# ---- block 1 ----
Fig. 1: block 1, metal 2
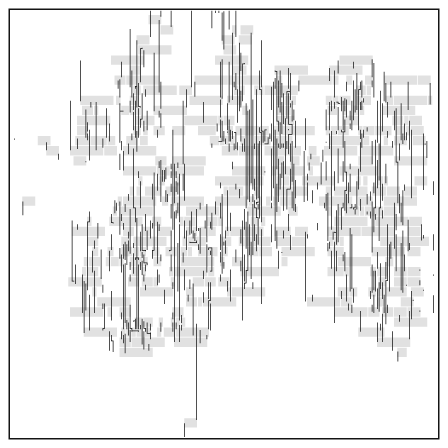
Fig. 2: block 1, signal wires on met3
Scale bar: 20 µm.
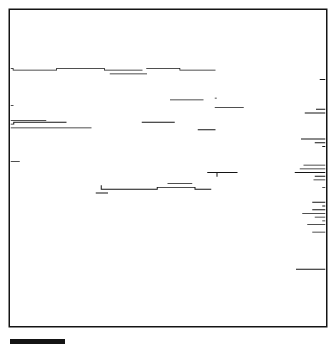
<file path="config.mk">
export PLATFORM = sky130hd
export DESIGN_NAME = ir_packet_scheduler
export DESIGN_NICKNAME = d
export VERILOG_FILES = /design/src/rtl/ir_packet_scheduler.sv
export SDC_FILE = /design/constraint.sdc
export NUM_CORES = 1
export LEC_CHECK = 0
export CAP_MARGIN = 10
export CORE_MARGIN = 1
export CORE_UTILIZATION = 25
export DETAILED_ROUTE_END_ITERATION = 8
export GPL_TIMING_DRIVEN = 0
export SLEW_MARGIN = 30
export SYNTH_ARGS = -nofsm -noshare
export SYNTH_HDL_FRONTEND = slang
export SYNTH_SLANG_ARGS = --single-unit
</file>
<file path="constraint.sdc">
create_clock -name CLK -period 3.5 [get_ports CLK]
set_input_delay 0.7 -clock CLK [delete_from_list [all_inputs] [get_ports CLK]]
set_output_delay 0.7 -clock CLK [all_outputs]
set_load 0.005 [all_outputs]
</file>
<file path="src/rtl/ir_packet_scheduler.sv">
// rtl/ir_packet_scheduler.sv - periodic IR packet trigger, command arbitration and TX handshake
module ir_packet_scheduler #(
  parameter int unsigned PERIOD_CYCLES  = 10000000,
  parameter int unsigned BUS_HOLD_TICKS = 20,
  parameter int unsigned START_TIMEOUT  = 16
) (
  input  logic       CLK,
  input  logic       RESET_N,
  input  logic       ENABLE,
  input  logic [3:0] SW_COMMAND,
  input  logic [3:0] BUS_COMMAND,
  input  logic       BUS_WE,
  input  logic       TX_IDLE,
  output logic [3:0] COMMAND,
  output logic       SEND_PACKET,
  output logic       BUSY,
  output logic       SOURCE,
  output logic [7:0] PACKET_COUNT,
  output logic [7:0] OVERRUN_COUNT,
  output logic       ERROR
);

  typedef enum logic [1:0] {
    ST_IDLE,
    ST_WAIT_START,
    ST_WAIT_DONE
  } state_t;

  localparam logic [23:0] PERIOD_LAST  = 24'(PERIOD_CYCLES - 1);
  localparam logic [7:0]  HOLD_LOAD    = 8'(BUS_HOLD_TICKS);
  localparam logic [4:0]  TIMEOUT_LAST = 5'(START_TIMEOUT - 1);

  state_t      state_q, state_d;
  logic [23:0] period_q, period_d;
  logic [7:0]  hold_q, hold_d;
  logic [3:0]  bus_cmd_q, bus_cmd_d;
  logic [4:0]  timeout_q, timeout_d;
  logic [3:0]  command_q, command_d;
  logic        send_q, send_d;
  logic        busy_q, busy_d;
  logic        source_q, source_d;
  logic [7:0]  pkt_q, pkt_d;
  logic [7:0]  ovr_q, ovr_d;
  logic        error_q, error_d;

  logic       tick;
  logic       sel_bus;
  logic [3:0] sel_cmd;

  // A same-cycle bus write wins over the stored bus command and counts as an active hold.
  assign tick    = ENABLE && (period_q == PERIOD_LAST);
  assign sel_bus = BUS_WE || (hold_q != 8'd0);
  assign sel_cmd = BUS_WE ? BUS_COMMAND : (sel_bus ? bus_cmd_q : SW_COMMAND);

  // Next-state logic: period counter, bus hold, handshake FSM and status counters.
  always_comb begin
    state_d   = state_q;
    period_d  = (!ENABLE || tick) ? 24'd0 : period_q + 24'd1;
    hold_d    = hold_q;
    bus_cmd_d = bus_cmd_q;
    timeout_d = timeout_q;
    command_d = command_q;
    send_d    = 1'b0;
    source_d  = source_q;
    pkt_d     = pkt_q;
    ovr_d     = ovr_q;
    error_d   = error_q;

    if (BUS_WE) begin
      bus_cmd_d = BUS_COMMAND;
      hold_d    = HOLD_LOAD;
    end else if (tick && (hold_q != 8'd0)) begin
      hold_d = hold_q - 8'd1;
    end

    case (state_q)
      ST_IDLE: begin
        if (tick) begin
          command_d = sel_cmd;
          source_d  = sel_bus;
          send_d    = 1'b1;
          pkt_d     = pkt_q + 8'd1;
          timeout_d = 5'd0;
          state_d   = ST_WAIT_START;
        end
      end
      ST_WAIT_START: begin
        if (!TX_IDLE) begin
          state_d = ST_WAIT_DONE;
        end else if (timeout_q == TIMEOUT_LAST) begin
          error_d = 1'b1;
          state_d = ST_IDLE;
        end else begin
          timeout_d = timeout_q + 5'd1;
        end
      end
      ST_WAIT_DONE: begin
        if (TX_IDLE) begin
          state_d = ST_IDLE;
        end
      end
      default: state_d = ST_IDLE;
    endcase

    // A tick that arrives while a packet is in flight is dropped and counted.
    if (tick && (state_q != ST_IDLE) && (ovr_q != 8'hFF)) begin
      ovr_d = ovr_q + 8'd1;
    end

    busy_d = (state_d != ST_IDLE);
  end

  // State and registered outputs; reset aborts any packet immediately.
  always_ff @(posedge CLK or negedge RESET_N) begin
    if (!RESET_N) begin
      state_q   <= ST_IDLE;
      period_q  <= 24'd0;
      hold_q    <= 8'd0;
      bus_cmd_q <= 4'd0;
      timeout_q <= 5'd0;
      command_q <= 4'd0;
      send_q    <= 1'b0;
      busy_q    <= 1'b0;
      source_q  <= 1'b0;
      pkt_q     <= 8'd0;
      ovr_q     <= 8'd0;
      error_q   <= 1'b0;
    end else begin
      state_q   <= state_d;
      period_q  <= period_d;
      hold_q    <= hold_d;
      bus_cmd_q <= bus_cmd_d;
      timeout_q <= timeout_d;
      command_q <= command_d;
      send_q    <= send_d;
      busy_q    <= busy_d;
      source_q  <= source_d;
      pkt_q     <= pkt_d;
      ovr_q     <= ovr_d;
      error_q   <= error_d;
    end
  end

  assign COMMAND       = command_q;
  assign SEND_PACKET   = send_q;
  assign BUSY          = busy_q;
  assign SOURCE        = source_q;
  assign PACKET_COUNT  = pkt_q;
  assign OVERRUN_COUNT = ovr_q;
  assign ERROR         = error_q;

endmodule

</file>
==> qor.yml <==
timing:
  final_max_slew_viol_count: 0
  worst_pin_slew_ps: 745
  hold_slack_ps: 299
  finalCritPeriodShare: 0.776
  finalWorstSetupSlack_ps: 784
  minimum_clock_period_after_layout_ps: 2720
grt:
  met1_usage: 0.143
  grt_pass1_vias: 2457
  grt_util_met3: 0.0413
  grt_overflow_total: 0
cells_and_area:
  largest_register: "period_q"
  fin_nets: 379
job:
  cap_violations: 0
yosys:
  yosysMostFrequentCell: "dfrtp_1"
  ff_type: "dfrtp_1"
  post_synth_mux_area_share: 0.0346
  yosysTopAreaCell: "dfrtp_1"
  syn-cell-area_um2: 3220
  number_of_unique_standard_cell_types_used_by_synthesis: 44
worst_setup_path:
  startpoint_type_of_the_worst_setup_path: "flop"
  worst-path-max-fanout: 10
  critical_path.endpoint_type: "flop"
  timing.critical_path.required_ps: 3710
  critical_path_at_ps: 2930
clock_tree:
  cts-resized-gates: 0
  cts_hold_buffers: 0
run_status:
  result_of_the_run: "finished clean"
Notes on Fig. 1 above:
main direction: vertical
share of all routed wire: 47%
longest straight run: 40.5 µm
number of vias in the routed layout: 2462
met2 Use GR: 0.194
Total Routed Length: 7040 µm

Notes on Fig. 2 above:
main direction: horizontal
share of all routed wire: 5.2%

[worst paths after layout]
check	start	to	cells after the start
max in group asynchronous	RESET_N	COMMAND[0]	2
max	period_q[0]	PACKET_COUNT[5]	7
min	RESET_N	PACKET_COUNT[4]	1
min reg2reg	ERROR	ERROR	1
min in group CLK	ERROR	ERROR	1
max reg2reg	period_q[0]	PACKET_COUNT[5]	7
[power breakdown]
group | internal [mW] | switching (mW)
clock network | 0.491 | 0.318
logic | 0.0252 | 0.0351
registers | 0.783 | 0.00475
total | 1.30 | 0.358
[worst max-delay path, stage by stage, from the launching register on]
cell and delay, ps:
dfrtp_1 380, ha_1 200, nand3_1 270, or4_1 590
buf_6 170, nor4_2 630, nand4_1 200, xnor2_1 160
[layout make-up]
type / count / area share
clock inverters: 3 / 0.00369
clock buffers: 12 / 0.0606
well taps: 172 / 0.0529
plain buffers: 8 / 0.0111
flip-flops and latches: 67 / 0.412
multi-input cells: 228 / 0.359
inverters: 10 / 0.00923
repair buffers: 36 / 0.0905
[cell families (layout without fill, tap and decap cells)]
logic type	after synthesis	count (layout)
compound gates	28	28
xor+xnor	37	37
mux	10	10
buf+inv	18	69
fa+ha+maj	6	6
simple gates	147	147
flops	67	67

# ---- block 2 ----
`src/rtl/lpddr2_port_arbiter_pkg.sv`:
```
// Shared definitions for the two-port LPDDR2 controller arbiter:
// FSM state encoding, requester ids and the data returned on an aborted read.
package lpddr2_arb_pkg;

  typedef enum logic [2:0] {
    IDLE      = 3'd0,
    ISSUE     = 3'd1,
    WAIT_BUSY = 3'd2,
    WAIT_DONE = 3'd3,
    RESP      = 3'd4
  } arb_state_t;

  // Requester ids: the CPU master path and the disk-to-DRAM copy client.
  localparam logic PORT_CPU = 1'b0;
  localparam logic PORT_DMA = 1'b1;

  // Read data handed back when a transaction is abandoned by the watchdog.
  localparam logic [31:0] TIMEOUT_DATA = 32'hDEADBEEF;

endpackage

```
`src/rtl/lpddr2_port_arbiter_if.sv`:
```
// Bundle of requester and controller-side signals around the arbiter.
//
// Handshake semantics:
//   Requester side: p*_rreq / p*_wreq are levels held (with stable addr/wdata)
//   until the one-cycle p*_ack pulse; p*_rdata is valid with p*_ack after a read.
//   Controller side: mem_ready high means idle and accepting. A command is a
//   one-cycle mem_rreq/mem_wreq pulse issued only while mem_ready is high; the
//   controller accepts by dropping mem_ready and completes by raising it again,
//   at which point mem_rdata is valid for a read.
// The "slave" modport is the arbiter view; "master" is the surrounding system.
interface lpddr2_port_arbiter_if
  import lpddr2_arb_pkg::*;
#(
  parameter int AW = 32,
  parameter int DW = 32
);

  logic          p0_rreq;
  logic          p0_wreq;
  logic [AW-1:0] p0_addr;
  logic [DW-1:0] p0_wdata;
  logic [DW-1:0] p0_rdata;
  logic          p0_ack;

  logic          p1_rreq;
  logic          p1_wreq;
  logic [AW-1:0] p1_addr;
  logic [DW-1:0] p1_wdata;
  logic [DW-1:0] p1_rdata;
  logic          p1_ack;

  logic          mem_ready;
  logic          mem_rreq;
  logic          mem_wreq;
  logic [AW-1:0] mem_addr;
  logic [DW-1:0] mem_wdata;
  logic [DW-1:0] mem_rdata;

  logic          busy;
  logic          err;
  arb_state_t    state;

  modport slave (
    input  p0_rreq, p0_wreq, p0_addr, p0_wdata,
    output p0_rdata, p0_ack,
    input  p1_rreq, p1_wreq, p1_addr, p1_wdata,
    output p1_rdata, p1_ack,
    input  mem_ready, mem_rdata,
    output mem_rreq, mem_wreq, mem_addr, mem_wdata,
    output busy, err, state
  );

  modport master (
    output p0_rreq, p0_wreq, p0_addr, p0_wdata,
    input  p0_rdata, p0_ack,
    output p1_rreq, p1_wreq, p1_addr, p1_wdata,
    input  p1_rdata, p1_ack,
    output mem_ready, mem_rdata,
    input  mem_rreq, mem_wreq, mem_addr, mem_wdata,
    input  busy, err, state
  );

endinterface

```
`src/rtl/lpddr2_port_arbiter_rr_arbiter2.sv`:
```
// Combinational two-way round-robin pick. A lone pending port wins outright;
// with both pending, the port that did not win last time is chosen.
module rr_arbiter2
  import lpddr2_arb_pkg::*;
(
  input  logic [1:0] pending,
  input  logic       last_grant,
  output logic       grant_valid,
  output logic       grant_id
);

  // Select the winner from the pending bits and the previous grant.
  always_comb begin
    grant_valid = |pending;
    grant_id    = PORT_CPU;
    if (pending == 2'b11) begin
      grant_id = ~last_grant;
    end else if (pending[1]) begin
      grant_id = PORT_DMA;
    end
  end

endmodule

```
`src/rtl/lpddr2_port_arbiter.sv`:
```
// Shares one LPDDR2 controller port between the CPU path (port 0) and a DMA
// client (port 1): round-robin grant, one transaction in flight, one-cycle ack
// back to the winning requester.
// Optional watchdog: define LPDDR2_ARB_TIMEOUT_EN to abort a transaction after
// TIMEOUT_CYC cycles of waiting on the controller (sticky err, rdata DEADBEEF).
module lpddr2_port_arbiter
  import lpddr2_arb_pkg::*;
#(
  parameter int AW = 32,
  parameter int DW = 32
`ifdef LPDDR2_ARB_TIMEOUT_EN
  ,
  parameter int TIMEOUT_CYC = 4096
`endif
) (
  input  logic                 clk,
  input  logic                 rst,
  lpddr2_port_arbiter_if.slave bus
);

  arb_state_t    state;
  logic          last_grant;
  logic          gid;
  logic          op_read;
  logic          mem_rreq_q;
  logic          mem_wreq_q;
  logic [AW-1:0] mem_addr_q;
  logic [DW-1:0] mem_wdata_q;
  logic [DW-1:0] rdata0_q;
  logic [DW-1:0] rdata1_q;
  logic          ack0_q;
  logic          ack1_q;
  logic          err_q;

  logic [1:0]    pending;
  logic          grant_valid;
  logic          grant_id;
  logic          sel_rd;
  logic [AW-1:0] sel_addr;
  logic [DW-1:0] sel_wdata;
  logic          timeout_hit;
  logic          done_now;
  logic          abort;
  logic          finish;
  logic [DW-1:0] resp_data;

  assign pending = {bus.p1_rreq | bus.p1_wreq, bus.p0_rreq | bus.p0_wreq};

  rr_arbiter2 u_rr (
    .pending     (pending),
    .last_grant  (last_grant),
    .grant_valid (grant_valid),
    .grant_id    (grant_id)
  );

  // Route the winning port's request; a read beats a write on the same port.
  always_comb begin
    sel_rd    = bus.p0_rreq;
    sel_addr  = bus.p0_addr;
    sel_wdata = bus.p0_wdata;
    if (grant_id == PORT_DMA) begin
      sel_rd    = bus.p1_rreq;
      sel_addr  = bus.p1_addr;
      sel_wdata = bus.p1_wdata;
    end
  end

  // Normal completion has priority over a watchdog expiry in the same cycle.
  assign done_now  = (state == WAIT_DONE) && bus.mem_ready;
  assign abort     = timeout_hit && !done_now;
  assign finish    = done_now || abort;
  assign resp_data = done_now ? bus.mem_rdata : DW'(TIMEOUT_DATA);

`ifdef LPDDR2_ARB_TIMEOUT_EN
  localparam int CNT_W = (TIMEOUT_CYC > 2) ? $clog2(TIMEOUT_CYC) : 1;

  logic [CNT_W-1:0] wait_cnt;
  logic             wait_st;

  assign wait_st     = (state == WAIT_BUSY) || (state == WAIT_DONE);
  assign timeout_hit = wait_st && (wait_cnt == CNT_W'(TIMEOUT_CYC - 1));

  // Count cycles spent waiting on the controller; latch err on expiry.
  always_ff @(posedge clk or posedge rst) begin
    if (rst) begin
      wait_cnt <= '0;
      err_q    <= 1'b0;
    end else if (wait_st) begin
      wait_cnt <= wait_cnt + 1'b1;
      if (abort) begin
        err_q <= 1'b1;
      end
    end else begin
      wait_cnt <= '0;
    end
  end
`else
  assign timeout_hit = 1'b0;
  assign err_q       = 1'b0;
`endif

  // Arbiter FSM: grant, one-cycle command, wait accept, wait done, ack.
  always_ff @(posedge clk or posedge rst) begin
    if (rst) begin
      state       <= IDLE;
      last_grant  <= PORT_DMA;
      gid         <= PORT_CPU;
      op_read     <= 1'b0;
      mem_rreq_q  <= 1'b0;
      mem_wreq_q  <= 1'b0;
      mem_addr_q  <= '0;
      mem_wdata_q <= '0;
      rdata0_q    <= '0;
      rdata1_q    <= '0;
      ack0_q      <= 1'b0;
      ack1_q      <= 1'b0;
    end else begin
      mem_rreq_q <= 1'b0;
      mem_wreq_q <= 1'b0;
      ack0_q     <= 1'b0;
      ack1_q     <= 1'b0;
      if (finish) begin
        if (op_read) begin
          if (gid == PORT_DMA) rdata1_q <= resp_data;
          else                 rdata0_q <= resp_data;
        end
        if (gid == PORT_DMA) ack1_q <= 1'b1;
        else                 ack0_q <= 1'b1;
        state <= RESP;
      end else begin
        case (state)
          IDLE: begin
            if (grant_valid && bus.mem_ready) begin
              gid         <= grant_id;
              last_grant  <= grant_id;
              op_read     <= sel_rd;
              mem_addr_q  <= sel_addr;
              mem_wdata_q <= sel_wdata;
              mem_rreq_q  <= sel_rd;
              mem_wreq_q  <= !sel_rd;
              state       <= ISSUE;
            end
          end
          ISSUE:     state <= WAIT_BUSY;
          WAIT_BUSY: if (!bus.mem_ready) state <= WAIT_DONE;
          WAIT_DONE: state <= WAIT_DONE;
          RESP:      state <= IDLE;
          default:   state <= IDLE;
        endcase
      end
    end
  end

  assign bus.mem_rreq  = mem_rreq_q;
  assign bus.mem_wreq  = mem_wreq_q;
  assign bus.mem_addr  = mem_addr_q;
  assign bus.mem_wdata = mem_wdata_q;
  assign bus.p0_rdata  = rdata0_q;
  assign bus.p1_rdata  = rdata1_q;
  assign bus.p0_ack    = ack0_q;
  assign bus.p1_ack    = ack1_q;
  assign bus.busy      = (state != IDLE);
  assign bus.err       = err_q;
  assign bus.state     = state;

endmodule

```
`src/flat_wrapper.sv`:
```
// flat-port wrapper written by rule: the top's interface ports become plain ports
module lpddr2_port_arbiter_flat import lpddr2_arb_pkg::*;
#(
  parameter int AW = 32,
  parameter int DW = 32

)
  (clk, rst, bus_p0_rreq, bus_p0_wreq, bus_p0_addr, bus_p0_wdata, bus_p0_rdata, bus_p0_ack, bus_p1_rreq, bus_p1_wreq, bus_p1_addr, bus_p1_wdata, bus_p1_rdata, bus_p1_ack, bus_mem_ready, bus_mem_rdata, bus_mem_rreq, bus_mem_wreq, bus_mem_addr, bus_mem_wdata, bus_busy, bus_err, bus_state);
  lpddr2_port_arbiter_if #(.AW(AW), .DW(DW)) bus_i ();
  input  logic clk;
  input  logic rst;
  input wire logic [$bits(bus_i.p0_rreq)-1:0] bus_p0_rreq;
  input wire logic [$bits(bus_i.p0_wreq)-1:0] bus_p0_wreq;
  input wire logic [$bits(bus_i.p0_addr)-1:0] bus_p0_addr;
  input wire logic [$bits(bus_i.p0_wdata)-1:0] bus_p0_wdata;
  output wire logic [$bits(bus_i.p0_rdata)-1:0] bus_p0_rdata;
  output wire logic [$bits(bus_i.p0_ack)-1:0] bus_p0_ack;
  input wire logic [$bits(bus_i.p1_rreq)-1:0] bus_p1_rreq;
  input wire logic [$bits(bus_i.p1_wreq)-1:0] bus_p1_wreq;
  input wire logic [$bits(bus_i.p1_addr)-1:0] bus_p1_addr;
  input wire logic [$bits(bus_i.p1_wdata)-1:0] bus_p1_wdata;
  output wire logic [$bits(bus_i.p1_rdata)-1:0] bus_p1_rdata;
  output wire logic [$bits(bus_i.p1_ack)-1:0] bus_p1_ack;
  input wire logic [$bits(bus_i.mem_ready)-1:0] bus_mem_ready;
  input wire logic [$bits(bus_i.mem_rdata)-1:0] bus_mem_rdata;
  output wire logic [$bits(bus_i.mem_rreq)-1:0] bus_mem_rreq;
  output wire logic [$bits(bus_i.mem_wreq)-1:0] bus_mem_wreq;
  output wire logic [$bits(bus_i.mem_addr)-1:0] bus_mem_addr;
  output wire logic [$bits(bus_i.mem_wdata)-1:0] bus_mem_wdata;
  output wire logic [$bits(bus_i.busy)-1:0] bus_busy;
  output wire logic [$bits(bus_i.err)-1:0] bus_err;
  output wire logic [$bits(bus_i.state)-1:0] bus_state;
  assign bus_i.p0_rreq = bus_p0_rreq;
  assign bus_i.p0_wreq = bus_p0_wreq;
  assign bus_i.p0_addr = bus_p0_addr;
  assign bus_i.p0_wdata = bus_p0_wdata;
  assign bus_p0_rdata = bus_i.p0_rdata;
  assign bus_p0_ack = bus_i.p0_ack;
  assign bus_i.p1_rreq = bus_p1_rreq;
  assign bus_i.p1_wreq = bus_p1_wreq;
  assign bus_i.p1_addr = bus_p1_addr;
  assign bus_i.p1_wdata = bus_p1_wdata;
  assign bus_p1_rdata = bus_i.p1_rdata;
  assign bus_p1_ack = bus_i.p1_ack;
  assign bus_i.mem_ready = bus_mem_ready;
  assign bus_i.mem_rdata = bus_mem_rdata;
  assign bus_mem_rreq = bus_i.mem_rreq;
  assign bus_mem_wreq = bus_i.mem_wreq;
  assign bus_mem_addr = bus_i.mem_addr;
  assign bus_mem_wdata = bus_i.mem_wdata;
  assign bus_busy = bus_i.busy;
  assign bus_err = bus_i.err;
  assign bus_state = bus_i.state;
  lpddr2_port_arbiter #(.AW(AW), .DW(DW)) u_core (.clk(clk), .rst(rst), .bus(bus_i));
endmodule
```
`config.mk`:
```
export PLATFORM = sky130hd
export DESIGN_NAME = lpddr2_port_arbiter_flat
export DESIGN_NICKNAME = d
export VERILOG_FILES = /design/src/rtl/lpddr2_port_arbiter_pkg.sv /design/src/rtl/lpddr2_port_arbiter_if.sv /design/src/rtl/lpddr2_port_arbiter_rr_arbiter2.sv /design/src/rtl/lpddr2_port_arbiter.sv /design/src/flat_wrapper.sv
export SDC_FILE = /design/constraint.sdc
export NUM_CORES = 1
export LEC_CHECK = 0
export ABC_CLOCK_PERIOD_IN_PS = 13400
export CAP_MARGIN = 25
export CORE_ASPECT_RATIO = 2
export CORE_MARGIN = 2
export CORE_UTILIZATION = 44
export CTS_CLUSTER_SIZE = 8
export DETAILED_ROUTE_END_ITERATION = 10
export PLACE_DENSITY = 0.87
export SYNTH_ARGS = -nofsm -noshare
export SYNTH_HDL_FRONTEND = slang
export SYNTH_HIERARCHICAL = 1
export SYNTH_SLANG_ARGS = --single-unit
```
`constraint.sdc`:
```
create_clock -name clk -period 13.4 [get_ports clk]
set_input_delay 4.02 -clock clk [delete_from_list [all_inputs] [get_ports clk]]
set_output_delay 4.02 -clock clk [all_outputs]
set_load 0.005 [all_outputs]
```
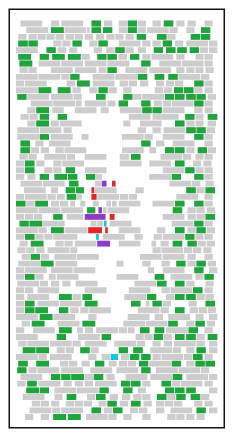
Fig. 3. Gate-type map (block 2).
[nand cells] purple | cells: 4 | where: middle
[inv cells] cyan | cells: 3
[nor cells] red | cells: 6 | most used: nor2_1 | where: middle
[mux cells] green | cells: 196 | most used: mux2_2 | where: spread over the die

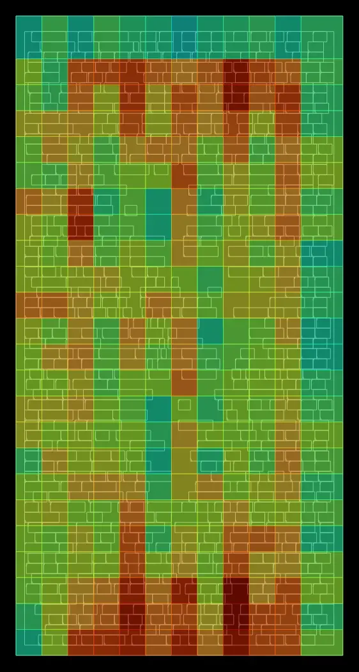
Fig. 4. Routing congestion map (block 2).
global-route met3 utilization: 0.0679
met1 track demand over resource: 0.233
met2 Use GR: 0.413

cell families after synthesis:
family          synth area share
simple gates              0.0198
flops                      0.569
compound gates           0.00206
buf+inv                   0.0262
mux                        0.382
other cells             0.000618
placed cells by master, fill, tap and decap left out:
cell	netlist	routed
buf_4	4	4
nor2b_1	1	1
mux2i_1	2	2
nand2b_1	1	1
clkinv_2	0	1
or2_1	1	1
diode_2	0	1
nor3_4	0	1
nand3_1	1	1
clkbuf_16	0	17
inv_2	1	1
nor2_2	1	1
clkdlybuf4s50_1	0	302
nand4b_4	0	1
and3_1	2	1
and2_1	1	1
clkinvlp_4	0	3
clkbuf_8	0	1
and3_2	0	1
buf_16	0	1
clkinv_4	0	4
a21boi_4	0	1
inv_6	0	5
mux2_2	161	161
or3_1	1	1
nor2_1	2	2
nor3_1	1	1
or2_2	2	2
inv_8	0	1
nand4b_2	2	1
a21oi_1	1	1
inv_1	2	1
mux2_1	3	3
conb_1	1	1
bufinv_16	0	1
dfstp_2	1	1
mux2_4	30	30
dfrtp_1	137	137
critical path, cell delays in order:
cell and delay [ps]:
clkdlybuf4s50_1 410, or2_2 330, a21boi_4 220, buf_4 680, mux2_2 440, mux2_2 270
==> qor.yml <==
grt:
  largest_net_degree_at_the_start_of_global_routing: 74
clock_tree:
  tritoncts.num_buffers: 17
yosys:
  yosysMostFrequentCell: "mux2_2"
  post-synth-top-area-fraction: 0.565
  async_set_or_reset_flop_fraction_in_the_synthesized_netlist: 1.00
timing:
  minimum_clock_period_after_layout_ps: 6110
  hold_slack_ps: 495
  totalNegativeSetupSlack_ps: 0
  maxClockFrequency_mhz: 164
pwr:
  combinationalPower_mw: 0.921
  power.total_mw: 2.11
  clock_share_of_power: 0.214
place:
  numPortBuffers: 302
cells_and_area:
  clock_network_share_of_area: 0.0589
  stdcell_area_um2: 9810
  comb_cells: 216
  comb_area_share: 0.253
  layout.area.top_class: "registers"
  fillers: 893
  area.share.sequential: 0.352
detailed_routing:
  top_signal_layer_used: "met4"
  vias: 4307
floorplanning:
  placeableCoreArea_um2: 13400
worst_hold_path:
  min_to: "u_core/bus.mem_wdata[0]"
run_status:
  result_of_the_run: "finished clean"
worst_setup_path:
  critical_path.endpoint_type: "flop"
job:
  openroad.warnings: 26

# ---- block 3 ----
Fig. 5: block 3, metal 2
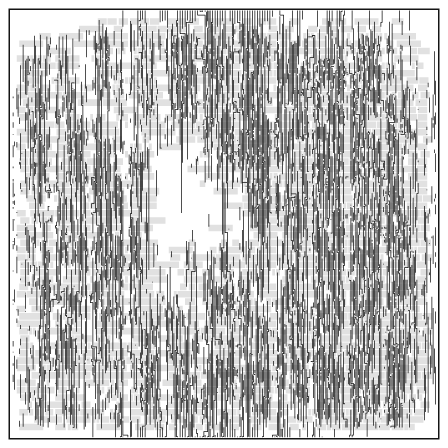
Fig. 6: block 3, where the registers sit
Other sequential cells in the stronger gray, the rest of the logic in the fainter gray.
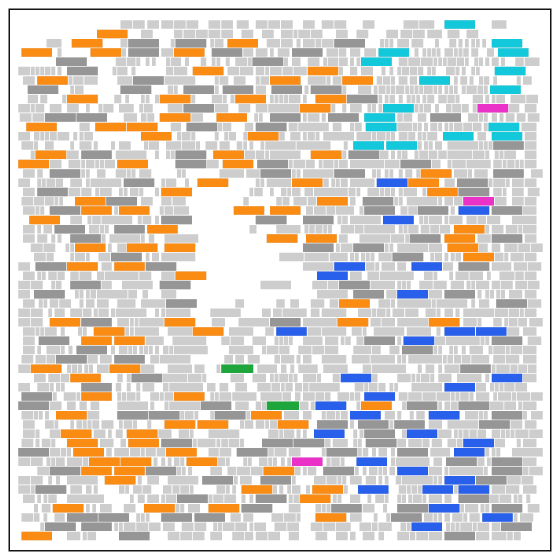
Fig. 7: block 3, routing congestion map
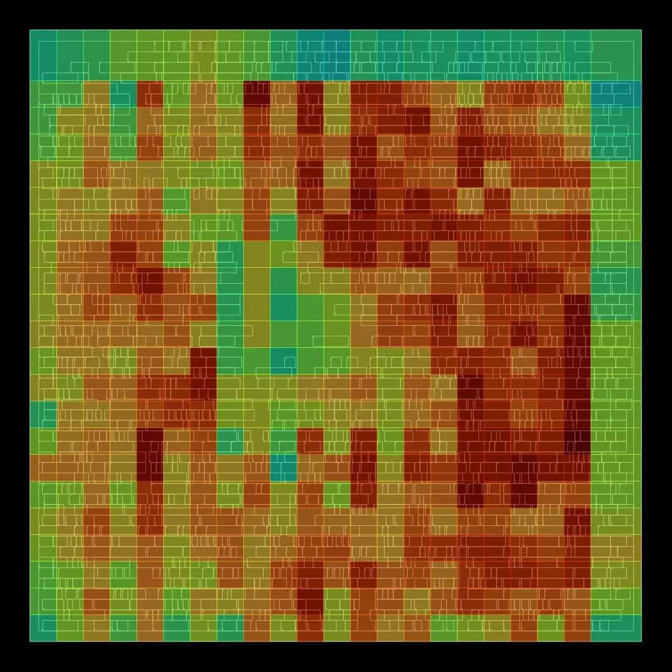
--- config.mk ---
export PLATFORM = sky130hd
export DESIGN_NAME = pipe_stage_reg
export DESIGN_NICKNAME = d
export VERILOG_FILES = /design/src/rtl/pipe_stage_reg.sv
export SDC_FILE = /design/constraint.sdc
export NUM_CORES = 1
export LEC_CHECK = 0
export ABC_AREA = 1
export CAP_MARGIN = 20
export CORE_MARGIN = 2
export CORE_UTILIZATION = 50
export CTS_CLUSTER_DIAMETER = 120
export CTS_CLUSTER_SIZE = 30
export DETAILED_ROUTE_END_ITERATION = 10
export MAX_ROUTING_LAYER = met4
export PLACE_DENSITY = 0.76
export SETUP_SLACK_MARGIN = 0.05
export SKIP_LAST_GASP = 1
export SYNTH_ARGS = -nofsm -noshare
export SYNTH_HDL_FRONTEND = slang
export SYNTH_SLANG_ARGS = --single-unit
--- constraint.sdc ---
create_clock -name clk -period 1.8 [get_ports clk]
set_input_delay 0.18 -clock clk [delete_from_list [all_inputs] [get_ports clk]]
set_output_delay 0.18 -clock clk [all_outputs]
set_load 0.01 [all_outputs]
--- src/rtl/pipe_stage_reg.sv ---
// Pipeline stage register with optional skid entry.
//
// Holds up to two instructions (main + skid) between two pipeline stages with a
// valid/ready handshake on each side. With SKID=1, in_ready is decoded from the
// stage state alone, so upstream never sees a combinational path from out_ready.
// With SKID=0 the stage is a single entry whose in_ready follows out_ready.
//
// Ports:
//   clk, rst_n                  clock (rising edge), asynchronous active-low reset
//   in_valid / in_ready         upstream handshake
//   in_data, in_dest, in_cword  incoming packed data fields, dest index, control word
//   flush                       synchronous squash of all held entries
//   out_valid / out_ready       downstream handshake
//   out_data, out_dest, out_cword  main entry contents (cword reads 0 when not valid)
//   occupancy                   number of valid entries (0..2)
//   stall_count, stall_clr      saturating downstream-stall counter and its clear
`timescale 1ns/1ps
module pipe_stage_reg #(
  parameter int unsigned DATA_W  = 16,
  parameter int unsigned N_DATA  = 6,
  parameter int unsigned DEST_W  = 3,
  parameter int unsigned CWORD_W = 31,
  parameter int unsigned SKID    = 1
) (
  input  logic                     clk,
  input  logic                     rst_n,
  input  logic                     in_valid,
  output logic                     in_ready,
  input  logic [N_DATA*DATA_W-1:0] in_data,
  input  logic [DEST_W-1:0]        in_dest,
  input  logic [CWORD_W-1:0]       in_cword,
  input  logic                     flush,
  output logic                     out_valid,
  input  logic                     out_ready,
  output logic [N_DATA*DATA_W-1:0] out_data,
  output logic [DEST_W-1:0]        out_dest,
  output logic [CWORD_W-1:0]       out_cword,
  output logic [1:0]               occupancy,
  output logic [15:0]              stall_count,
  input  logic                     stall_clr
);

  localparam int unsigned DW = N_DATA * DATA_W;

  // Encoding doubles as the occupancy count.
  typedef enum logic [1:0] {
    StEmpty = 2'd0,
    StHalf  = 2'd1,
    StFull  = 2'd2
  } state_e;

  state_e state_q, state_d;

  logic [DW-1:0]      main_data_q, skid_data_q;
  logic [DEST_W-1:0]  main_dest_q, skid_dest_q;
  logic [CWORD_W-1:0] main_cword_q, skid_cword_q;
  logic [15:0]        stall_count_q;

  logic accept, deliver;
  logic load_main, load_skid, main_from_skid;

  assign out_valid   = (state_q != StEmpty);
  assign occupancy   = state_q;
  assign out_data    = main_data_q;
  assign out_dest    = main_dest_q;
  assign out_cword   = out_valid ? main_cword_q : '0;
  assign stall_count = stall_count_q;

  // rst_n gates in_ready so upstream sees no acceptance while reset is held.
  always_comb begin
    in_ready = 1'b0;
    if (SKID != 0) begin
      in_ready = rst_n & (state_q != StFull);
    end else begin
      in_ready = rst_n & (~out_valid | out_ready);
    end
  end

  assign accept  = in_valid & in_ready;
  assign deliver = out_valid & out_ready;

  always_comb begin
    state_d        = state_q;
    load_main      = 1'b0;
    load_skid      = 1'b0;
    main_from_skid = 1'b0;
    if (flush) begin
      // Deliver still completes downstream; any same-cycle accept is dropped.
      state_d = StEmpty;
    end else begin
      case (state_q)
        StEmpty: begin
          if (accept) begin
            state_d   = StHalf;
            load_main = 1'b1;
          end
        end
        StHalf: begin
          if (accept && deliver) begin
            load_main = 1'b1;
          end else if (accept && (SKID != 0)) begin
            state_d   = StFull;
            load_skid = 1'b1;
          end else if (deliver) begin
            state_d = StEmpty;
          end
        end
        StFull: begin
          if (deliver) begin
            state_d        = StHalf;
            main_from_skid = 1'b1;
          end
        end
        default: state_d = StEmpty;
      endcase
    end
  end

  always_ff @(posedge clk or negedge rst_n) begin
    if (!rst_n) begin
      state_q      <= StEmpty;
      main_data_q  <= '0;
      main_dest_q  <= '0;
      main_cword_q <= '0;
      skid_data_q  <= '0;
      skid_dest_q  <= '0;
      skid_cword_q <= '0;
    end else begin
      state_q <= state_d;
      if (load_main) begin
        main_data_q  <= in_data;
        main_dest_q  <= in_dest;
        main_cword_q <= in_cword;
      end else if (main_from_skid) begin
        main_data_q  <= skid_data_q;
        main_dest_q  <= skid_dest_q;
        main_cword_q <= skid_cword_q;
      end
      if (load_skid) begin
        skid_data_q  <= in_data;
        skid_dest_q  <= in_dest;
        skid_cword_q <= in_cword;
      end
    end
  end

  // Clear wins over a same-cycle stall; flush does not touch the counter.
  always_ff @(posedge clk or negedge rst_n) begin
    if (!rst_n) begin
      stall_count_q <= '0;
    end else if (stall_clr) begin
      stall_count_q <= '0;
    end else if (out_valid && !out_ready && (stall_count_q != 16'hFFFF)) begin
      stall_count_q <= stall_count_q + 16'd1;
    end
  end

endmodule

==> qor.yml <==
run_status:
  result_of_the_run: "complete, but fails checks"
  failed_checks: "setup timing"
yosys:
  synthTopCellsByCount: "nand2_1, dfrtp_1, inv_1"
  number_of_unique_standard_cell_types_used_by_synthesis: 21
  async_set_or_reset_flop_fraction_in_the_synthesized_netlist: 1.00
  synthTopCellsByArea: "dfrtp_1, nand2_1, a22oi_1"
  syn_avg_cell_area_um2: 8.73
  post-synth-top-area-fraction: 0.587
  syn-cell-area_um2: 11900
cells_and_area:
  layout.area.top_class: "registers"
  numSequentialCells: 278
  postLayoutCoreUtil: 0.794
  synthToLayoutAreaGrowth_pct: 56.7
  comb_area_share: 0.265
  clock_network_share_of_area: 0.0191
  number_of_clock_buffers_in_the_layout: 13
  num-nonclk-buffers: 433
worst_setup_path:
  worst-path-max-fanout: 8
  startpoint: "occupancy[1]"
grt:
  grt_overflow_total: 0
  grt_pass1_vias: 10526
  global_route_wire_length_before_repair_um: 56500
  grt_util_met3: 0.0471
clock_tree:
  clock_path_buffers: 3
  clkSinkCount: 278
  cts-resized-gates: 168
  clock_insertion_delay_worst_skew_ps: 500
timing:
  totalNegativeSetupSlack_ps: -4060
  worst_pin_slew_ps: 896
  minimum_clock_period_after_layout_ps: 1910
  setup_violations: 89
  maxClockFrequency_mhz: 522
  finalWorstSetupSlack_ps: -115
  relSlewSlack: 0.403
  finalCritPeriodShare: 1.06
detailed_routing:
  totalWireLength_um: 44600
  routed-wl-met3_um: 4160
  routed_via_density: 5.65
pwr:
  power.ir.vdd_worst_mv: 0.938
place:
  numPortBuffers: 285
  pre_cts_slack_ps: -134
floorplanning:
  placeableCoreArea_um2: 23400
job:
  cap_violations: 0
Notes on Fig. 5 above:
longest straight run: 47.3 µm
share of all routed wire: 49%
main direction: vertical
nets with wire on the layer: 1634

Notes on Fig. 6 above:
[skid_data_q] orange | sequential cells: 96
[stall_count] cyan | sequential cells: 16 | where: top right
[skid_dest_q] magenta | sequential cells: 3
[occupancy] green | sequential cells: 2
[skid_cword_q] blue | sequential cells: 31
not colored: 130

Notes on Fig. 7 above:
post-DR wirelength/cell: 21.7 µm
met1 track demand over resource: 0.397
GRT Resource Usage Total: 0.298

==> cell families after synthesis <==
| kind of cell | synth area share |
|---|---|
| AND-OR/OR-AND | 0.142 |
| AND/OR/NAND/NOR | 0.182 |
| flip-flops | 0.587 |
| adder cells (fa/ha/maj) | 0.00106 |
| XOR/XNOR | 0.00222 |
| buffers and inverters | 0.0857 |
==> power breakdown <==
part	total (mW)	switching, mW	internal [mW]
Combinational	6.73	3.15	3.57
Sequential	9.93	1.66	8.27
Clock	3.39	2.04	1.35
Total	20.0	6.85	13.2
==> sequential cells by signal, indices dropped and copies added, names as in the netlist <==
name          count
skid_data_q      96
occupancy         2
out_data         96
skid_cword_q     31
out_dest          3
main_cword_q     31
stall_count      16
skid_dest_q       3
==> critical path, cell delays in order, from the launching register on <==
cell	delay (ps)
dfrtp_2	420
nor2_4	60
buf_6	130
buf_16	140
buf_8	120
o21ai_4	250
buf_6	170
buf_12	160
clkbuf_16	170
nand2_1	60
o21ai_1	120

# ---- block 4 ----
`config.mk`:
```
export PLATFORM = sky130hd
export DESIGN_NAME = peripheral_bus_hub
export DESIGN_NICKNAME = d
export VERILOG_FILES = /design/src/rtl/peripheral_bus_pkg.sv /design/src/rtl/peripheral_wait_counter.sv /design/src/rtl/peripheral_bus_hub.sv
export SDC_FILE = /design/constraint.sdc
export NUM_CORES = 1
export LEC_CHECK = 0
export CORE_MARGIN = 4
export CORE_UTILIZATION = 39
export CTS_CLUSTER_SIZE = 8
export DETAILED_ROUTE_END_ITERATION = 8
export GPL_TIMING_DRIVEN = 0
export PLACE_DENSITY = 0.82
export SLEW_MARGIN = 10
export SYNTH_ARGS = -nofsm -noshare
export SYNTH_HDL_FRONTEND = slang
export SYNTH_SLANG_ARGS = --single-unit
```
`constraint.sdc`:
```
create_clock -name clock -period 2.4 [get_ports clock]
set_input_delay 0.24 -clock clock [delete_from_list [all_inputs] [get_ports clock]]
set_output_delay 0.24 -clock clock [all_outputs]
set_load 0.01 [all_outputs]
```
`src/rtl/peripheral_bus_pkg.sv`:
```
// peripheral_bus_pkg: shared FSM states, slot map and helpers for the peripheral bus hub.
package peripheral_bus_pkg;
  typedef enum logic [1:0] {IDLE, WAIT, DONE} bus_state_e;
  typedef enum logic [3:0] {
    SLOT_DMA      = 4'd0,
    SLOT_PIC      = 4'd1,
    SLOT_PIT      = 4'd2,
    SLOT_PPI      = 4'd3,
    SLOT_DMA_PAGE = 4'd4
  } slot_id_e;
  localparam logic [7:0] TIMEOUT_FILL = 8'hFF;
  function automatic int slot_idx_width(input int n);
    return (n > 1) ? $clog2(n) : 1;
  endfunction
endpackage

```
`src/rtl/peripheral_wait_counter.sv`:
```
// peripheral_wait_counter: loadable down-counter with zero detect; saturates at zero.
module peripheral_wait_counter #(
  parameter int WIDTH = 4
) (
  input  logic             clock,
  input  logic             reset_n,
  input  logic             load_i,
  input  logic [WIDTH-1:0] load_val_i,
  input  logic             dec_i,
  output logic             zero_o
);
  logic [WIDTH-1:0] count_q, count_d;
  always_comb count_d = load_i ? load_val_i : (dec_i && count_q != '0) ? count_q - 1'b1 : count_q;
  always_ff @(posedge clock or negedge reset_n)
    if (!reset_n) count_q <= '0;
    else count_q <= count_d;
  assign zero_o = (count_q == '0);
endmodule

```
`src/rtl/peripheral_bus_hub.sv`:
```
// peripheral_bus_hub: I/O slot decoder with per-slot wait states, ready handshake and read latch.
// Optional ready-stall timeout is built when BUS_TIMEOUT_EN is defined.
module peripheral_bus_hub
  import peripheral_bus_pkg::*;
#(
  parameter int SLOT_COUNT     = 8,
  parameter int SLOT_SEL_LO    = 5,
  parameter int IO_SPACE_BITS  = 10,
  parameter int WAIT_WIDTH     = 4,
  parameter int INTA_SLOT      = int'(SLOT_PIC),
  parameter int TIMEOUT_CYCLES = 255
) (
  input  logic                             clock,
  input  logic                             reset_n,
  input  logic                             address_enable_n,
  input  logic [19:0]                      address,
  input  logic                             io_read_n,
  input  logic                             io_write_n,
  input  logic                             interrupt_acknowledge_n,
  input  logic [SLOT_COUNT*WAIT_WIDTH-1:0] slot_wait_states,
  input  logic [SLOT_COUNT-1:0]            slot_ready,
  input  logic [SLOT_COUNT*8-1:0]          slot_data_in,
  output logic [SLOT_COUNT-1:0]            chip_select_n,
  output logic                             io_ready,
  output logic [7:0]                       data_bus_out,
  output logic                             data_bus_out_from_chipset,
  output logic                             timeout_flag
);
  localparam int SW = slot_idx_width(SLOT_COUNT);
  localparam int HI = SLOT_SEL_LO + SW;
  logic [WAIT_WIDTH-1:0] waits [SLOT_COUNT];
  logic [7:0] datas [SLOT_COUNT];
  for (genvar g = 0; g < SLOT_COUNT; g++) begin : g_unpack
    assign waits[g] = slot_wait_states[g*WAIT_WIDTH +: WAIT_WIDTH];
    assign datas[g] = slot_data_in[g*8 +: 8];
  end
  bus_state_e state_q;
  logic [SW-1:0] slot_q;
  logic rd_q, strobe_q, io_ready_q;
  logic [7:0] data_q;
  logic hit, strobe, start, wzero, inta, rd_out;
  logic [SW-1:0] slot;
  logic [WAIT_WIDTH-1:0] w_sel;
  assign hit = !address_enable_n && (address[IO_SPACE_BITS-1:HI] == '0);
  assign slot = address[SLOT_SEL_LO +: SW];
  assign w_sel = waits[slot];
  assign strobe = !address_enable_n && (!io_read_n || !io_write_n);
  assign start = strobe && !strobe_q && hit && state_q == IDLE;
  assign chip_select_n = hit ? ~(SLOT_COUNT'(1) << slot) : '1;
  peripheral_wait_counter #(.WIDTH(WAIT_WIDTH)) u_wait (
    .clock(clock), .reset_n(reset_n), .load_i(start),
    .load_val_i(w_sel == '0 ? '0 : w_sel - 1'b1),
    .dec_i(state_q == WAIT), .zero_o(wzero)
  );
`ifdef BUS_TIMEOUT_EN
  localparam int TW = (TIMEOUT_CYCLES > 1) ? $clog2(TIMEOUT_CYCLES + 1) : 1;
  logic tzero, tflag_q;
  // Counts only stalled cycles: wait count expired while the slot still holds ready low.
  peripheral_wait_counter #(.WIDTH(TW)) u_timeout (
    .clock(clock), .reset_n(reset_n), .load_i(start),
    .load_val_i(TW'(TIMEOUT_CYCLES - 1)),
    .dec_i(state_q == WAIT && strobe && wzero && !slot_ready[slot_q]), .zero_o(tzero)
  );
  assign timeout_flag = tflag_q;
  logic unused_ok;
  assign unused_ok = ^{address[19:IO_SPACE_BITS], address[SLOT_SEL_LO-1:0]};
`else
  assign timeout_flag = 1'b0;
  logic unused_ok;
  assign unused_ok = ^{address[19:IO_SPACE_BITS], address[SLOT_SEL_LO-1:0], TIMEOUT_FILL, TIMEOUT_CYCLES[0]};
`endif
  always_ff @(posedge clock or negedge reset_n)
    if (!reset_n) begin
      state_q    <= IDLE;
      io_ready_q <= 1'b1;
      data_q     <= 8'h00;
      strobe_q   <= 1'b0;
      slot_q     <= '0;
      rd_q       <= 1'b0;
`ifdef BUS_TIMEOUT_EN
      tflag_q    <= 1'b0;
`endif
    end else begin
      strobe_q <= strobe;
      case (state_q)
        IDLE: if (start) begin
          slot_q <= slot;
          rd_q   <= !io_read_n;
          if (w_sel == '0 && slot_ready[slot]) begin
            state_q <= DONE;
            data_q  <= datas[slot];
          end else begin
            state_q    <= WAIT;
            io_ready_q <= 1'b0;
          end
        end
        WAIT: if (!strobe) begin
          state_q    <= IDLE;
          io_ready_q <= 1'b1;
        end else if (wzero && slot_ready[slot_q]) begin
          state_q    <= DONE;
          io_ready_q <= 1'b1;
          data_q     <= datas[slot_q];
        end
`ifdef BUS_TIMEOUT_EN
        else if (wzero && tzero) begin
          state_q    <= DONE;
          io_ready_q <= 1'b1;
          data_q     <= TIMEOUT_FILL;
          tflag_q    <= 1'b1;
        end
`endif
        DONE: if (!strobe) state_q <= IDLE;
        default: state_q <= IDLE;
      endcase
    end
  // Interrupt acknowledge bypasses the FSM entirely and forces the PIC slot onto the bus.
  assign inta = !interrupt_acknowledge_n;
  assign rd_out = state_q == DONE && rd_q;
  assign io_ready = io_ready_q || inta;
  assign data_bus_out_from_chipset = inta || rd_out;
  assign data_bus_out = inta ? datas[INTA_SLOT] : rd_out ? data_q : 8'h00;
endmodule
```
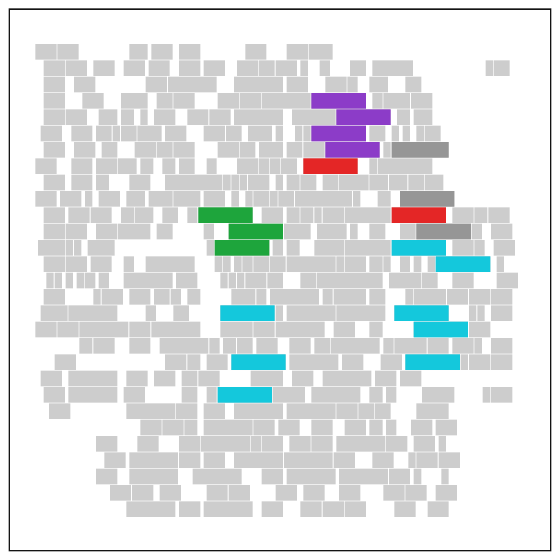
Fig. 8. Where the registers sit (block 4).
Other sequential cells in the stronger gray, the rest of the logic in the fainter gray.
[state_q] red | sequential cells: 2
[slot_q] green | sequential cells: 3
[data_q] cyan | sequential cells: 8
[u_wait.count_q] purple | sequential cells: 4
not colored: 3

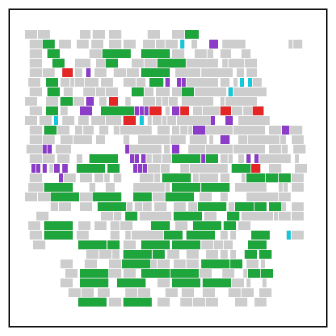
Fig. 9. Gate-type map (block 4).
[nand cells] purple | cells: 35 | most used: nand2_1
[mux cells] green | cells: 74 | most used: mux4_2 | where: spread over the die
[non-inverting ao/oa cells] red | cells: 8 | most used: a22o_1
[inv cells] cyan | cells: 7 | most used: inv_1
logic gate fraction of the total cell area: 0.483
most frequently placed logic cell in the final layout: clkdlybuf4s50_1
number of standard cells in the final layout excluding fillers: 475

==> qor.yml <==
run_status:
  result_of_the_run: "finished clean"
place:
  numPortBuffers: 131
floorplanning:
  core_util_floorplan: 0.408
  num_rows: 29
grt:
  grt-busiest-layer: "met2"
  grt_pass1_vias: 2993
  grt_util_met3: 0.0417
  global_route_wire_length_before_repair_um: 15400
  use_met2: 0.432
  grt.total_usage: 0.238
detailed_routing:
  drtPass1Iterations: 4
  detail_route.drc_violations: 0
  wl_met2_um: 5080
  vias: 2828
  post_drt_wl_per_cell_um: 20.9
  top_signal_layer_used: "met4"
timing:
  final_max_slew_viol_count: 0
  minimum_clock_period_after_layout_ps: 2350
  worst_pin_slew_ps: 920
cells_and_area:
  synthToLayoutAreaGrowth_pct: 67.2
  postLayoutCoreUtil: 0.681
  max_ffs_per_register: 8
  fin_nets: 531
worst_setup_path:
  worst-setup-path-type: "in -> reg"
  worstPathCellList: "dlygate4sd2_1, mux4_1, mux2i_1, o31a_2, nand2_2, a221oi_4, buf_12, mux2_4"
yosys:
  adder_share_synth: 0.00956
  synthTopCellsByCount: "mux4_2, mux2i_1, nand2_1"
  syn-cell-area_um2: 2620
  ff_type: "dfrtp_1"
  async_set_or_reset_flop_fraction_in_the_synthesized_netlist: 1.00
  enable_flop_cells: 0
  synth_compound_gate_area_share: 0.119
  dominant_combinational_cell_family_by_area_after_synthesis: "multiplexers"
  number_of_unique_standard_cell_types_used_by_synthesis: 46
clock_tree:
  cts.htree.levels: 1
  clockRootBuffer: "clkbuf_8"
  cts_tree: "yes"
  post-cts-setup-buffer-count: 3
pwr:
  power.ir.vdd_worst_mv: 0.255
  power.total_mw: 1.91
-- where the power goes --
group          switching (mW)  internal, mW  total (mW)
Sequential             0.0690         0.412       0.481
Clock                   0.120         0.223       0.342
Combinational           0.446         0.641        1.09
Total                   0.635          1.28        1.91
-- layout make-up --
cell class                 count  area, µm²
tap                           77       96.3
inverter                       7       26.3
sequential                    20        502
clock buffer                   3       41.3
clock inverter                 1       30.0
fill                         495       2050
multi-input combinational    202       2110
timing repair buffer         144       1430
buffer                        21        139
-- per-stage QoR --
stage	std cells	TNS, ps	cell area [µm²]	hold WS, ps	setup WS (ps)
floorplan	250	0	2620	-55.6	178
global placement	458	-8590	4030	465	-617
detailed placement	458	-9440	4030	502	-722
CTS	465	0	4200	507	13.5
global route	475	-105	4380	542	-19.3
finish	475	0	4380	494	50.2
-- final timing paths --
| kind | start | endpoint | slack (ps) |
|---|---|---|---|
| worst max-delay path | address[5] | data_q[2] | 50 |
| worst min-delay path | reset_n | u_wait.count_q[0] | 490 |
| worst max register to register | u_wait.count_q[1] | data_q[2] | 100 |
| worst min register to register | rd_q | rd_q | 520 |
| max in group asynchronous | reset_n | data_q[3] | 1350 |
| min in group clock | rd_q | rd_q | 520 |

# ---- block 5 ----
Fig. 10: block 5, where the registers sit
Other sequential cells in the stronger gray, the rest of the logic in the fainter gray.
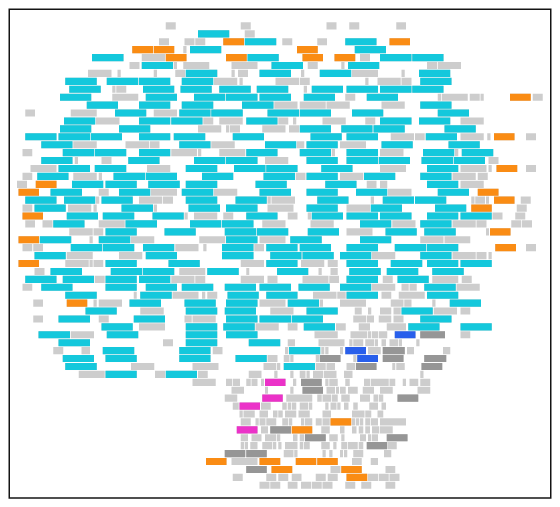
Fig. 11: block 5, signal wires on met3
Scale bar: 50 µm.
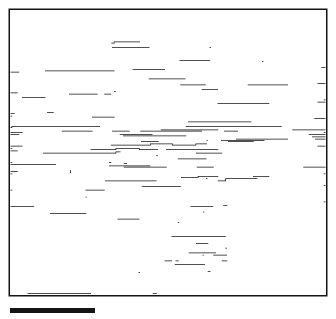
$ cat config.mk
export PLATFORM = sky130hd
export DESIGN_NAME = trng_fifo_wb
export DESIGN_NICKNAME = d
export VERILOG_FILES = /design/src/rtl/trng_fifo_wb.sv
export SDC_FILE = /design/constraint.sdc
export NUM_CORES = 1
export LEC_CHECK = 0
export CORE_ASPECT_RATIO = 0.9
export CORE_MARGIN = 2
export CORE_UTILIZATION = 40
export CTS_BUF_LIST = sky130_fd_sc_hd__clkbuf_16
export CTS_CLUSTER_SIZE = 28
export DETAILED_ROUTE_END_ITERATION = 7
export PLACE_DENSITY = 0.71
export SLEW_MARGIN = 20
export SYNTH_ARGS = -nofsm -noshare
export SYNTH_HDL_FRONTEND = slang
export SYNTH_SLANG_ARGS = --single-unit
$ cat constraint.sdc
create_clock -name wb_clk_i -period 8.8 [get_ports wb_clk_i]
set_input_delay 0.88 -clock wb_clk_i [delete_from_list [all_inputs] [get_ports wb_clk_i]]
set_output_delay 0.88 -clock wb_clk_i [all_outputs]
set_load 0.02 [all_outputs]
$ cat src/rtl/trng_fifo_wb.sv
// Wishbone-readable FIFO that captures one 32-bit TRNG word per rising edge of trng_valid_i.
// Provides data/status/control/threshold registers and a level interrupt.
module trng_fifo_wb #(
  parameter int unsigned DEPTH  = 8,
  parameter int unsigned CNT_WD = 4
) (
  input  logic        wb_clk_i,
  input  logic        rst_i,
  input  logic        wb_cyc_i,
  input  logic        wb_stb_i,
  input  logic [8:0]  wb_adr_i,
  input  logic        wb_we_i,
  input  logic [31:0] wb_dat_i,
  input  logic [3:0]  wb_sel_i,
  output logic [31:0] wb_dat_o,
  output logic        wb_ack_o,
  input  logic        trng_valid_i,
  input  logic [31:0] trng_data_i,
  output logic        irq_o
);

  localparam int unsigned AW = $clog2(DEPTH);
  localparam logic [CNT_WD-1:0] CountFull = CNT_WD'(DEPTH);

  typedef enum logic [1:0] {
    RegData   = 2'd0,
    RegStatus = 2'd1,
    RegCtrl   = 2'd2,
    RegThresh = 2'd3
  } reg_e;

  logic [31:0]       mem_q [DEPTH];
  logic [AW-1:0]     wr_ptr_q, wr_ptr_d;
  logic [AW-1:0]     rd_ptr_q, rd_ptr_d;
  logic [CNT_WD-1:0] count_q, count_d;
  logic [CNT_WD-1:0] thresh_q, thresh_d;
  logic              enable_q, enable_d;
  logic              irq_en_q, irq_en_d;
  logic              ovf_q, ovf_d;
  logic              unf_q, unf_d;
  logic              valid_q;
  logic              ack_q;
  logic [31:0]       dat_q, dat_d;
  logic              irq_q, irq_d;

  logic        acc, acc_rd, acc_wr;
  reg_e        sel;
  logic        empty, full;
  logic        pop_req, pop;
  logic        push_req, push;
  logic        flush;
  logic [31:0] rdata;

  // Address bits above the register select, byte enables and most data bits are don't-care.
  logic unused_bits;
  assign unused_bits = ^{wb_adr_i[8:2], wb_sel_i, wb_dat_i};

  assign sel    = reg_e'(wb_adr_i[1:0]);
  assign acc    = wb_cyc_i & wb_stb_i & ~ack_q;
  assign acc_rd = acc & ~wb_we_i;
  assign acc_wr = acc & wb_we_i;

  assign empty = (count_q == '0);
  assign full  = (count_q == CountFull);

  assign pop_req  = acc_rd & (sel == RegData);
  assign pop      = pop_req & ~empty;
  assign flush    = acc_wr & (sel == RegCtrl) & wb_dat_i[2];
  assign push_req = trng_valid_i & ~valid_q & enable_q & ~flush;
  // A simultaneous pop frees the head slot, so a push into a full FIFO still lands.
  assign push     = push_req & (~full | pop);

  always_comb begin
    wr_ptr_d = wr_ptr_q;
    rd_ptr_d = rd_ptr_q;
    count_d  = count_q;
    if (flush) begin
      wr_ptr_d = '0;
      rd_ptr_d = '0;
      count_d  = '0;
    end else begin
      if (push) wr_ptr_d = wr_ptr_q + AW'(1);
      if (pop)  rd_ptr_d = rd_ptr_q + AW'(1);
      unique case ({push, pop})
        2'b10:   count_d = count_q + CNT_WD'(1);
        2'b01:   count_d = count_q - CNT_WD'(1);
        default: count_d = count_q;
      endcase
    end
  end

  always_comb begin
    ovf_d    = ovf_q;
    unf_d    = unf_q;
    enable_d = enable_q;
    irq_en_d = irq_en_q;
    thresh_d = thresh_q;
    if (acc_wr && sel == RegStatus) begin
      if (wb_dat_i[18]) ovf_d = 1'b0;
      if (wb_dat_i[19]) unf_d = 1'b0;
    end
    if (acc_wr && sel == RegCtrl) begin
      enable_d = wb_dat_i[0];
      irq_en_d = wb_dat_i[1];
    end
    if (acc_wr && sel == RegThresh) thresh_d = wb_dat_i[CNT_WD-1:0];
    // A new event wins over a same-cycle W1C clear.
    if (push_req && full && !pop) ovf_d = 1'b1;
    if (pop_req && empty)         unf_d = 1'b1;
  end

  always_comb begin
    rdata = '0;
    unique case (sel)
      RegData: begin
        if (!empty) rdata = mem_q[rd_ptr_q];
      end
      RegStatus: begin
        rdata[CNT_WD-1:0] = count_q;
        rdata[16]         = empty;
        rdata[17]         = full;
        rdata[18]         = ovf_q;
        rdata[19]         = unf_q;
      end
      RegCtrl: begin
        rdata[0] = enable_q;
        rdata[1] = irq_en_q;
      end
      RegThresh: begin
        rdata[CNT_WD-1:0] = thresh_q;
      end
      default: rdata = '0;
    endcase
  end

  assign dat_d = acc_rd ? rdata : 32'h0;
  assign irq_d = irq_en_d & (((thresh_d != '0) & (count_d >= thresh_d)) | ovf_d);

  always_ff @(posedge wb_clk_i) begin
    if (rst_i) begin
      wr_ptr_q <= '0;
      rd_ptr_q <= '0;
      count_q  <= '0;
      thresh_q <= '0;
      enable_q <= 1'b0;
      irq_en_q <= 1'b0;
      ovf_q    <= 1'b0;
      unf_q    <= 1'b0;
      valid_q  <= 1'b0;
      ack_q    <= 1'b0;
      dat_q    <= '0;
      irq_q    <= 1'b0;
    end else begin
      wr_ptr_q <= wr_ptr_d;
      rd_ptr_q <= rd_ptr_d;
      count_q  <= count_d;
      thresh_q <= thresh_d;
      enable_q <= enable_d;
      irq_en_q <= irq_en_d;
      ovf_q    <= ovf_d;
      unf_q    <= unf_d;
      valid_q  <= trng_valid_i;
      ack_q    <= acc;
      dat_q    <= dat_d;
      irq_q    <= irq_d;
    end
  end

  // Storage carries no reset; stale words are never visible because count gates reads.
  always_ff @(posedge wb_clk_i) begin
    if (!rst_i && push) mem_q[wr_ptr_q] <= trng_data_i;
  end

  assign wb_ack_o = ack_q;
  assign wb_dat_o = dat_q;
  assign irq_o    = irq_q;

endmodule

==> qor.yml <==
run_status:
  result_of_the_run: "finished clean"
clock_tree:
  clock_insertion_delay_worst_skew_ps: 500
  clockRootBuffer: "clkbuf_16"
  cts.htree.levels: 2
  clkSinkCount: 312
detailed_routing:
  vias: 5819
grt:
  grt-busiest-layer: "met2"
  grt.total_usage: 0.149
  grt_antenna_before_repair: 2
pwr:
  cell_internal_power_dissipation_mw: 2.34
  combPwrFrac: 0.017
yosys:
  dominant_combinational_cell_family_by_area_after_synthesis: "multiplexers"
  synthTopCellsByCount: "edfxtp_1, nor2_1, mux4_2"
  yosysTopAreaCell: "edfxtp_1"
  syn_inst: 618
worst_setup_path:
  critical_path.endpoint_type: "flop"
  worstPathCellList: "clkdlybuf4s50_1, nor2_2, a21oi_1, o21ai_1, nand2_1, or3_1, nor3_4, buf_4"
  crit_path_cell_count: 8
  critical-path-top-delay-family: "simple AND/OR/NAND/NOR gates"
  worst-r2r-setup-slack_ps: 5720
  worstPathBufferInverterCount: 2
  startpoint: "wb_adr_i[0]"
floorplanning:
  die_h_um: 167
  num_rows: 59
  die_w_um: 185
  floorplan.die_area_um2: 31000
timing:
  final_hold_viol_count: 0
  unrepaired_setup_endpoints_after_global_routing: "no"
  maxClockFrequency_mhz: 262
  totalNegativeSetupSlack_ps: 0
cells_and_area:
  synthToLayoutAreaGrowth_pct: 19.1
job:
  openroad.warnings: 63
worst_hold_path:
  hold_start: "rd_ptr_q[2]"
Notes on Fig. 10 above:
[thresh_q] magenta | sequential cells: 4 | where: bottom middle
[wb_dat_o] orange | sequential cells: 32 | where: spread over the die
[mem_q] cyan | sequential cells: 256
[wr_ptr_q] blue | sequential cells: 3
not colored: 17
core occupancy in the finished layout: 0.487
Seq group: 1.60 mW

Notes on Fig. 11 above:
main direction: horizontal
nets with wire on the layer: 61
longest straight run: 56.1 µm

## area by class of cell
type                            instances  area, µm²  share of cell area
Multi-Input combinational cell        273       2930               0.207
Inverter                                2       7.51            0.000532
Antenna cell                            2       5.00            0.000354
Sequential cell                       312       8810               0.624
Clock inverter                         26        116             0.00824
Timing Repair Buffer                   91        881              0.0624
Tap cell                              396        495              0.0351
Clock buffer                           35        876              0.0620
## through the flow
stage	cell area [µm²]	cells	util	power (mW)
4_1_cts	14100	1135	0.486	2.93
6_report	14100	1137	0.487	2.90
5_1_grt	14100	1136	0.487	3.00
2_1_floorplan	11900	618	-	1.64
3_3_place_gp	13100	1074	0.452	1.68
3_5_place_dp	13100	1074	0.452	1.68
## cells in the final DEF (no fill, tap or decap), drive strengths merged, types with 3 or more instances in the layout
cell type,instances
nor2b,4
edfxtp,256
clkbuf,35
nor3b,5
nand3b,4
xnor2,3
nor3,6
mux2,4
nand3,3
nand2,9
mux2i,42
or2,3
buf,12
clkinv,8
mux4,64
nor2,70
ha,7
xor2,6
o21ai,6
clkdlybuf4s50,79
inv,18
nand4,3
dfxtp,56
a21oi,11

# ---- block 6 ----
Fig. 12: block 6, metal 2
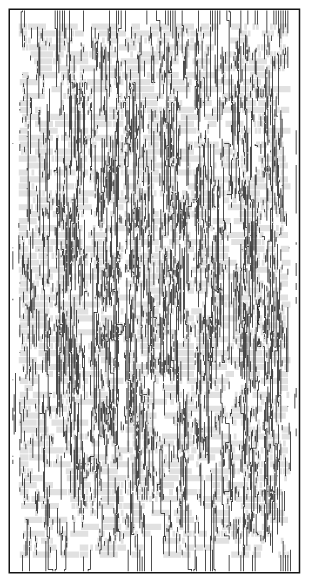
Fig. 13: block 6, signal wires on met3
Scale bar: 20 µm.
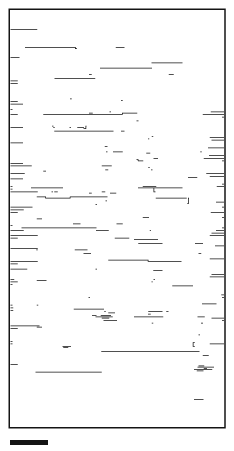
[src/rtl/gpio_disp_pkg.sv]
// rtl/gpio_disp_pkg.sv - shared types and constants for the GPIO display bridge
package gpio_disp_pkg;

    typedef enum logic [1:0] {IDLE, SHIFT, LOAD} disp_state_t;

    localparam int BCD_W = 40;
    localparam int BIN_W = 32;

    // Segment patterns in active-high form, bit order {g,f,e,d,c,b,a}
    localparam logic [6:0] SEG_BLANK = 7'h00;
    localparam logic [6:0] SEG_DASH  = 7'h40;

endpackage

[src/rtl/seg7_decode.sv]
// rtl/seg7_decode.sv - BCD nibble to active-high seven-segment pattern
module seg7_decode (
    input  logic [3:0] i_bcd,
    output logic [6:0] o_seg
);

    always_comb begin
        case (i_bcd)
            4'd0:    o_seg = 7'h3F;
            4'd1:    o_seg = 7'h06;
            4'd2:    o_seg = 7'h5B;
            4'd3:    o_seg = 7'h4F;
            4'd4:    o_seg = 7'h66;
            4'd5:    o_seg = 7'h6D;
            4'd6:    o_seg = 7'h7D;
            4'd7:    o_seg = 7'h07;
            4'd8:    o_seg = 7'h7F;
            4'd9:    o_seg = 7'h6F;
            default: o_seg = 7'h00;
        endcase
    end

endmodule

[src/rtl/gpio_display_bridge.sv]
// rtl/gpio_display_bridge.sv - switch synchroniser and binary-to-decimal display driver for the CPU GPIO port
module gpio_display_bridge
    import gpio_disp_pkg::*;
#(
    parameter int NDIGITS        = 8,
    parameter bit SEG_ACTIVE_LOW = 1'b1,
    parameter bit BLANK_LZ       = 1'b0
) (
    input  logic                   clk,
    input  logic                   rst_n,
    input  logic [31:0]            cpu_gpio_out,
    input  logic [17:0]            sw,
    output logic [31:0]            cpu_gpio_in,
    output logic [7*NDIGITS-1:0]   hex_o,
    output logic                   busy,
    output logic                   ovf
);

    disp_state_t            r_state;
    logic [17:0]            r_sync1, r_sync2;
    logic [BIN_W-1:0]       r_bin, r_last_val;
    logic [BCD_W-1:0]       r_bcd;
    logic [5:0]             r_cnt;
    logic                   r_pending, r_busy, r_ovf;
    logic [7*NDIGITS-1:0]   r_seg;

    logic [BCD_W-1:0]       w_bcd_adj;
    logic                   w_ovf;
    logic [NDIGITS-1:0]     w_blank;
    logic [7*NDIGITS-1:0]   w_seg_dec;

    always_comb begin
        w_bcd_adj = '0;
        for (int i = 0; i < BCD_W / 4; i++) begin
            w_bcd_adj[4*i +: 4] = (r_bcd[4*i +: 4] >= 4'd5) ? r_bcd[4*i +: 4] + 4'd3
                                                           : r_bcd[4*i +: 4];
        end
    end

    always_comb begin
        w_ovf = 1'b0;
        for (int i = 4 * NDIGITS; i < BCD_W; i++) begin
            w_ovf = w_ovf | r_bcd[i];
        end
    end

    // Scan from the top digit down; a zero digit is blanked until the first nonzero one
    always_comb begin
        logic w_seen;
        w_seen  = 1'b0;
        w_blank = '0;
        for (int d = NDIGITS - 1; d >= 0; d--) begin
            if (BLANK_LZ && (d != 0) && !w_seen && (r_bcd[4*d +: 4] == 4'd0)) begin
                w_blank[d] = 1'b1;
            end
            if (r_bcd[4*d +: 4] != 4'd0) begin
                w_seen = 1'b1;
            end
        end
    end

    for (genvar d = 0; d < NDIGITS; d++) begin : g_dec
        seg7_decode u_dec (
            .i_bcd (r_bcd[4*d +: 4]),
            .o_seg (w_seg_dec[7*d +: 7])
        );
    end

    always_ff @(posedge clk) begin
        if (!rst_n) begin
            r_state    <= IDLE;
            r_sync1    <= '0;
            r_sync2    <= '0;
            r_bin      <= '0;
            r_last_val <= '0;
            r_bcd      <= '0;
            r_cnt      <= '0;
            r_pending  <= 1'b1;
            r_busy     <= 1'b0;
            r_ovf      <= 1'b0;
            r_seg      <= {NDIGITS{SEG_BLANK}};
        end else begin
            r_sync1 <= sw;
            r_sync2 <= r_sync1;
            case (r_state)
                IDLE: begin
                    if (r_pending || (cpu_gpio_out != r_last_val)) begin
                        r_last_val <= cpu_gpio_out;
                        r_bin      <= cpu_gpio_out;
                        r_bcd      <= '0;
                        r_cnt      <= '0;
                        r_pending  <= 1'b0;
                        r_busy     <= 1'b1;
                        r_state    <= SHIFT;
                    end
                end
                SHIFT: begin
                    {r_bcd, r_bin} <= {w_bcd_adj[BCD_W-2:0], r_bin, 1'b0};
                    r_cnt          <= r_cnt + 6'd1;
                    if (r_cnt == 6'd31) begin
                        r_state <= LOAD;
                    end
                end
                LOAD: begin
                    r_ovf <= w_ovf;
                    for (int d = 0; d < NDIGITS; d++) begin
                        r_seg[7*d +: 7] <= w_ovf        ? SEG_DASH  :
                                           w_blank[d]   ? SEG_BLANK :
                                                          w_seg_dec[7*d +: 7];
                    end
                    r_busy  <= 1'b0;
                    r_state <= IDLE;
                end
                default: r_state <= IDLE;
            endcase
        end
    end

    assign cpu_gpio_in = {14'b0, r_sync2};
    assign hex_o       = SEG_ACTIVE_LOW ? ~r_seg : r_seg;
    assign busy        = r_busy;
    assign ovf         = r_ovf;

endmodule
[config.mk]
export PLATFORM = sky130hd
export DESIGN_NAME = gpio_display_bridge
export DESIGN_NICKNAME = d
export VERILOG_FILES = /design/src/rtl/gpio_disp_pkg.sv /design/src/rtl/seg7_decode.sv /design/src/rtl/gpio_display_bridge.sv
export SDC_FILE = /design/constraint.sdc
export NUM_CORES = 1
export LEC_CHECK = 0
export ABC_AREA = 1
export CAP_MARGIN = 10
export CORE_AREA = 3 3 110 217
export DETAILED_ROUTE_END_ITERATION = 8
export DIE_AREA = 0 0 113 220
export PLACE_DENSITY_LB_ADDON = 0.08
export REMOVE_ABC_BUFFERS = 1
export SLEW_MARGIN = 5
export SYNTH_ARGS = -nofsm -noshare
export SYNTH_HDL_FRONTEND = slang
export SYNTH_SLANG_ARGS = --single-unit
[constraint.sdc]
create_clock -name clk -period 4.2 [get_ports clk]
set_clock_uncertainty 0.15 [all_clocks]
set_input_delay 1.26 -clock clk [delete_from_list [all_inputs] [get_ports clk]]
set_output_delay 1.26 -clock clk [all_outputs]
set_load 0.005 [all_outputs]
==> qor.yml <==
timing:
  finalCritPeriodShare: 0.868
  finalWorstSetupSlack_ps: 554
  minimum_clock_period_after_layout_ps: 3650
  unrepaired_setup_endpoints_after_global_routing: "no"
  setup_violations: 0
yosys:
  syn-cell-area_um2: 12600
  async_set_or_reset_flop_fraction_in_the_synthesized_netlist: 0
  enable_flop_cells: 0
  yosysMostFrequentCell: "nand2_1"
  number_of_unique_standard_cell_types_used_by_synthesis: 37
  synthTopCellsByArea: "dfxtp_1, nand2_1, inv_1"
  synthXorXnorAreaFrac: 0.00905
  ys_cells: 1765
  adder_share_synth: 0.0696
  syn_inst: 1765
cells_and_area:
  comb_area_share: 0.383
  antenna_cells_inserted: 0
  fin_nets: 2005
  comb_cells: 1100
  fillers: 2065
  postLayoutCoreUtil: 0.665
  number_of_clock_buffers_in_the_layout: 32
  layout.area.top_class: "combinational gates"
  num-nonclk-inverters: 337
  num-nonclk-buffers: 157
pwr:
  power.total_mw: 5.13
  power.ir.vdd_worst_mv: 0.477
  combPwrFrac: 0.072
place:
  hpwl_um: 19900
  numPortBuffers: 127
  pre_cts_slack_ps: -41.4
grt:
  global_route_wire_length_before_repair_um: 46300
  grt_antenna_before_repair: 0
  grt.total_usage: 0.223
worst_hold_path:
  hold_start: "r_sync1[3]"
  hold_class: "reg -> reg"
clock_tree:
  post-cts-setup-buffer-count: 0
  clk_transition_reported_paths_ps: 60
detailed_routing:
  antenna_left: 0
  routed_via_density: 5.00
worst_setup_path:
  critical-path-slowest-cell: "clkdlybuf4s50_1"
  worst-r2r-setup-slack_ps: 1460
  max_incr_delay_on_cp_ps: 480
run_status:
  result_of_the_run: "finished clean"
Notes on Fig. 12 above:
main direction: vertical
nets with wire on the layer: 1568

Notes on Fig. 13 above:
share of all routed wire: 3.9%
wire length on this layer: 1080 µm
longest straight run: 51.5 µm
nets with wire on the layer: 121
main direction: horizontal

-- layer usage --
| layer | up-vias | GRT usage | wire, µm | share of wire |
|---|---|---|---|---|
| met2 | 223 | 0.446 | 15300 | 0.55 |
| met1 | 4948 | 0.223 | 10400 | 0.37 |
| li1 | 5640 | - | - | - |
| met4 | 0 | 0.0991 | 1080 | 0.039 |
| met5 | - | 0 | 0 | 0 |
| met3 | 67 | 0.0272 | 1080 | 0.039 |
-- layout by cell type (no fill, tap or decap), drive strengths merged, types with 8 or more instances in the layout --
cell / n
inv: 336
nand4: 9
a22oi: 33
nor2: 77
a21oi: 147
nand2: 524
o21ai: 42
conb: 14
dfxtp: 263
ha: 70
clkdlybuf4s50: 126
nand3: 146
buf: 31
clkinv: 9
nand3b: 8
clkbuf: 32
o221ai: 8
-- power groups by stage --
stage | sequential, mW | clock (mW) | combinational [mW]
4_1_cts | 2.60 | 2.23 | 0.376
3_3_place_gp | 2.65 | 0 | 0.368
5_1_grt | 2.60 | 2.32 | 0.422
6_report | 2.60 | 2.17 | 0.372
2_1_floorplan | 2.64 | 0 | 0.209
3_5_place_dp | 2.65 | 0 | 0.373

# ---- block 7 ----
Fig. 14: block 7, signal wires on met3
Scale bar: 20 µm.
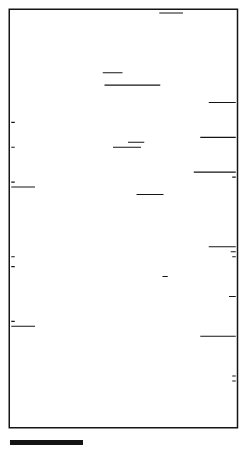
Fig. 15: block 7, metal 2
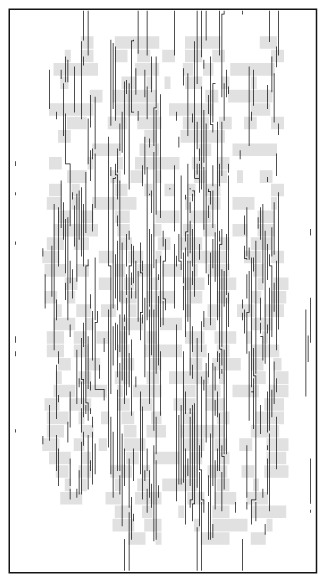
**config.mk**
```make
export PLATFORM = sky130hd
export DESIGN_NAME = alu_hs
export DESIGN_NICKNAME = d
export VERILOG_FILES = /design/src/rtl/alu_hs.sv
export SDC_FILE = /design/constraint.sdc
export NUM_CORES = 1
export LEC_CHECK = 0
export CELL_PAD_IN_SITES_DETAIL_PLACEMENT = 2
export CELL_PAD_IN_SITES_GLOBAL_PLACEMENT = 2
export CORE_ASPECT_RATIO = 2
export CORE_MARGIN = 5
export CORE_UTILIZATION = 27
export CTS_BUF_LIST = sky130_fd_sc_hd__clkbuf_8
export DETAILED_ROUTE_END_ITERATION = 6
export PLACE_DENSITY_LB_ADDON = 0.1
export REMOVE_ABC_BUFFERS = 1
export SLEW_MARGIN = 20
export SYNTH_ARGS = -nofsm -noshare
export SYNTH_HDL_FRONTEND = slang
export SYNTH_SLANG_ARGS = --single-unit
```
**constraint.sdc**
```tcl
create_clock -name clk -period 2.65 [get_ports clk]
set_clock_uncertainty 0.2 [all_clocks]
set_input_delay 0.53 -clock clk [delete_from_list [all_inputs] [get_ports clk]]
set_output_delay 0.53 -clock clk [all_outputs]
set_load 0.1 [all_outputs]
```
**src/rtl/alu_hs.sv**
```systemverilog
// Registered ALU with valid/ready handshake and persistent N/V/C/Z flag register.
// Latency 1 cycle from accept to out_valid; 1 op/cycle while the consumer keeps out_ready high.
// Backpressure: in_ready = !out_valid || out_ready; a held result freezes res/flags/out_valid.
module alu_hs #(
   parameter int WIDTH = 8
) (
   input  logic             clk,
   input  logic             rst_n,
   input  logic             in_valid,
   output logic             in_ready,
   input  logic [2:0]       op,
   input  logic [WIDTH-1:0] opA,
   input  logic [WIDTH-1:0] opB,
   output logic             out_valid,
   input  logic             out_ready,
   output logic [WIDTH-1:0] res,
   output logic [3:0]       flags
);

   typedef enum logic [2:0] {
      OP_ADD = 3'd0,
      OP_SUB = 3'd1,
      OP_ADC = 3'd2,
      OP_SBC = 3'd3,
      OP_AND = 3'd4,
      OP_OR  = 3'd5,
      OP_XOR = 3'd6,
      OP_CMP = 3'd7
   } op_e;

   // Flag bit positions inside the {N,V,C,Z} vector.
   localparam int FLAG_N = 3;
   localparam int FLAG_V = 2;
   localparam int FLAG_C = 1;
   localparam int FLAG_Z = 0;

   op_e              op_sel;
   logic             accept;
   logic             is_arith;
   logic             is_sub;
   logic             carry_in;
   logic [WIDTH-1:0] b_eff;
   logic [WIDTH-1:0] logic_res;
   logic [WIDTH:0]   sum;
   logic [WIDTH-1:0] alu_res;
   logic             ovf;
   logic [3:0]       flags_new;

   logic             out_valid_q, out_valid_d;
   logic [WIDTH-1:0] res_q, res_d;
   logic [3:0]       flags_q, flags_d;

   assign op_sel   = op_e'(op);
   assign in_ready = !out_valid_q || out_ready;
   assign accept   = in_valid && in_ready;

   // Decode the opcode into adder controls and the bitwise result.
   // Chained ops read the committed C flag straight from the flag register, which
   // already holds the previous accept's carry on the next edge.
   always_comb begin
      is_arith  = 1'b0;
      is_sub    = 1'b0;
      carry_in  = 1'b0;
      logic_res = '0;
      case (op_sel)
         OP_ADD: begin
            is_arith = 1'b1;
         end
         OP_SUB, OP_CMP: begin
            is_arith = 1'b1;
            is_sub   = 1'b1;
            carry_in = 1'b1;
         end
         OP_ADC: begin
            is_arith = 1'b1;
            carry_in = flags_q[FLAG_C];
         end
         OP_SBC: begin
            is_arith = 1'b1;
            is_sub   = 1'b1;
            carry_in = flags_q[FLAG_C];
         end
         OP_AND: logic_res = opA & opB;
         OP_OR:  logic_res = opA | opB;
         OP_XOR: logic_res = opA ^ opB;
         default: logic_res = '0;
      endcase
   end

   // WIDTH+1-bit adder; subtract forms add the inverted B operand.
   always_comb begin
      b_eff = is_sub ? ~opB : opB;
      sum   = {1'b0, opA} + {1'b0, b_eff} + {{WIDTH{1'b0}}, carry_in};
   end

   // Select the result and form the candidate flag vector; logic ops keep C and V.
   always_comb begin
      alu_res   = is_arith ? sum[WIDTH-1:0] : logic_res;
      ovf       = (opA[WIDTH-1] == b_eff[WIDTH-1]) && (alu_res[WIDTH-1] != opA[WIDTH-1]);
      flags_new = flags_q;
      flags_new[FLAG_N] = alu_res[WIDTH-1];
      flags_new[FLAG_Z] = (alu_res == '0);
      if (is_arith) begin
         flags_new[FLAG_V] = ovf;
         flags_new[FLAG_C] = sum[WIDTH];
      end
   end

   // Output register next state: accept loads (CMP leaves res alone), consume-only empties.
   always_comb begin
      out_valid_d = out_valid_q;
      res_d       = res_q;
      flags_d     = flags_q;
      if (accept) begin
         out_valid_d = 1'b1;
         flags_d     = flags_new;
         if (op_sel != OP_CMP) begin
            res_d = alu_res;
         end
      end else if (out_ready) begin
         out_valid_d = 1'b0;
      end
   end

   // State registers; reset drops any pending result immediately.
   always_ff @(posedge clk or negedge rst_n) begin
      if (!rst_n) begin
         out_valid_q <= 1'b0;
         res_q       <= '0;
         flags_q     <= 4'b0000;
      end else begin
         out_valid_q <= out_valid_d;
         res_q       <= res_d;
         flags_q     <= flags_d;
      end
   end

   assign out_valid = out_valid_q;
   assign res       = res_q;
   assign flags     = flags_q;

endmodule

```
==> qor.yml <==
run_status:
  result_of_the_run: "complete, but fails checks"
  failed_checks: "setup timing"
timing:
  setup_violations: 8
  finalWorstSetupSlack_ps: -182
clock_tree:
  cts.htree.levels: 1
  clock_path_buffers: 2
worst_setup_path:
  worstReg2RegStart: "flags[1]"
  critical-path-slowest-cell: "fa_2"
grt:
  grt-busiest-layer: "met2"
yosys:
  ff_type: "dfrtp_1"
  syn_avg_cell_area_um2: 9.02
floorplanning:
  die_h_um: 114
  die_w_um: 62.0
detailed_routing:
  detail_route.drc_violations: 0
  post_drt_wl_per_cell_um: 18.1
worst_hold_path:
  hold_class: "reg -> reg"
  min_to: "res[3]"
About Fig. 14:
wire length on this layer: 112 µm
main direction: horizontal
nets with wire on the layer: 24
longest straight run: 14.9 µm

About Fig. 15:
main direction: vertical
share of all routed wire: 60%
longest straight run: 40.1 µm
nets with wire on the layer: 280
number of vias in the routed layout: 1579
Total Routed Length: 5650 µm
met2 Use GR: 0.325

## sequential cells by signal, summed over array words and instances (netlist names)
name and count:
flags 4, out_valid 1, res 8
## power breakdown
part,leakage (nW),switching (mW),total [mW],internal [mW]
Clock,0.0269,0.0732,0.176,0.102
Sequential,0.157,0.0309,0.280,0.249
Combinational,1.04,0.688,1.08,0.389
Total,1.22,0.792,1.53,0.740
## through the flow
stage / power (mW) / util / setup TNS (ps)
after global routing: 1.61 / 0.474 / -1530
after global placement: 1.23 / 0.411 / -9240
final: 1.53 / 0.474 / -1010
after floorplan: 0.906 / - / -5390
after CTS: 1.50 / 0.457 / -770
after detailed placement: 1.25 / 0.411 / -9900
## how the worst max path moves through the flow
stage	endpoint	start	cells after the start	slack, ps
after detailed placement	flags[0]	op[1]	12	-1090
after global placement	flags[0]	op[1]	12	-970
after global routing	flags[0]	op[1]	11	-270
after CTS	flags[2]	op[1]	12	-200
after floorplan	res[6]	op[2]	9	-620
final	flags[2]	op[1]	11	-180
## area by class of cell
cell class              instances  area [µm²]
well taps                      60        75.1
clock inverters                 1        3.75
fillers                       607        2800
multi-input cells             127        1210
inverters                      17        68.8
flip-flops and latches         13         325
clock buffers                   3        41.3
repair buffers                 91         797

# ---- block 8 ----
Fig. 16: block 8, metal 2
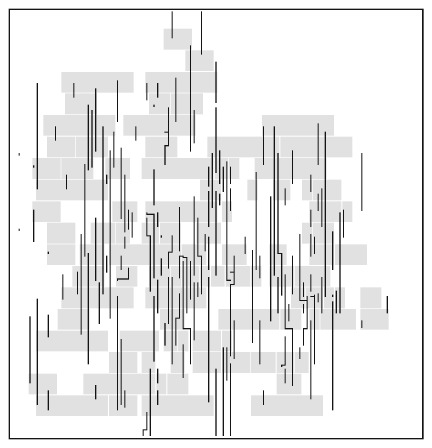
Fig. 17: block 8, routing congestion map
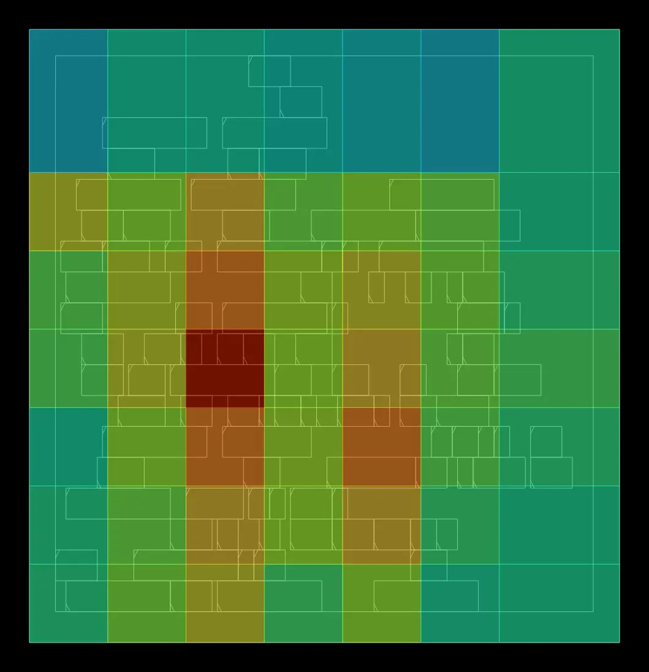
===== src/rtl/iobuf_pkg.sv =====
// iobuf_pkg: shared types and limits for the iobuf sequencer.
//   state_t   sequencer FSM states
//   io_cfg_t  one iobuf configuration {oe, od, dir, din}
package iobuf_pkg;
  typedef enum logic [2:0] {IDLE, PARK, WAIT_OFF, APPLY, WAIT_ON} state_t;
  typedef struct packed {
    logic oe;
    logic od;
    logic dir;
    logic din;
  } io_cfg_t;
  localparam int SETTLE_MIN = 1;
  localparam int SETTLE_MAX = 255;
endpackage


===== src/rtl/iobuf_seq_sync2.sv =====
// sync2: two-flop synchroniser bringing an asynchronous bit into the clk domain.
//   clk  system clock
//   rst  asynchronous active-low reset, clears both flops
//   d_i  asynchronous input
//   q_o  synchronised output, two clk edges after d_i
module sync2 (
  input  logic clk,
  input  logic rst,
  input  logic d_i,
  output logic q_o
);
  logic meta_q;
  always_ff @(posedge clk or negedge rst)
    if (!rst) {q_o, meta_q} <= 2'b00;
    else {q_o, meta_q} <= {meta_q, d_i};
endmodule


===== src/rtl/iobuf_seq.sv =====
// iobuf_seq: break-before-make sequencer that applies oe/od/dir/din requests to one iobuf.
//   clk, rst                   clock, asynchronous active-low reset
//   req_valid/req_ready        request handshake; req_oe/od/dir/din latched on accept
//   busy                       a direction/mode sequence is in progress (~req_ready)
//   io_oe/io_od/io_dir/io_din  registered drive to the iobuf
//   io_dout, pin_in            pin readback and its clk-domain synchronised copy
module iobuf_seq
  import iobuf_pkg::*;
#(
  parameter  int SETTLE_CYCLES = 4,
  localparam int CNT_W = $clog2(SETTLE_CYCLES + 1)
) (
  input  logic clk,
  input  logic rst,
  input  logic req_valid,
  output logic req_ready,
  input  logic req_oe,
  input  logic req_od,
  input  logic req_dir,
  input  logic req_din,
  output logic busy,
  output logic io_oe,
  output logic io_od,
  output logic io_dir,
  output logic io_din,
  input  logic io_dout,
  output logic pin_in
);
  localparam logic [CNT_W-1:0] LOAD = CNT_W'(SETTLE_CYCLES - 1);
  if (SETTLE_CYCLES < SETTLE_MIN || SETTLE_CYCLES > SETTLE_MAX) begin : g_bad_settle
    $error("iobuf_seq: SETTLE_CYCLES out of range");
  end
  state_t           state_q;
  io_cfg_t          io_q, req_q, req;
  logic [CNT_W-1:0] cnt_q;
  logic             busy_q, fast_q, accept, fast;
  assign req    = '{oe: req_oe, od: req_od, dir: req_dir, din: req_din};
  assign accept = req_valid & ~busy_q;
  // Only din differs: no buffer reconfiguration, so no Hi-Z window is needed.
  assign fast   = {req.oe, req.od, req.dir} == {io_q.oe, io_q.od, io_q.dir};
  // Requests are latched on the accept edge and acted on one edge later;
  // non-fast requests raise busy on the accept edge so nothing overlaps them.
  always_ff @(posedge clk or negedge rst)
    if (!rst) begin
      state_q <= IDLE;
      io_q    <= '0;
      req_q   <= '0;
      cnt_q   <= '0;
      busy_q  <= 1'b0;
      fast_q  <= 1'b0;
    end else begin
      fast_q <= 1'b0;
      case (state_q)
        IDLE: begin
          if (fast_q) io_q.din <= req_q.din;
          if (accept) begin
            req_q  <= req;
            fast_q <= fast;
            if (!fast) begin
              busy_q  <= 1'b1;
              state_q <= io_q.oe ? PARK : APPLY;
            end
          end
        end
        PARK: begin
          io_q.oe <= 1'b0;
          cnt_q   <= LOAD;
          state_q <= WAIT_OFF;
        end
        // The end of the off-settle applies the new mode exactly like a cold APPLY.
        WAIT_OFF, APPLY:
          if (state_q == WAIT_OFF && cnt_q != '0) cnt_q <= cnt_q - CNT_W'(1);
          else begin
            io_q    <= '{oe: 1'b0, od: req_q.od, dir: req_q.dir, din: req_q.din};
            cnt_q   <= LOAD;
            state_q <= req_q.oe ? WAIT_ON : IDLE;
            busy_q  <= req_q.oe;
          end
        WAIT_ON:
          if (cnt_q != '0) cnt_q <= cnt_q - CNT_W'(1);
          else begin
            io_q.oe <= 1'b1;
            state_q <= IDLE;
            busy_q  <= 1'b0;
          end
        default: begin
          state_q <= IDLE;
          busy_q  <= 1'b0;
        end
      endcase
    end
  assign {io_oe, io_od, io_dir, io_din} = io_q;
  assign busy      = busy_q;
  assign req_ready = ~busy_q;
  sync2 u_sync (.clk(clk), .rst(rst), .d_i(io_dout), .q_o(pin_in));
endmodule


===== config.mk =====
export PLATFORM = sky130hd
export DESIGN_NAME = iobuf_seq
export DESIGN_NICKNAME = d
export VERILOG_FILES = /design/src/rtl/iobuf_pkg.sv /design/src/rtl/iobuf_seq_sync2.sv /design/src/rtl/iobuf_seq.sv
export SDC_FILE = /design/constraint.sdc
export NUM_CORES = 1
export LEC_CHECK = 0
export CAP_MARGIN = 30
export CORE_AREA = 2 2 50 52
export DETAILED_ROUTE_END_ITERATION = 10
export DIE_AREA = 0 0 52 54
export GPL_ROUTABILITY_DRIVEN = 0
export PLACE_DENSITY = 0.69
export SLEW_MARGIN = 20
export SYNTH_ARGS = -nofsm -noshare
export SYNTH_HDL_FRONTEND = slang
export SYNTH_SLANG_ARGS = --single-unit

===== constraint.sdc =====
create_clock -name clk -period 2.54 [get_ports clk]
set_clock_uncertainty 0.1 [all_clocks]
set_input_delay 0.508 -clock clk [delete_from_list [all_inputs] [get_ports clk]]
set_output_delay 0.508 -clock clk [all_outputs]
set_load 0.02 [all_outputs]

==> qor.yml <==
detailed_routing:
  wl_met2_um: 840
  totalWireLength_um: 1680
yosys:
  async_set_or_reset_flop_fraction_in_the_synthesized_netlist: 1.00
  synthTopCellsByArea: "dfrtp_1, mux2_2, xnor2_1"
  syn_avg_cell_area_um2: 11.4
  number_of_unique_standard_cell_types_used_by_synthesis: 36
  synth-seq-area-share: 0.475
  yosys_register_bits: 18
  syn_inst: 83
  enable_flop_cells: 0
timing:
  relSlewSlack: 0.568
  minimum_clock_period_after_layout_ps: 2010
  setup_violations: 0
  unrepaired_setup_endpoints_after_global_routing: "no"
  hold_slack_ps: 260
  finalCritPeriodShare: 0.791
  maxClockFrequency_mhz: 498
worst_setup_path:
  worstPathBufferInverterCount: 2
  worstReg2RegStart: "cnt_q[0]"
  worst-path-max-fanout: 4
  critical_path_at_ps: 1400
  timing.critical_path.required_ps: 1930
  worst_setup_path_endpoint: "req_ready"
  critical-path-slowest-cell: "clkdlybuf4s50_1"
clock_tree:
  tritoncts.num_buffers: 3
  cts_tree: "yes"
  clockRootBuffer: "clkbuf_4"
  post-cts-setup-buffer-count: 0
worst_hold_path:
  min_to: "u_sync.q_o"
grt:
  largest_net_degree_at_the_start_of_global_routing: 19
pwr:
  combPwrFrac: 0.399
  share_seq_of_total_power: 0.448
  power.switching_mw: 0.417
  combinationalPower_mw: 0.459
  power_top_consumer: "sequential cells"
run_status:
  result_of_the_run: "finished clean"
floorplanning:
  die_w_um: 52
  die_h_um: 54
  num_rows: 18
  floorplan.die_area_um2: 2810
cells_and_area:
  most_frequent_cells_in_the_layout: "dfrtp_1, clkdlybuf4s50_1, mux2_2"
place:
  numPortBuffers: 14
job:
  openroad.warnings: 27
Notes on Fig. 16 above:
longest straight run: 21.1 µm
share of all routed wire: 50%
wire length on this layer: 841 µm
main direction: vertical
nets with wire on the layer: 96

Notes on Fig. 17 above:
core occupancy in the finished layout: 0.490
GRT Resource Usage Total: 0.142
most crowded layer after global routing: met2
post-DR wirelength/cell: 13.1 µm
global-route met3 utilization: 0.0167

kinds of logic after synthesis:
kind of cell / count (synthesis) / synth area share
and+or+nand+nor: 25 / 0.161
AOI/OAI and AO/OA: 18 / 0.156
DFF: 18 / 0.475
buffers and inverters: 8 / 0.0514
muxes: 8 / 0.0937
xor gates and xnor gates: 4 / 0.0369
adders and majority gates: 2 / 0.0264
sequential cells by signal, summed over array words and instances (netlist names):
signal,count
u_sync.meta_q,1
cnt_q,3
busy,1
fast_q,1
io_dir,1
req_q,4
io_din,1
io_oe,1
state_q,3
u_sync.q_o,1
io_od,1
layout make-up:
type	count	area, µm²
clock buffers	4	36.3
inverters	4	15.0
flip-flops and latches	18	450
fillers	214	1180
multi-input cells	57	449
well taps	30	37.5
repair buffers	15	148
stage by stage:
stage	instances	instance area, µm²	setup slack (ps)	util
finish	128	1140	531	0.490
global route	128	1140	407	0.490
CTS	128	1140	524	0.490
detailed placement	124	1100	464	0.474
global placement	124	1100	493	0.474
floorplan	83	948	849	-

# ---- block 9 ----
Fig. 18: block 9, metal 2
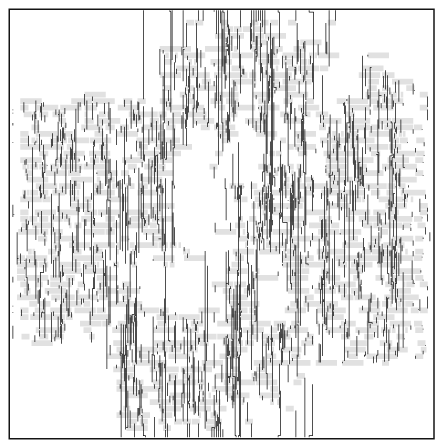
Fig. 19: block 9, gate-type map
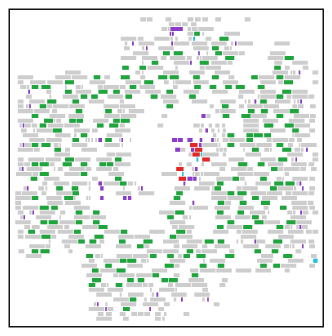
Fig. 20: block 9, where the registers sit
Other sequential cells in the stronger gray, the rest of the logic in the fainter gray.
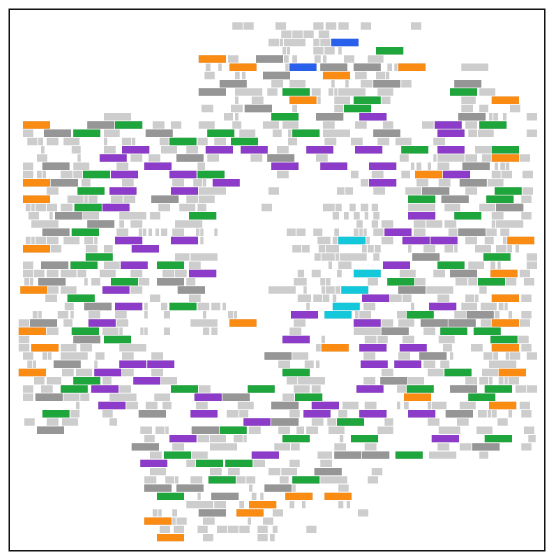
<file path="config.mk">
export PLATFORM = sky130hd
export DESIGN_NAME = mux_scan_collector
export DESIGN_NICKNAME = d
export VERILOG_FILES = /design/src/rtl/mux_scan_collector.sv
export SDC_FILE = /design/constraint.sdc
export NUM_CORES = 1
export LEC_CHECK = 0
export CORE_AREA = 2 2 174 176
export DETAILED_ROUTE_END_ITERATION = 16
export DIE_AREA = 0 0 176 178
export HOLD_SLACK_MARGIN = 0.1
export SETUP_SLACK_MARGIN = 0.1
export SYNTH_ARGS = -nofsm -noshare
export SYNTH_HDL_FRONTEND = slang
export SYNTH_SLANG_ARGS = --single-unit
</file>
<file path="constraint.sdc">
create_clock -name clk -period 7.7 [get_ports clk]
set_input_delay 1.54 -clock clk [delete_from_list [all_inputs] [get_ports clk]]
set_output_delay 1.54 -clock clk [all_outputs]
set_load 0.005 [all_outputs]
</file>
<file path="src/rtl/mux_scan_collector.sv">
// Scan sequencer and snapshot collector for a 32:1 x 2-bit channel mux.
// Steps the mux select through every channel, one per clock. It records each
// sample, then presents the assembled snapshot on a valid/ready port together
// with a per-channel change mask relative to the last accepted snapshot.
//
// Handshake: snap_valid rises at the end of a scan and stays high with
// snap_data/changed frozen until a rising clk edge samples snap_ready=1. At
// that edge the snapshot is consumed and snap_valid falls. snap_ready has no
// effect while snap_valid is low.
module mux_scan_collector #(
  parameter int NUM_CH = 32,
  parameter int SEL_W  = 5,
  parameter int DATA_W = 2
) (
  input  logic                     clk,
  input  logic                     reset,
  input  logic                     start,
  output logic [SEL_W-1:0]         sel,
  input  logic [DATA_W-1:0]        mux_out,
  output logic                     busy,
  output logic                     snap_valid,
  input  logic                     snap_ready,
  output logic [NUM_CH*DATA_W-1:0] snap_data,
  output logic [NUM_CH-1:0]        changed,
  output logic                     start_ovr,
  output logic [1:0]               fsm_state
);

  localparam int SNAP_W = NUM_CH * DATA_W;
  localparam logic [SEL_W-1:0] LAST_SEL = SEL_W'(NUM_CH - 1);

  typedef enum logic [1:0] {
    IDLE = 2'd0,
    SCAN = 2'd1,
    HOLD = 2'd2
  } state_t;

  state_t              state;
  logic [SNAP_W-1:0]   cap_buf;    // samples gathered during the current scan
  logic [SNAP_W-1:0]   prev_snap;  // last snapshot the consumer accepted
  logic [SNAP_W-1:0]   scan_word;  // completed snapshot at the final scan edge
  logic [NUM_CH-1:0]   scan_diff;  // per-channel change mask for scan_word

  assign fsm_state = state;
  assign busy      = (state != IDLE);

  // Final snapshot: the last channel comes straight from the mux, because its
  // buffer slot is only written at the same edge that publishes the snapshot.
  always_comb begin
    scan_word = cap_buf;
    scan_word[SNAP_W-1 -: DATA_W] = mux_out;
    scan_diff = '0;
    for (int i = 0; i < NUM_CH; i++) begin
      scan_diff[i] = |(scan_word[i*DATA_W +: DATA_W] ^ prev_snap[i*DATA_W +: DATA_W]);
    end
  end

  // Scan/hold sequencer with its capture, snapshot and overrun registers.
  always_ff @(posedge clk or posedge reset) begin
    if (reset) begin
      state      <= IDLE;
      sel        <= '0;
      cap_buf    <= '0;
      prev_snap  <= '0;
      snap_data  <= '0;
      changed    <= '0;
      snap_valid <= 1'b0;
      start_ovr  <= 1'b0;
    end else begin
      // A start request that cannot be honoured is flagged for one cycle.
      start_ovr <= start && (state != IDLE);
      case (state)
        IDLE: begin
          sel <= '0;
          if (start) begin
            state <= SCAN;
          end
        end
        SCAN: begin
          for (int i = 0; i < NUM_CH; i++) begin
            if (sel == SEL_W'(i)) begin
              cap_buf[i*DATA_W +: DATA_W] <= mux_out;
            end
          end
          if (sel == LAST_SEL) begin
            snap_data  <= scan_word;
            changed    <= scan_diff;
            snap_valid <= 1'b1;
            sel        <= '0;
            state      <= HOLD;
          end else begin
            sel <= sel + 1'b1;
          end
        end
        HOLD: begin
          sel <= '0;
          if (snap_ready) begin
            prev_snap  <= snap_data;
            snap_valid <= 1'b0;
            state      <= IDLE;
          end
        end
        default: begin
          sel        <= '0;
          snap_valid <= 1'b0;
          state      <= IDLE;
        end
      endcase
    end
  end

endmodule

</file>
==> qor.yml <==
run_status:
  result_of_the_run: "finished clean"
place:
  placer_s_final_routability_congestion_estimate: 0.681
timing:
  hold_slack_ps: 476
  setup_violations: 0
worst_setup_path:
  timing.critical_path.required_ps: 6160
  worst-r2r-setup-slack_ps: 5030
pwr:
  power.total_mw: 4.26
  share_seq_of_total_power: 0.451
  power.ir.vdd_worst_mv: 0.216
detailed_routing:
  routed-wl-met3_um: 967
  top_signal_layer_used: "met4"
  detail_route.drc_violations: 0
  drtPass1Iterations: 4
yosys:
  post-synth-top-area-fraction: 0.585
  synth_compound_gate_area_share: 0.0172
  yosys_register_bits: 231
  synth_warnings: 0
clock_tree:
  cts-resized-gates: 0
  cts_tree: "yes"
  clock_insertion_delay_worst_skew_ps: 530
grt:
  grt.total_usage: 0.131
job:
  cap_violations: 0
cells_and_area:
  fin_nets: 821
  layout.cells.most_common: "dfrtp_1"
About Fig. 18:
share of all routed wire: 45%
nets with wire on the layer: 730
main direction: vertical
longest straight run: 75.8 µm
Total Routed Length: 19900 µm
met2 Use GR: 0.209

About Fig. 19:
[inv cells] cyan | cells: 5 | most used: inv_1
[nand cells] purple | cells: 57 | most used: nand2_1 | where: spread over the die
[mux cells] green | cells: 191 | most used: mux2_2
[fa/ha/maj cells] red | cells: 6 | most used: ha_1 | where: middle

About Fig. 20:
[fsm_state] blue | sequential cells: 2
[sel] cyan | sequential cells: 5
[changed] orange | sequential cells: 32 | where: spread over the die
[prev_snap] green | sequential cells: 64 | where: spread over the die
[cap_buf] purple | sequential cells: 62
sequential share of cell area: 0.479
sequential cell area in the final layout: 5780 µm²
core occupancy in the finished layout: 0.411
Seq group: 1.92 mW

[worst max-delay path, delay by kind of cell (launching register included)]
| family | cells | cell delay (ps) |
|---|---|---|
| buf+inv | 1 | 440 |
| flops | 1 | 590 |
| simple gates | 1 | 400 |
[how the worst max path moves through the flow]
| stage | startpoint | end | slack [ps] |
|---|---|---|---|
| 6_report | fsm_state[0] | busy | 4200 |
| 5_1_grt | fsm_state[0] | busy | 4110 |
| 4_1_cts | fsm_state[0] | busy | 4170 |
| 3_5_place_dp | snap_ready | prev_snap[61] | 3890 |
| 3_3_place_gp | snap_ready | prev_snap[60] | 3890 |
| 2_1_floorplan | reset | cap_buf[0] | 3140 |
[final cells by class]
| class | count | share of cell area |
|---|---|---|
| inverters | 5 | 0.00187 |
| well taps | 390 | 0.0404 |
| repair buffers | 117 | 0.0960 |
| flip-flops and latches | 231 | 0.479 |
| clock inverters | 3 | 0.00166 |
| clock buffers | 42 | 0.0648 |
| multi-input cells | 428 | 0.316 |
[registers in the layout, indices dropped and copies added, names as in the netlist]
name        cells
changed        32
prev_snap      64
sel             5
cap_buf        62
snap_data      64
start_ovr       1
fsm_state       2
snap_valid      1

# ---- block 10 ----
Fig. 21: block 10, routing congestion map
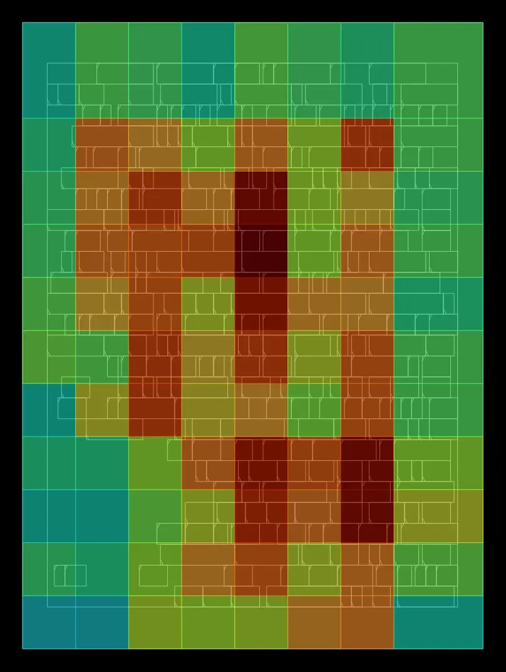
Fig. 22: block 10, gate-type map
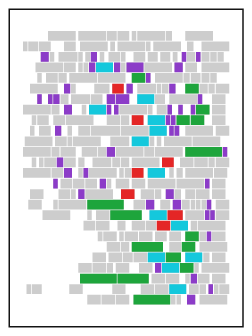
==> config.mk <==
export PLATFORM = sky130hd
export DESIGN_NAME = seg_scan_display
export DESIGN_NICKNAME = d
export VERILOG_FILES = /design/src/rtl/seg_scan_display.sv
export SDC_FILE = /design/constraint.sdc
export NUM_CORES = 1
export LEC_CHECK = 0
export ABC_CLOCK_PERIOD_IN_PS = 6460
export CAP_MARGIN = 5
export CORE_ASPECT_RATIO = 1.4
export CORE_MARGIN = 3
export CORE_UTILIZATION = 57
export CTS_BUF_LIST = sky130_fd_sc_hd__clkbuf_4 sky130_fd_sc_hd__clkbuf_8
export CTS_CLUSTER_DIAMETER = 80
export CTS_CLUSTER_SIZE = 24
export DETAILED_ROUTE_END_ITERATION = 8
export GPL_TIMING_DRIVEN = 0
export PLACE_DENSITY = 0.95
export SETUP_SLACK_MARGIN = 0.4
export SKIP_CTS_REPAIR_TIMING = 1
export SYNTH_ARGS = -nofsm -noshare
export SYNTH_HDL_FRONTEND = slang
export SYNTH_SLANG_ARGS = --single-unit
==> constraint.sdc <==
create_clock -name clk -period 6.46 [get_ports clk]
set_clock_uncertainty 0.15 [all_clocks]
set_input_delay 0.969 -clock clk [delete_from_list [all_inputs] [get_ports clk]]
set_output_delay 0.969 -clock clk [all_outputs]
set_load 0.03 [all_outputs]
==> src/rtl/seg_scan_display.sv <==
// rtl/seg_scan_display.sv - time-multiplexed 7-segment scanner with blink, decimal-point and anti-ghost blanking
module seg_scan_display #(
    parameter int NUM_DIGITS     = 4,
    parameter int DISP_WIDTH     = 8,
    parameter int CLK_DIV_PERIOD = 125000,
    parameter int BLANK_CYCLES   = 2,
    parameter int BLINK_FRAMES   = 100
) (
    input  logic                    clk,
    input  logic                    rst,
    input  logic                    show,
    input  logic [4*NUM_DIGITS-1:0] digit_data,
    input  logic [NUM_DIGITS-1:0]   digit_valid,
    input  logic [NUM_DIGITS-1:0]   blink_mask,
    input  logic [NUM_DIGITS-1:0]   dp_mask,
    output logic [DISP_WIDTH-1:0]   disps,
    output logic [7:0]              digital_leds,
    output logic                    frame_start
);

    localparam int PW = (NUM_DIGITS > 1) ? $clog2(NUM_DIGITS) : 1;
    localparam int CW = $clog2(CLK_DIV_PERIOD);
    localparam int BW = (BLINK_FRAMES > 1) ? $clog2(BLINK_FRAMES) : 1;
    localparam logic [PW-1:0] POS_LAST   = PW'(NUM_DIGITS - 1);
    localparam logic [CW-1:0] CNT_LAST   = CW'(CLK_DIV_PERIOD - 1);
    localparam logic [CW-1:0] CNT_EN     = CW'((BLANK_CYCLES > 0) ? BLANK_CYCLES - 1 : 0);
    localparam logic [BW-1:0] BLINK_LAST = BW'(BLINK_FRAMES - 1);

    logic [CW-1:0]         cnt_q, cnt_d;
    logic [PW-1:0]         pos_q, pos_d, pos_nxt;
    logic [BW-1:0]         blink_cnt_q, blink_cnt_d;
    logic                  blink_phase_q, blink_phase_d;
    logic                  lit_q, lit_d, lit_nxt;
    logic [DISP_WIDTH-1:0] disps_q, disps_d;
    logic [7:0]            leds_q, leds_d, glyph_nxt;
    logic                  frame_start_q, frame_start_d;
    logic                  tick;
    logic [3:0]            nib_nxt;

    function automatic logic [6:0] hex7(input logic [3:0] n);
        case (n)
            4'h0: hex7 = 7'h3f;  4'h1: hex7 = 7'h06;  4'h2: hex7 = 7'h5b;  4'h3: hex7 = 7'h4f;
            4'h4: hex7 = 7'h66;  4'h5: hex7 = 7'h6d;  4'h6: hex7 = 7'h7d;  4'h7: hex7 = 7'h07;
            4'h8: hex7 = 7'h7f;  4'h9: hex7 = 7'h6f;  4'ha: hex7 = 7'h77;  4'hb: hex7 = 7'h7c;
            4'hc: hex7 = 7'h39;  4'hd: hex7 = 7'h5e;  4'he: hex7 = 7'h79;  default: hex7 = 7'h71;
        endcase
    endfunction

    always_comb begin
        tick      = (cnt_q == CNT_LAST);
        cnt_d     = tick ? '0 : cnt_q + 1'b1;
        pos_nxt   = (pos_q == POS_LAST) ? '0 : pos_q + 1'b1;
        nib_nxt   = digit_data[{pos_nxt, 2'b00} +: 4];
        lit_nxt   = digit_valid[pos_nxt] & ~(blink_mask[pos_nxt] & blink_phase_q);
        if (!digit_valid[pos_nxt])
            glyph_nxt = 8'h00;
        else
            glyph_nxt = {dp_mask[pos_nxt], show ? hex7(nib_nxt) : 7'h40};

        pos_d         = pos_q;
        leds_d        = leds_q;
        disps_d       = disps_q;
        lit_d         = lit_q;
        blink_cnt_d   = blink_cnt_q;
        blink_phase_d = blink_phase_q;
        frame_start_d = 1'b0;

        if (tick) begin
            // Inputs are captured only here; the slot then shows a stable snapshot.
            pos_d   = pos_nxt;
            leds_d  = glyph_nxt;
            lit_d   = lit_nxt;
            disps_d = '1;
            if (BLANK_CYCLES == 0)
                disps_d[pos_nxt] = ~lit_nxt;
            if (pos_nxt == '0) begin
                frame_start_d = 1'b1;
                if (blink_cnt_q == BLINK_LAST) begin
                    blink_cnt_d   = '0;
                    blink_phase_d = ~blink_phase_q;
                end else begin
                    blink_cnt_d = blink_cnt_q + 1'b1;
                end
            end
        end else if ((BLANK_CYCLES > 0) && (cnt_q == CNT_EN)) begin
            disps_d        = '1;
            disps_d[pos_q] = ~lit_q;
        end
    end

    always_ff @(posedge clk) begin
        if (rst) begin
            cnt_q         <= '0;
            pos_q         <= POS_LAST;
            blink_cnt_q   <= '0;
            blink_phase_q <= 1'b0;
            lit_q         <= 1'b0;
            disps_q       <= '1;
            leds_q        <= 8'h00;
            frame_start_q <= 1'b0;
        end else begin
            cnt_q         <= cnt_d;
            pos_q         <= pos_d;
            blink_cnt_q   <= blink_cnt_d;
            blink_phase_q <= blink_phase_d;
            lit_q         <= lit_d;
            disps_q       <= disps_d;
            leds_q        <= leds_d;
            frame_start_q <= frame_start_d;
        end
    end

    assign disps        = disps_q;
    assign digital_leds = leds_q;
    assign frame_start  = frame_start_q;

endmodule

==> qor.yml <==
place:
  placer_s_final_routability_congestion_estimate: 0.895
job:
  cap_violations: 0
cells_and_area:
  largest_register: "cnt_q"
  max_ffs_per_register: 17
  layout-drive-gt1-share: 0.0927
detailed_routing:
  totalWireLength_um: 5740
  met1_wirelength_um: 2130
timing:
  finalCritPeriodShare: 0.533
  minimum_clock_period_after_layout_ps: 3440
  maxClockFrequency_mhz: 290
  relSlewSlack: 0.601
floorplanning:
  floorplan.die_area_um2: 4880
  num_rows: 26
  die_w_um: 59.9
  io_pins: 48
worst_setup_path:
  startpoint_type_of_the_worst_setup_path: "flop"
  worst-setup-path-type: "reg -> reg"
  critical_path.endpoint_type: "flop"
  worst-path-max-fanout: 10
  critical_path_at_ps: 3490
  worstReg2RegStart: "pos_q[0]"
pwr:
  clock_share_of_power: 0.364
  power.switching_mw: 0.120
  power_top_consumer: "sequential cells"
  power_sequential_mw: 0.256
  power.leakage_nw: 1.12
clock_tree:
  clkSinkCount: 41
  cts.htree.levels: 2
  clock_insertion_delay_worst_skew_ps: 300
  clk_transition_reported_paths_ps: 80
worst_hold_path:
  whs_path_depth: 2
  hold_start: "digital_leds[2]"
grt:
  global_route_wire_length_before_repair_um: 9540
  grt_overflow_total: 0
yosys:
  dominant_combinational_cell_family_by_area_after_synthesis: "simple AND/OR/NAND/NOR gates"
  adder_share_synth: 0.0702
  async_set_or_reset_flop_fraction_in_the_synthesized_netlist: 0
  synth.yosys.chip_area_um2: 2320
  post_synth_mux_area_share: 0.114
  synth_warnings: 0
run_status:
  result_of_the_run: "finished clean"
Notes on Fig. 21 above:
post-DR wirelength/cell: 16.7 µm
global-route met3 utilization: 0.0487
met1 track demand over resource: 0.249
GRT Resource Usage Total: 0.257

Notes on Fig. 22 above:
[fa/ha/maj cells] cyan | cells: 13 | most used: ha_1
[nand cells] purple | cells: 49 | most used: nand2_1
[non-inverting ao/oa cells] red | cells: 7 | where: middle
[mux cells] green | cells: 16 | most used: mux2i_1
number of standard cells in the final layout excluding fillers: 344
most frequently placed logic cell in the final layout: clkdlybuf4s50_1
logic gate fraction of the total cell area: 0.481

[metrics by stage]
stage	total power, mW	std cells	util	worst slack, ps	instance area, µm²
global route	0.508	344	0.771	2830	2910
finish	0.493	344	0.771	3020	2910
global placement	0.315	336	0.745	3200	2810
CTS	0.492	344	0.771	3040	2910
floorplan	0.292	251	-	3550	2330
detailed placement	0.318	336	0.745	3050	2810
[cell type report]
type,instances,area [µm²]
Clock inverter,2,13.8
Buffer,12,67.6
Inverter,11,41.3
Clock buffer,6,82.6
Fill cell,244,866
Sequential cell,41,821
Multi-Input combinational cell,187,1400
Timing Repair Buffer,43,430
Tap cell,42,52.6
[cell usage after synthesis, types with 5 or more instances]
cell and count:
a21oi_1 6, and3_1 5, buf_4 5, dfxtp_1 41
ha_1 13, inv_1 11, mux2i_1 8, nand2_1 24
nand3_1 13, nand4_1 6, nor2_1 25, o21ai_1 6
or3_1 5, xor2_1 14
[worst max-delay path, cell delays in order (launching register included)]
cell and delay (ps):
dfxtp_1 490, inv_1 110, ha_1 290, clkbuf_1 460, mux4_1 480, ha_1 250
o211ai_1 140, and3_1 210, or4b_1 520, a32o_1 240

# ---- block 11 ----
Fig. 23: block 11, gate-type map
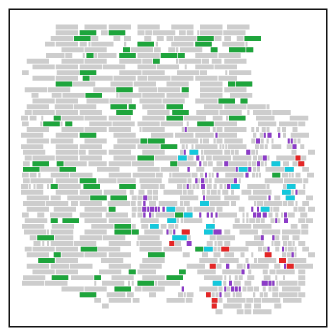
Fig. 24: block 11, metal 2
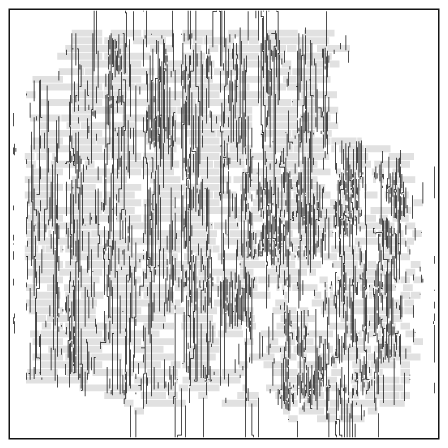
### src/rtl/frame_pixel_scheduler.sv
// rtl/frame_pixel_scheduler.sv - raster walker issuing engine requests and streaming buffered RGB results
// Credits bound outstanding requests to the FIFO depth, since the engine cannot be stalled.
module frame_pixel_scheduler #(
    parameter int H_RES = 640,
    parameter int V_RES = 480,
    parameter int DEPTH = 8
) (
    input  logic        aclk,
    input  logic        areset,
    input  logic        start,
    output logic        busy,
    output logic        frame_done,
    output logic        req_valid,
    input  logic        req_ready,
    output logic [11:0] req_x,
    output logic [11:0] req_y,
    input  logic        pix_valid,
    input  logic [23:0] pix_rgb,
    output logic [23:0] m_axis_tdata,
    output logic        m_axis_tvalid,
    input  logic        m_axis_tready,
    output logic        m_axis_tuser,
    output logic        m_axis_tlast,
    output logic        overflow_err
);
    localparam int AW = $clog2(DEPTH);
    localparam int CW = $clog2(DEPTH + 1);
    localparam logic [CW-1:0] DEPTH_C = CW'(DEPTH);
    localparam logic [11:0]   H_LAST  = 12'(H_RES - 1);
    localparam logic [11:0]   V_LAST  = 12'(V_RES - 1);

    typedef enum logic [1:0] {S_IDLE, S_RUN, S_DRAIN, S_DONE} state_t;

    state_t          state_q, state_d;
    logic [11:0]     rx_q, rx_d, ry_q, ry_d, ox_q, ox_d, oy_q, oy_d;
    logic [CW-1:0]   credits_q, credits_d;
    logic [CW-1:0]   count_q, count_d;
    logic [AW-1:0]   wr_ptr_q, wr_ptr_d, rd_ptr_q, rd_ptr_d;
    logic            ovf_q, ovf_d;
    logic [23:0]     mem_q [DEPTH];

    logic req_hs, out_hs, full, push_ok, last_req, last_out;

    assign req_hs   = req_valid && req_ready;
    assign out_hs   = m_axis_tvalid && m_axis_tready;
    assign full     = (count_q == DEPTH_C);
    // A pop in the same cycle frees the slot, so a push into a full FIFO is still accepted.
    assign push_ok  = pix_valid && (!full || out_hs);
    assign last_req = (rx_q == H_LAST) && (ry_q == V_LAST);
    assign last_out = (ox_q == H_LAST) && (oy_q == V_LAST);

    always_ff @(posedge aclk or posedge areset) begin
        if (areset) state_q <= S_IDLE;
        else        state_q <= state_d;
    end

    always_comb begin
        state_d = state_q;
        case (state_q)
            S_IDLE:  if (start) state_d = S_RUN;
            S_RUN:   if (req_hs && last_req) state_d = S_DRAIN;
            S_DRAIN: if (out_hs && last_out) state_d = S_DONE;
            S_DONE:  state_d = S_IDLE;
            default: state_d = S_IDLE;
        endcase
    end

    always_comb begin
        busy       = (state_q != S_IDLE);
        frame_done = (state_q == S_DONE);
        req_valid  = (state_q == S_RUN) && (credits_q != '0);
    end

    always_comb begin
        rx_d = rx_q;
        ry_d = ry_q;
        ox_d = ox_q;
        oy_d = oy_q;
        if (state_q == S_IDLE && start) begin
            rx_d = '0;
            ry_d = '0;
            ox_d = '0;
            oy_d = '0;
        end else begin
            if (req_hs) begin
                if (rx_q == H_LAST) begin
                    rx_d = '0;
                    ry_d = ry_q + 12'd1;
                end else begin
                    rx_d = rx_q + 12'd1;
                end
            end
            if (out_hs) begin
                if (ox_q == H_LAST) begin
                    ox_d = '0;
                    oy_d = oy_q + 12'd1;
                end else begin
                    ox_d = ox_q + 12'd1;
                end
            end
        end
    end

    always_comb begin
        credits_d = credits_q;
        if (req_hs && !out_hs)      credits_d = credits_q - CW'(1);
        else if (!req_hs && out_hs) credits_d = credits_q + CW'(1);

        wr_ptr_d = wr_ptr_q;
        rd_ptr_d = rd_ptr_q;
        count_d  = count_q;
        if (push_ok) wr_ptr_d = wr_ptr_q + AW'(1);
        if (out_hs)  rd_ptr_d = rd_ptr_q + AW'(1);
        if (push_ok && !out_hs)      count_d = count_q + CW'(1);
        else if (!push_ok && out_hs) count_d = count_q - CW'(1);

        ovf_d = ovf_q || (pix_valid && !push_ok);
    end

    always_ff @(posedge aclk or posedge areset) begin
        if (areset) begin
            rx_q      <= '0;
            ry_q      <= '0;
            ox_q      <= '0;
            oy_q      <= '0;
            credits_q <= DEPTH_C;
            count_q   <= '0;
            wr_ptr_q  <= '0;
            rd_ptr_q  <= '0;
            ovf_q     <= 1'b0;
        end else begin
            rx_q      <= rx_d;
            ry_q      <= ry_d;
            ox_q      <= ox_d;
            oy_q      <= oy_d;
            credits_q <= credits_d;
            count_q   <= count_d;
            wr_ptr_q  <= wr_ptr_d;
            rd_ptr_q  <= rd_ptr_d;
            ovf_q     <= ovf_d;
        end
    end

    // Storage needs no reset: tdata is masked while the FIFO is empty.
    always_ff @(posedge aclk) begin
        if (push_ok) mem_q[wr_ptr_q] <= pix_rgb;
    end

    always_comb begin
        m_axis_tvalid = (count_q != '0);
        m_axis_tdata  = m_axis_tvalid ? mem_q[rd_ptr_q] : 24'h0;
        m_axis_tuser  = m_axis_tvalid && (ox_q == 12'd0) && (oy_q == 12'd0);
        m_axis_tlast  = m_axis_tvalid && (ox_q == H_LAST);
        req_x         = rx_q;
        req_y         = ry_q;
        overflow_err  = ovf_q;
    end
endmodule

### config.mk
export PLATFORM = sky130hd
export DESIGN_NAME = frame_pixel_scheduler
export DESIGN_NICKNAME = d
export VERILOG_FILES = /design/src/rtl/frame_pixel_scheduler.sv
export SDC_FILE = /design/constraint.sdc
export NUM_CORES = 1
export LEC_CHECK = 0
export ABC_AREA = 0
export CAP_MARGIN = 25
export CORE_MARGIN = 5
export CORE_UTILIZATION = 55
export CTS_CLUSTER_DIAMETER = 150
export DETAILED_ROUTE_END_ITERATION = 10
export GPL_ROUTABILITY_DRIVEN = 0
export PLACE_DENSITY = 0.76
export SYNTH_ARGS = -nofsm -noshare
export SYNTH_HDL_FRONTEND = slang
export SYNTH_SLANG_ARGS = --single-unit
### constraint.sdc
create_clock -name aclk -period 8.5 [get_ports aclk]
set_clock_uncertainty 0.15 [all_clocks]
set_input_delay 1.7 -clock aclk [delete_from_list [all_inputs] [get_ports aclk]]
set_output_delay 1.7 -clock aclk [all_outputs]
set_load 0.02 [all_outputs]
==> qor.yml <==
run_status:
  result_of_the_run: "finished clean"
grt:
  grt_util_met3: 0.0386
timing:
  setup_violations: 0
  maxClockFrequency_mhz: 207
  final_max_slew_viol_count: 0
cells_and_area:
  num-nonclk-inverters: 20
  max_ffs_per_register: 192
  layout-drive-gt1-share: 0.154
floorplanning:
  placeableCoreArea_um2: 19500
  floorplan.die_area_um2: 22800
worst_setup_path:
  worst-r2r-setup-slack_ps: 5340
  worstReg2RegStart: "count_q[0]"
  critical_path_at_ps: 2970
detailed_routing:
  post_drt_wl_per_cell_um: 20.9
  vias: 6485
  antenna_left: 0
place:
  hpwl_um: 13700
pwr:
  clock_share_of_power: 0.283
  combPwrFrac: 0.332
yosys:
  ys_cells: 703
  synthTopCellsByArea: "edfxtp_1, dfrtp_1, mux4_2"
  syn-cell-area_um2: 10900
  syn_avg_cell_area_um2: 15.5
  synth_warnings: 0
clock_tree:
  post-cts-setup-buffer-count: 0
worst_hold_path:
  hold_start: "overflow_err"
## Picture notes: Fig. 23
[non-inverting ao/oa cells] red | cells: 12
[fa/ha/maj cells] cyan | cells: 20 | most used: ha_1
[mux cells] green | cells: 75 | most used: mux4_2
[nand cells] purple | cells: 76 | most used: nand2_1
number of standard cells in the final layout excluding fillers: 1089
most frequently placed logic cell in the final layout: edfxtp_1
logic gate fraction of the total cell area: 0.257

## Picture notes: Fig. 24
wire length on this layer: 11700 µm
share of all routed wire: 51%

-- kinds of logic (layout without fill, tap and decap cells) --
| group | count (synthesis) | in the layout | share of synthesized area |
|---|---|---|---|
| AND-OR/OR-AND | 68 | 68 | 0.0396 |
| XOR/XNOR | 34 | 34 | 0.0273 |
| adder cells (fa/ha/maj) | 20 | 20 | 0.0236 |
| buffers and inverters | 47 | 168 | 0.0172 |
| flip-flops | 257 | 257 | 0.677 |
| multiplexers | 75 | 75 | 0.124 |
| AND/OR/NAND/NOR | 202 | 202 | 0.0916 |
-- power by group through the flow --
| stage | sequential, mW | clock (mW) | combinational (mW) |
|---|---|---|---|
| floorplan | 1.65 | 0 | 0.956 |
| global placement | 1.72 | 0 | 1.38 |
| detailed placement | 1.74 | 0 | 1.42 |
| CTS | 1.72 | 1.25 | 1.43 |
| global route | 1.70 | 1.31 | 1.57 |
| finish | 1.68 | 1.24 | 1.45 |
-- how the worst max path moves through the flow --
stage,depth (start not counted),to,slack (ps)
floorplan,5,mem_q[0][0],4120
global placement,11,count_q[3],3910
detailed placement,11,count_q[3],3720
CTS,4,m_axis_tdata[18],3430
global route,5,m_axis_tdata[3],3480
finish,4,m_axis_tlast,3680


==> notes/layouts.md <==
Pictures saved along the way, in no particular order.

Signal wires on met3.
image #1
Scale bar: 50 µm.
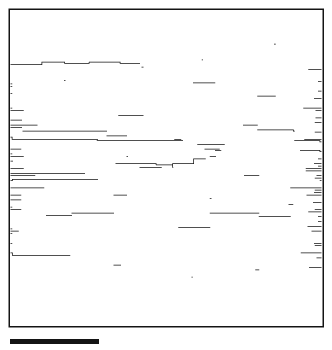
image #2
Scale bar: 20 µm.
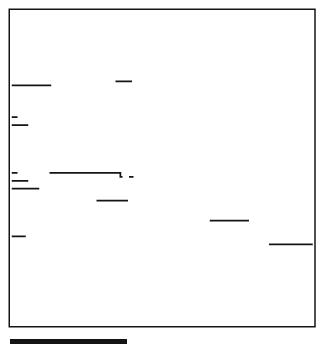
image #3
Scale bar: 50 µm.
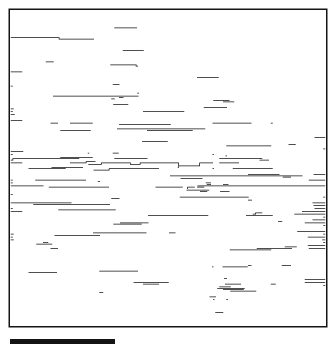
image #4
Scale bar: 20 µm.
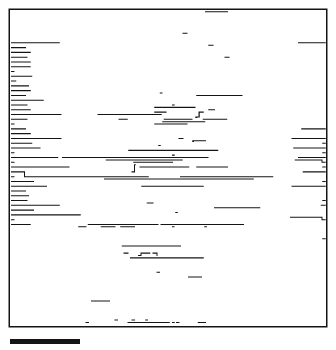
image #5
Scale bar: 20 µm.
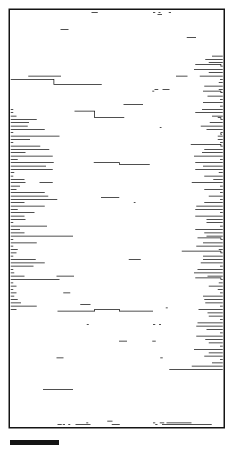
image #6
Scale bar: 50 µm.
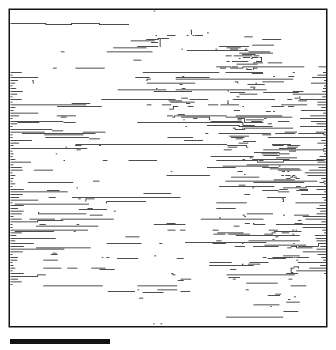
The one with the largest die is image #1.
The one with the smallest die is image #2.
image #1 -> block 9
image #2 -> block 8
image #4 -> block 4
image #5 -> block 2
image #6 -> block 3
image #3 -> block 11

Key to image #6:
wire length on this layer: 4160 µm
nets with wire on the layer: 338
share of all routed wire: 9.3%
longest straight run: 75.4 µm
main direction: horizontal


==> layout pictures side by side <==
Gate-type map.
shot_01.png
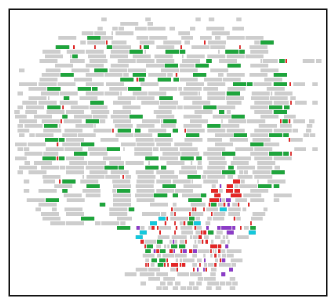
shot_02.png
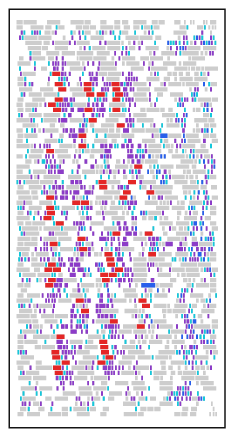
shot_03.png
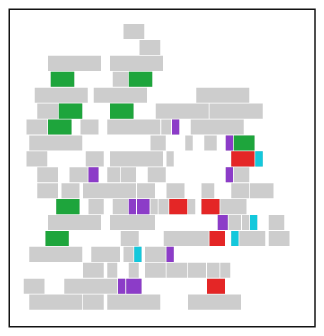
shot_04.png
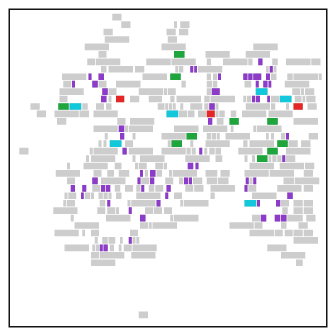
shot_05.png
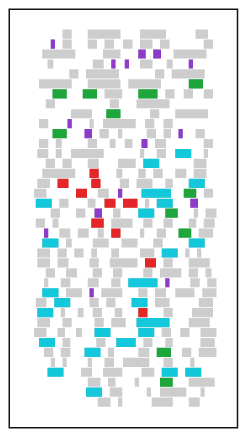
shot_06.png
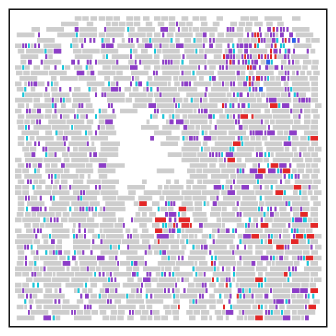
shot_04.png comes from block 1.
shot_01.png comes from block 5.
shot_06.png comes from block 3.
shot_03.png comes from block 8.
shot_05.png comes from block 7.
shot_02.png comes from block 6.
The one with the fewest cells is shot_03.png.

Power and IR drop assume default switching activity.
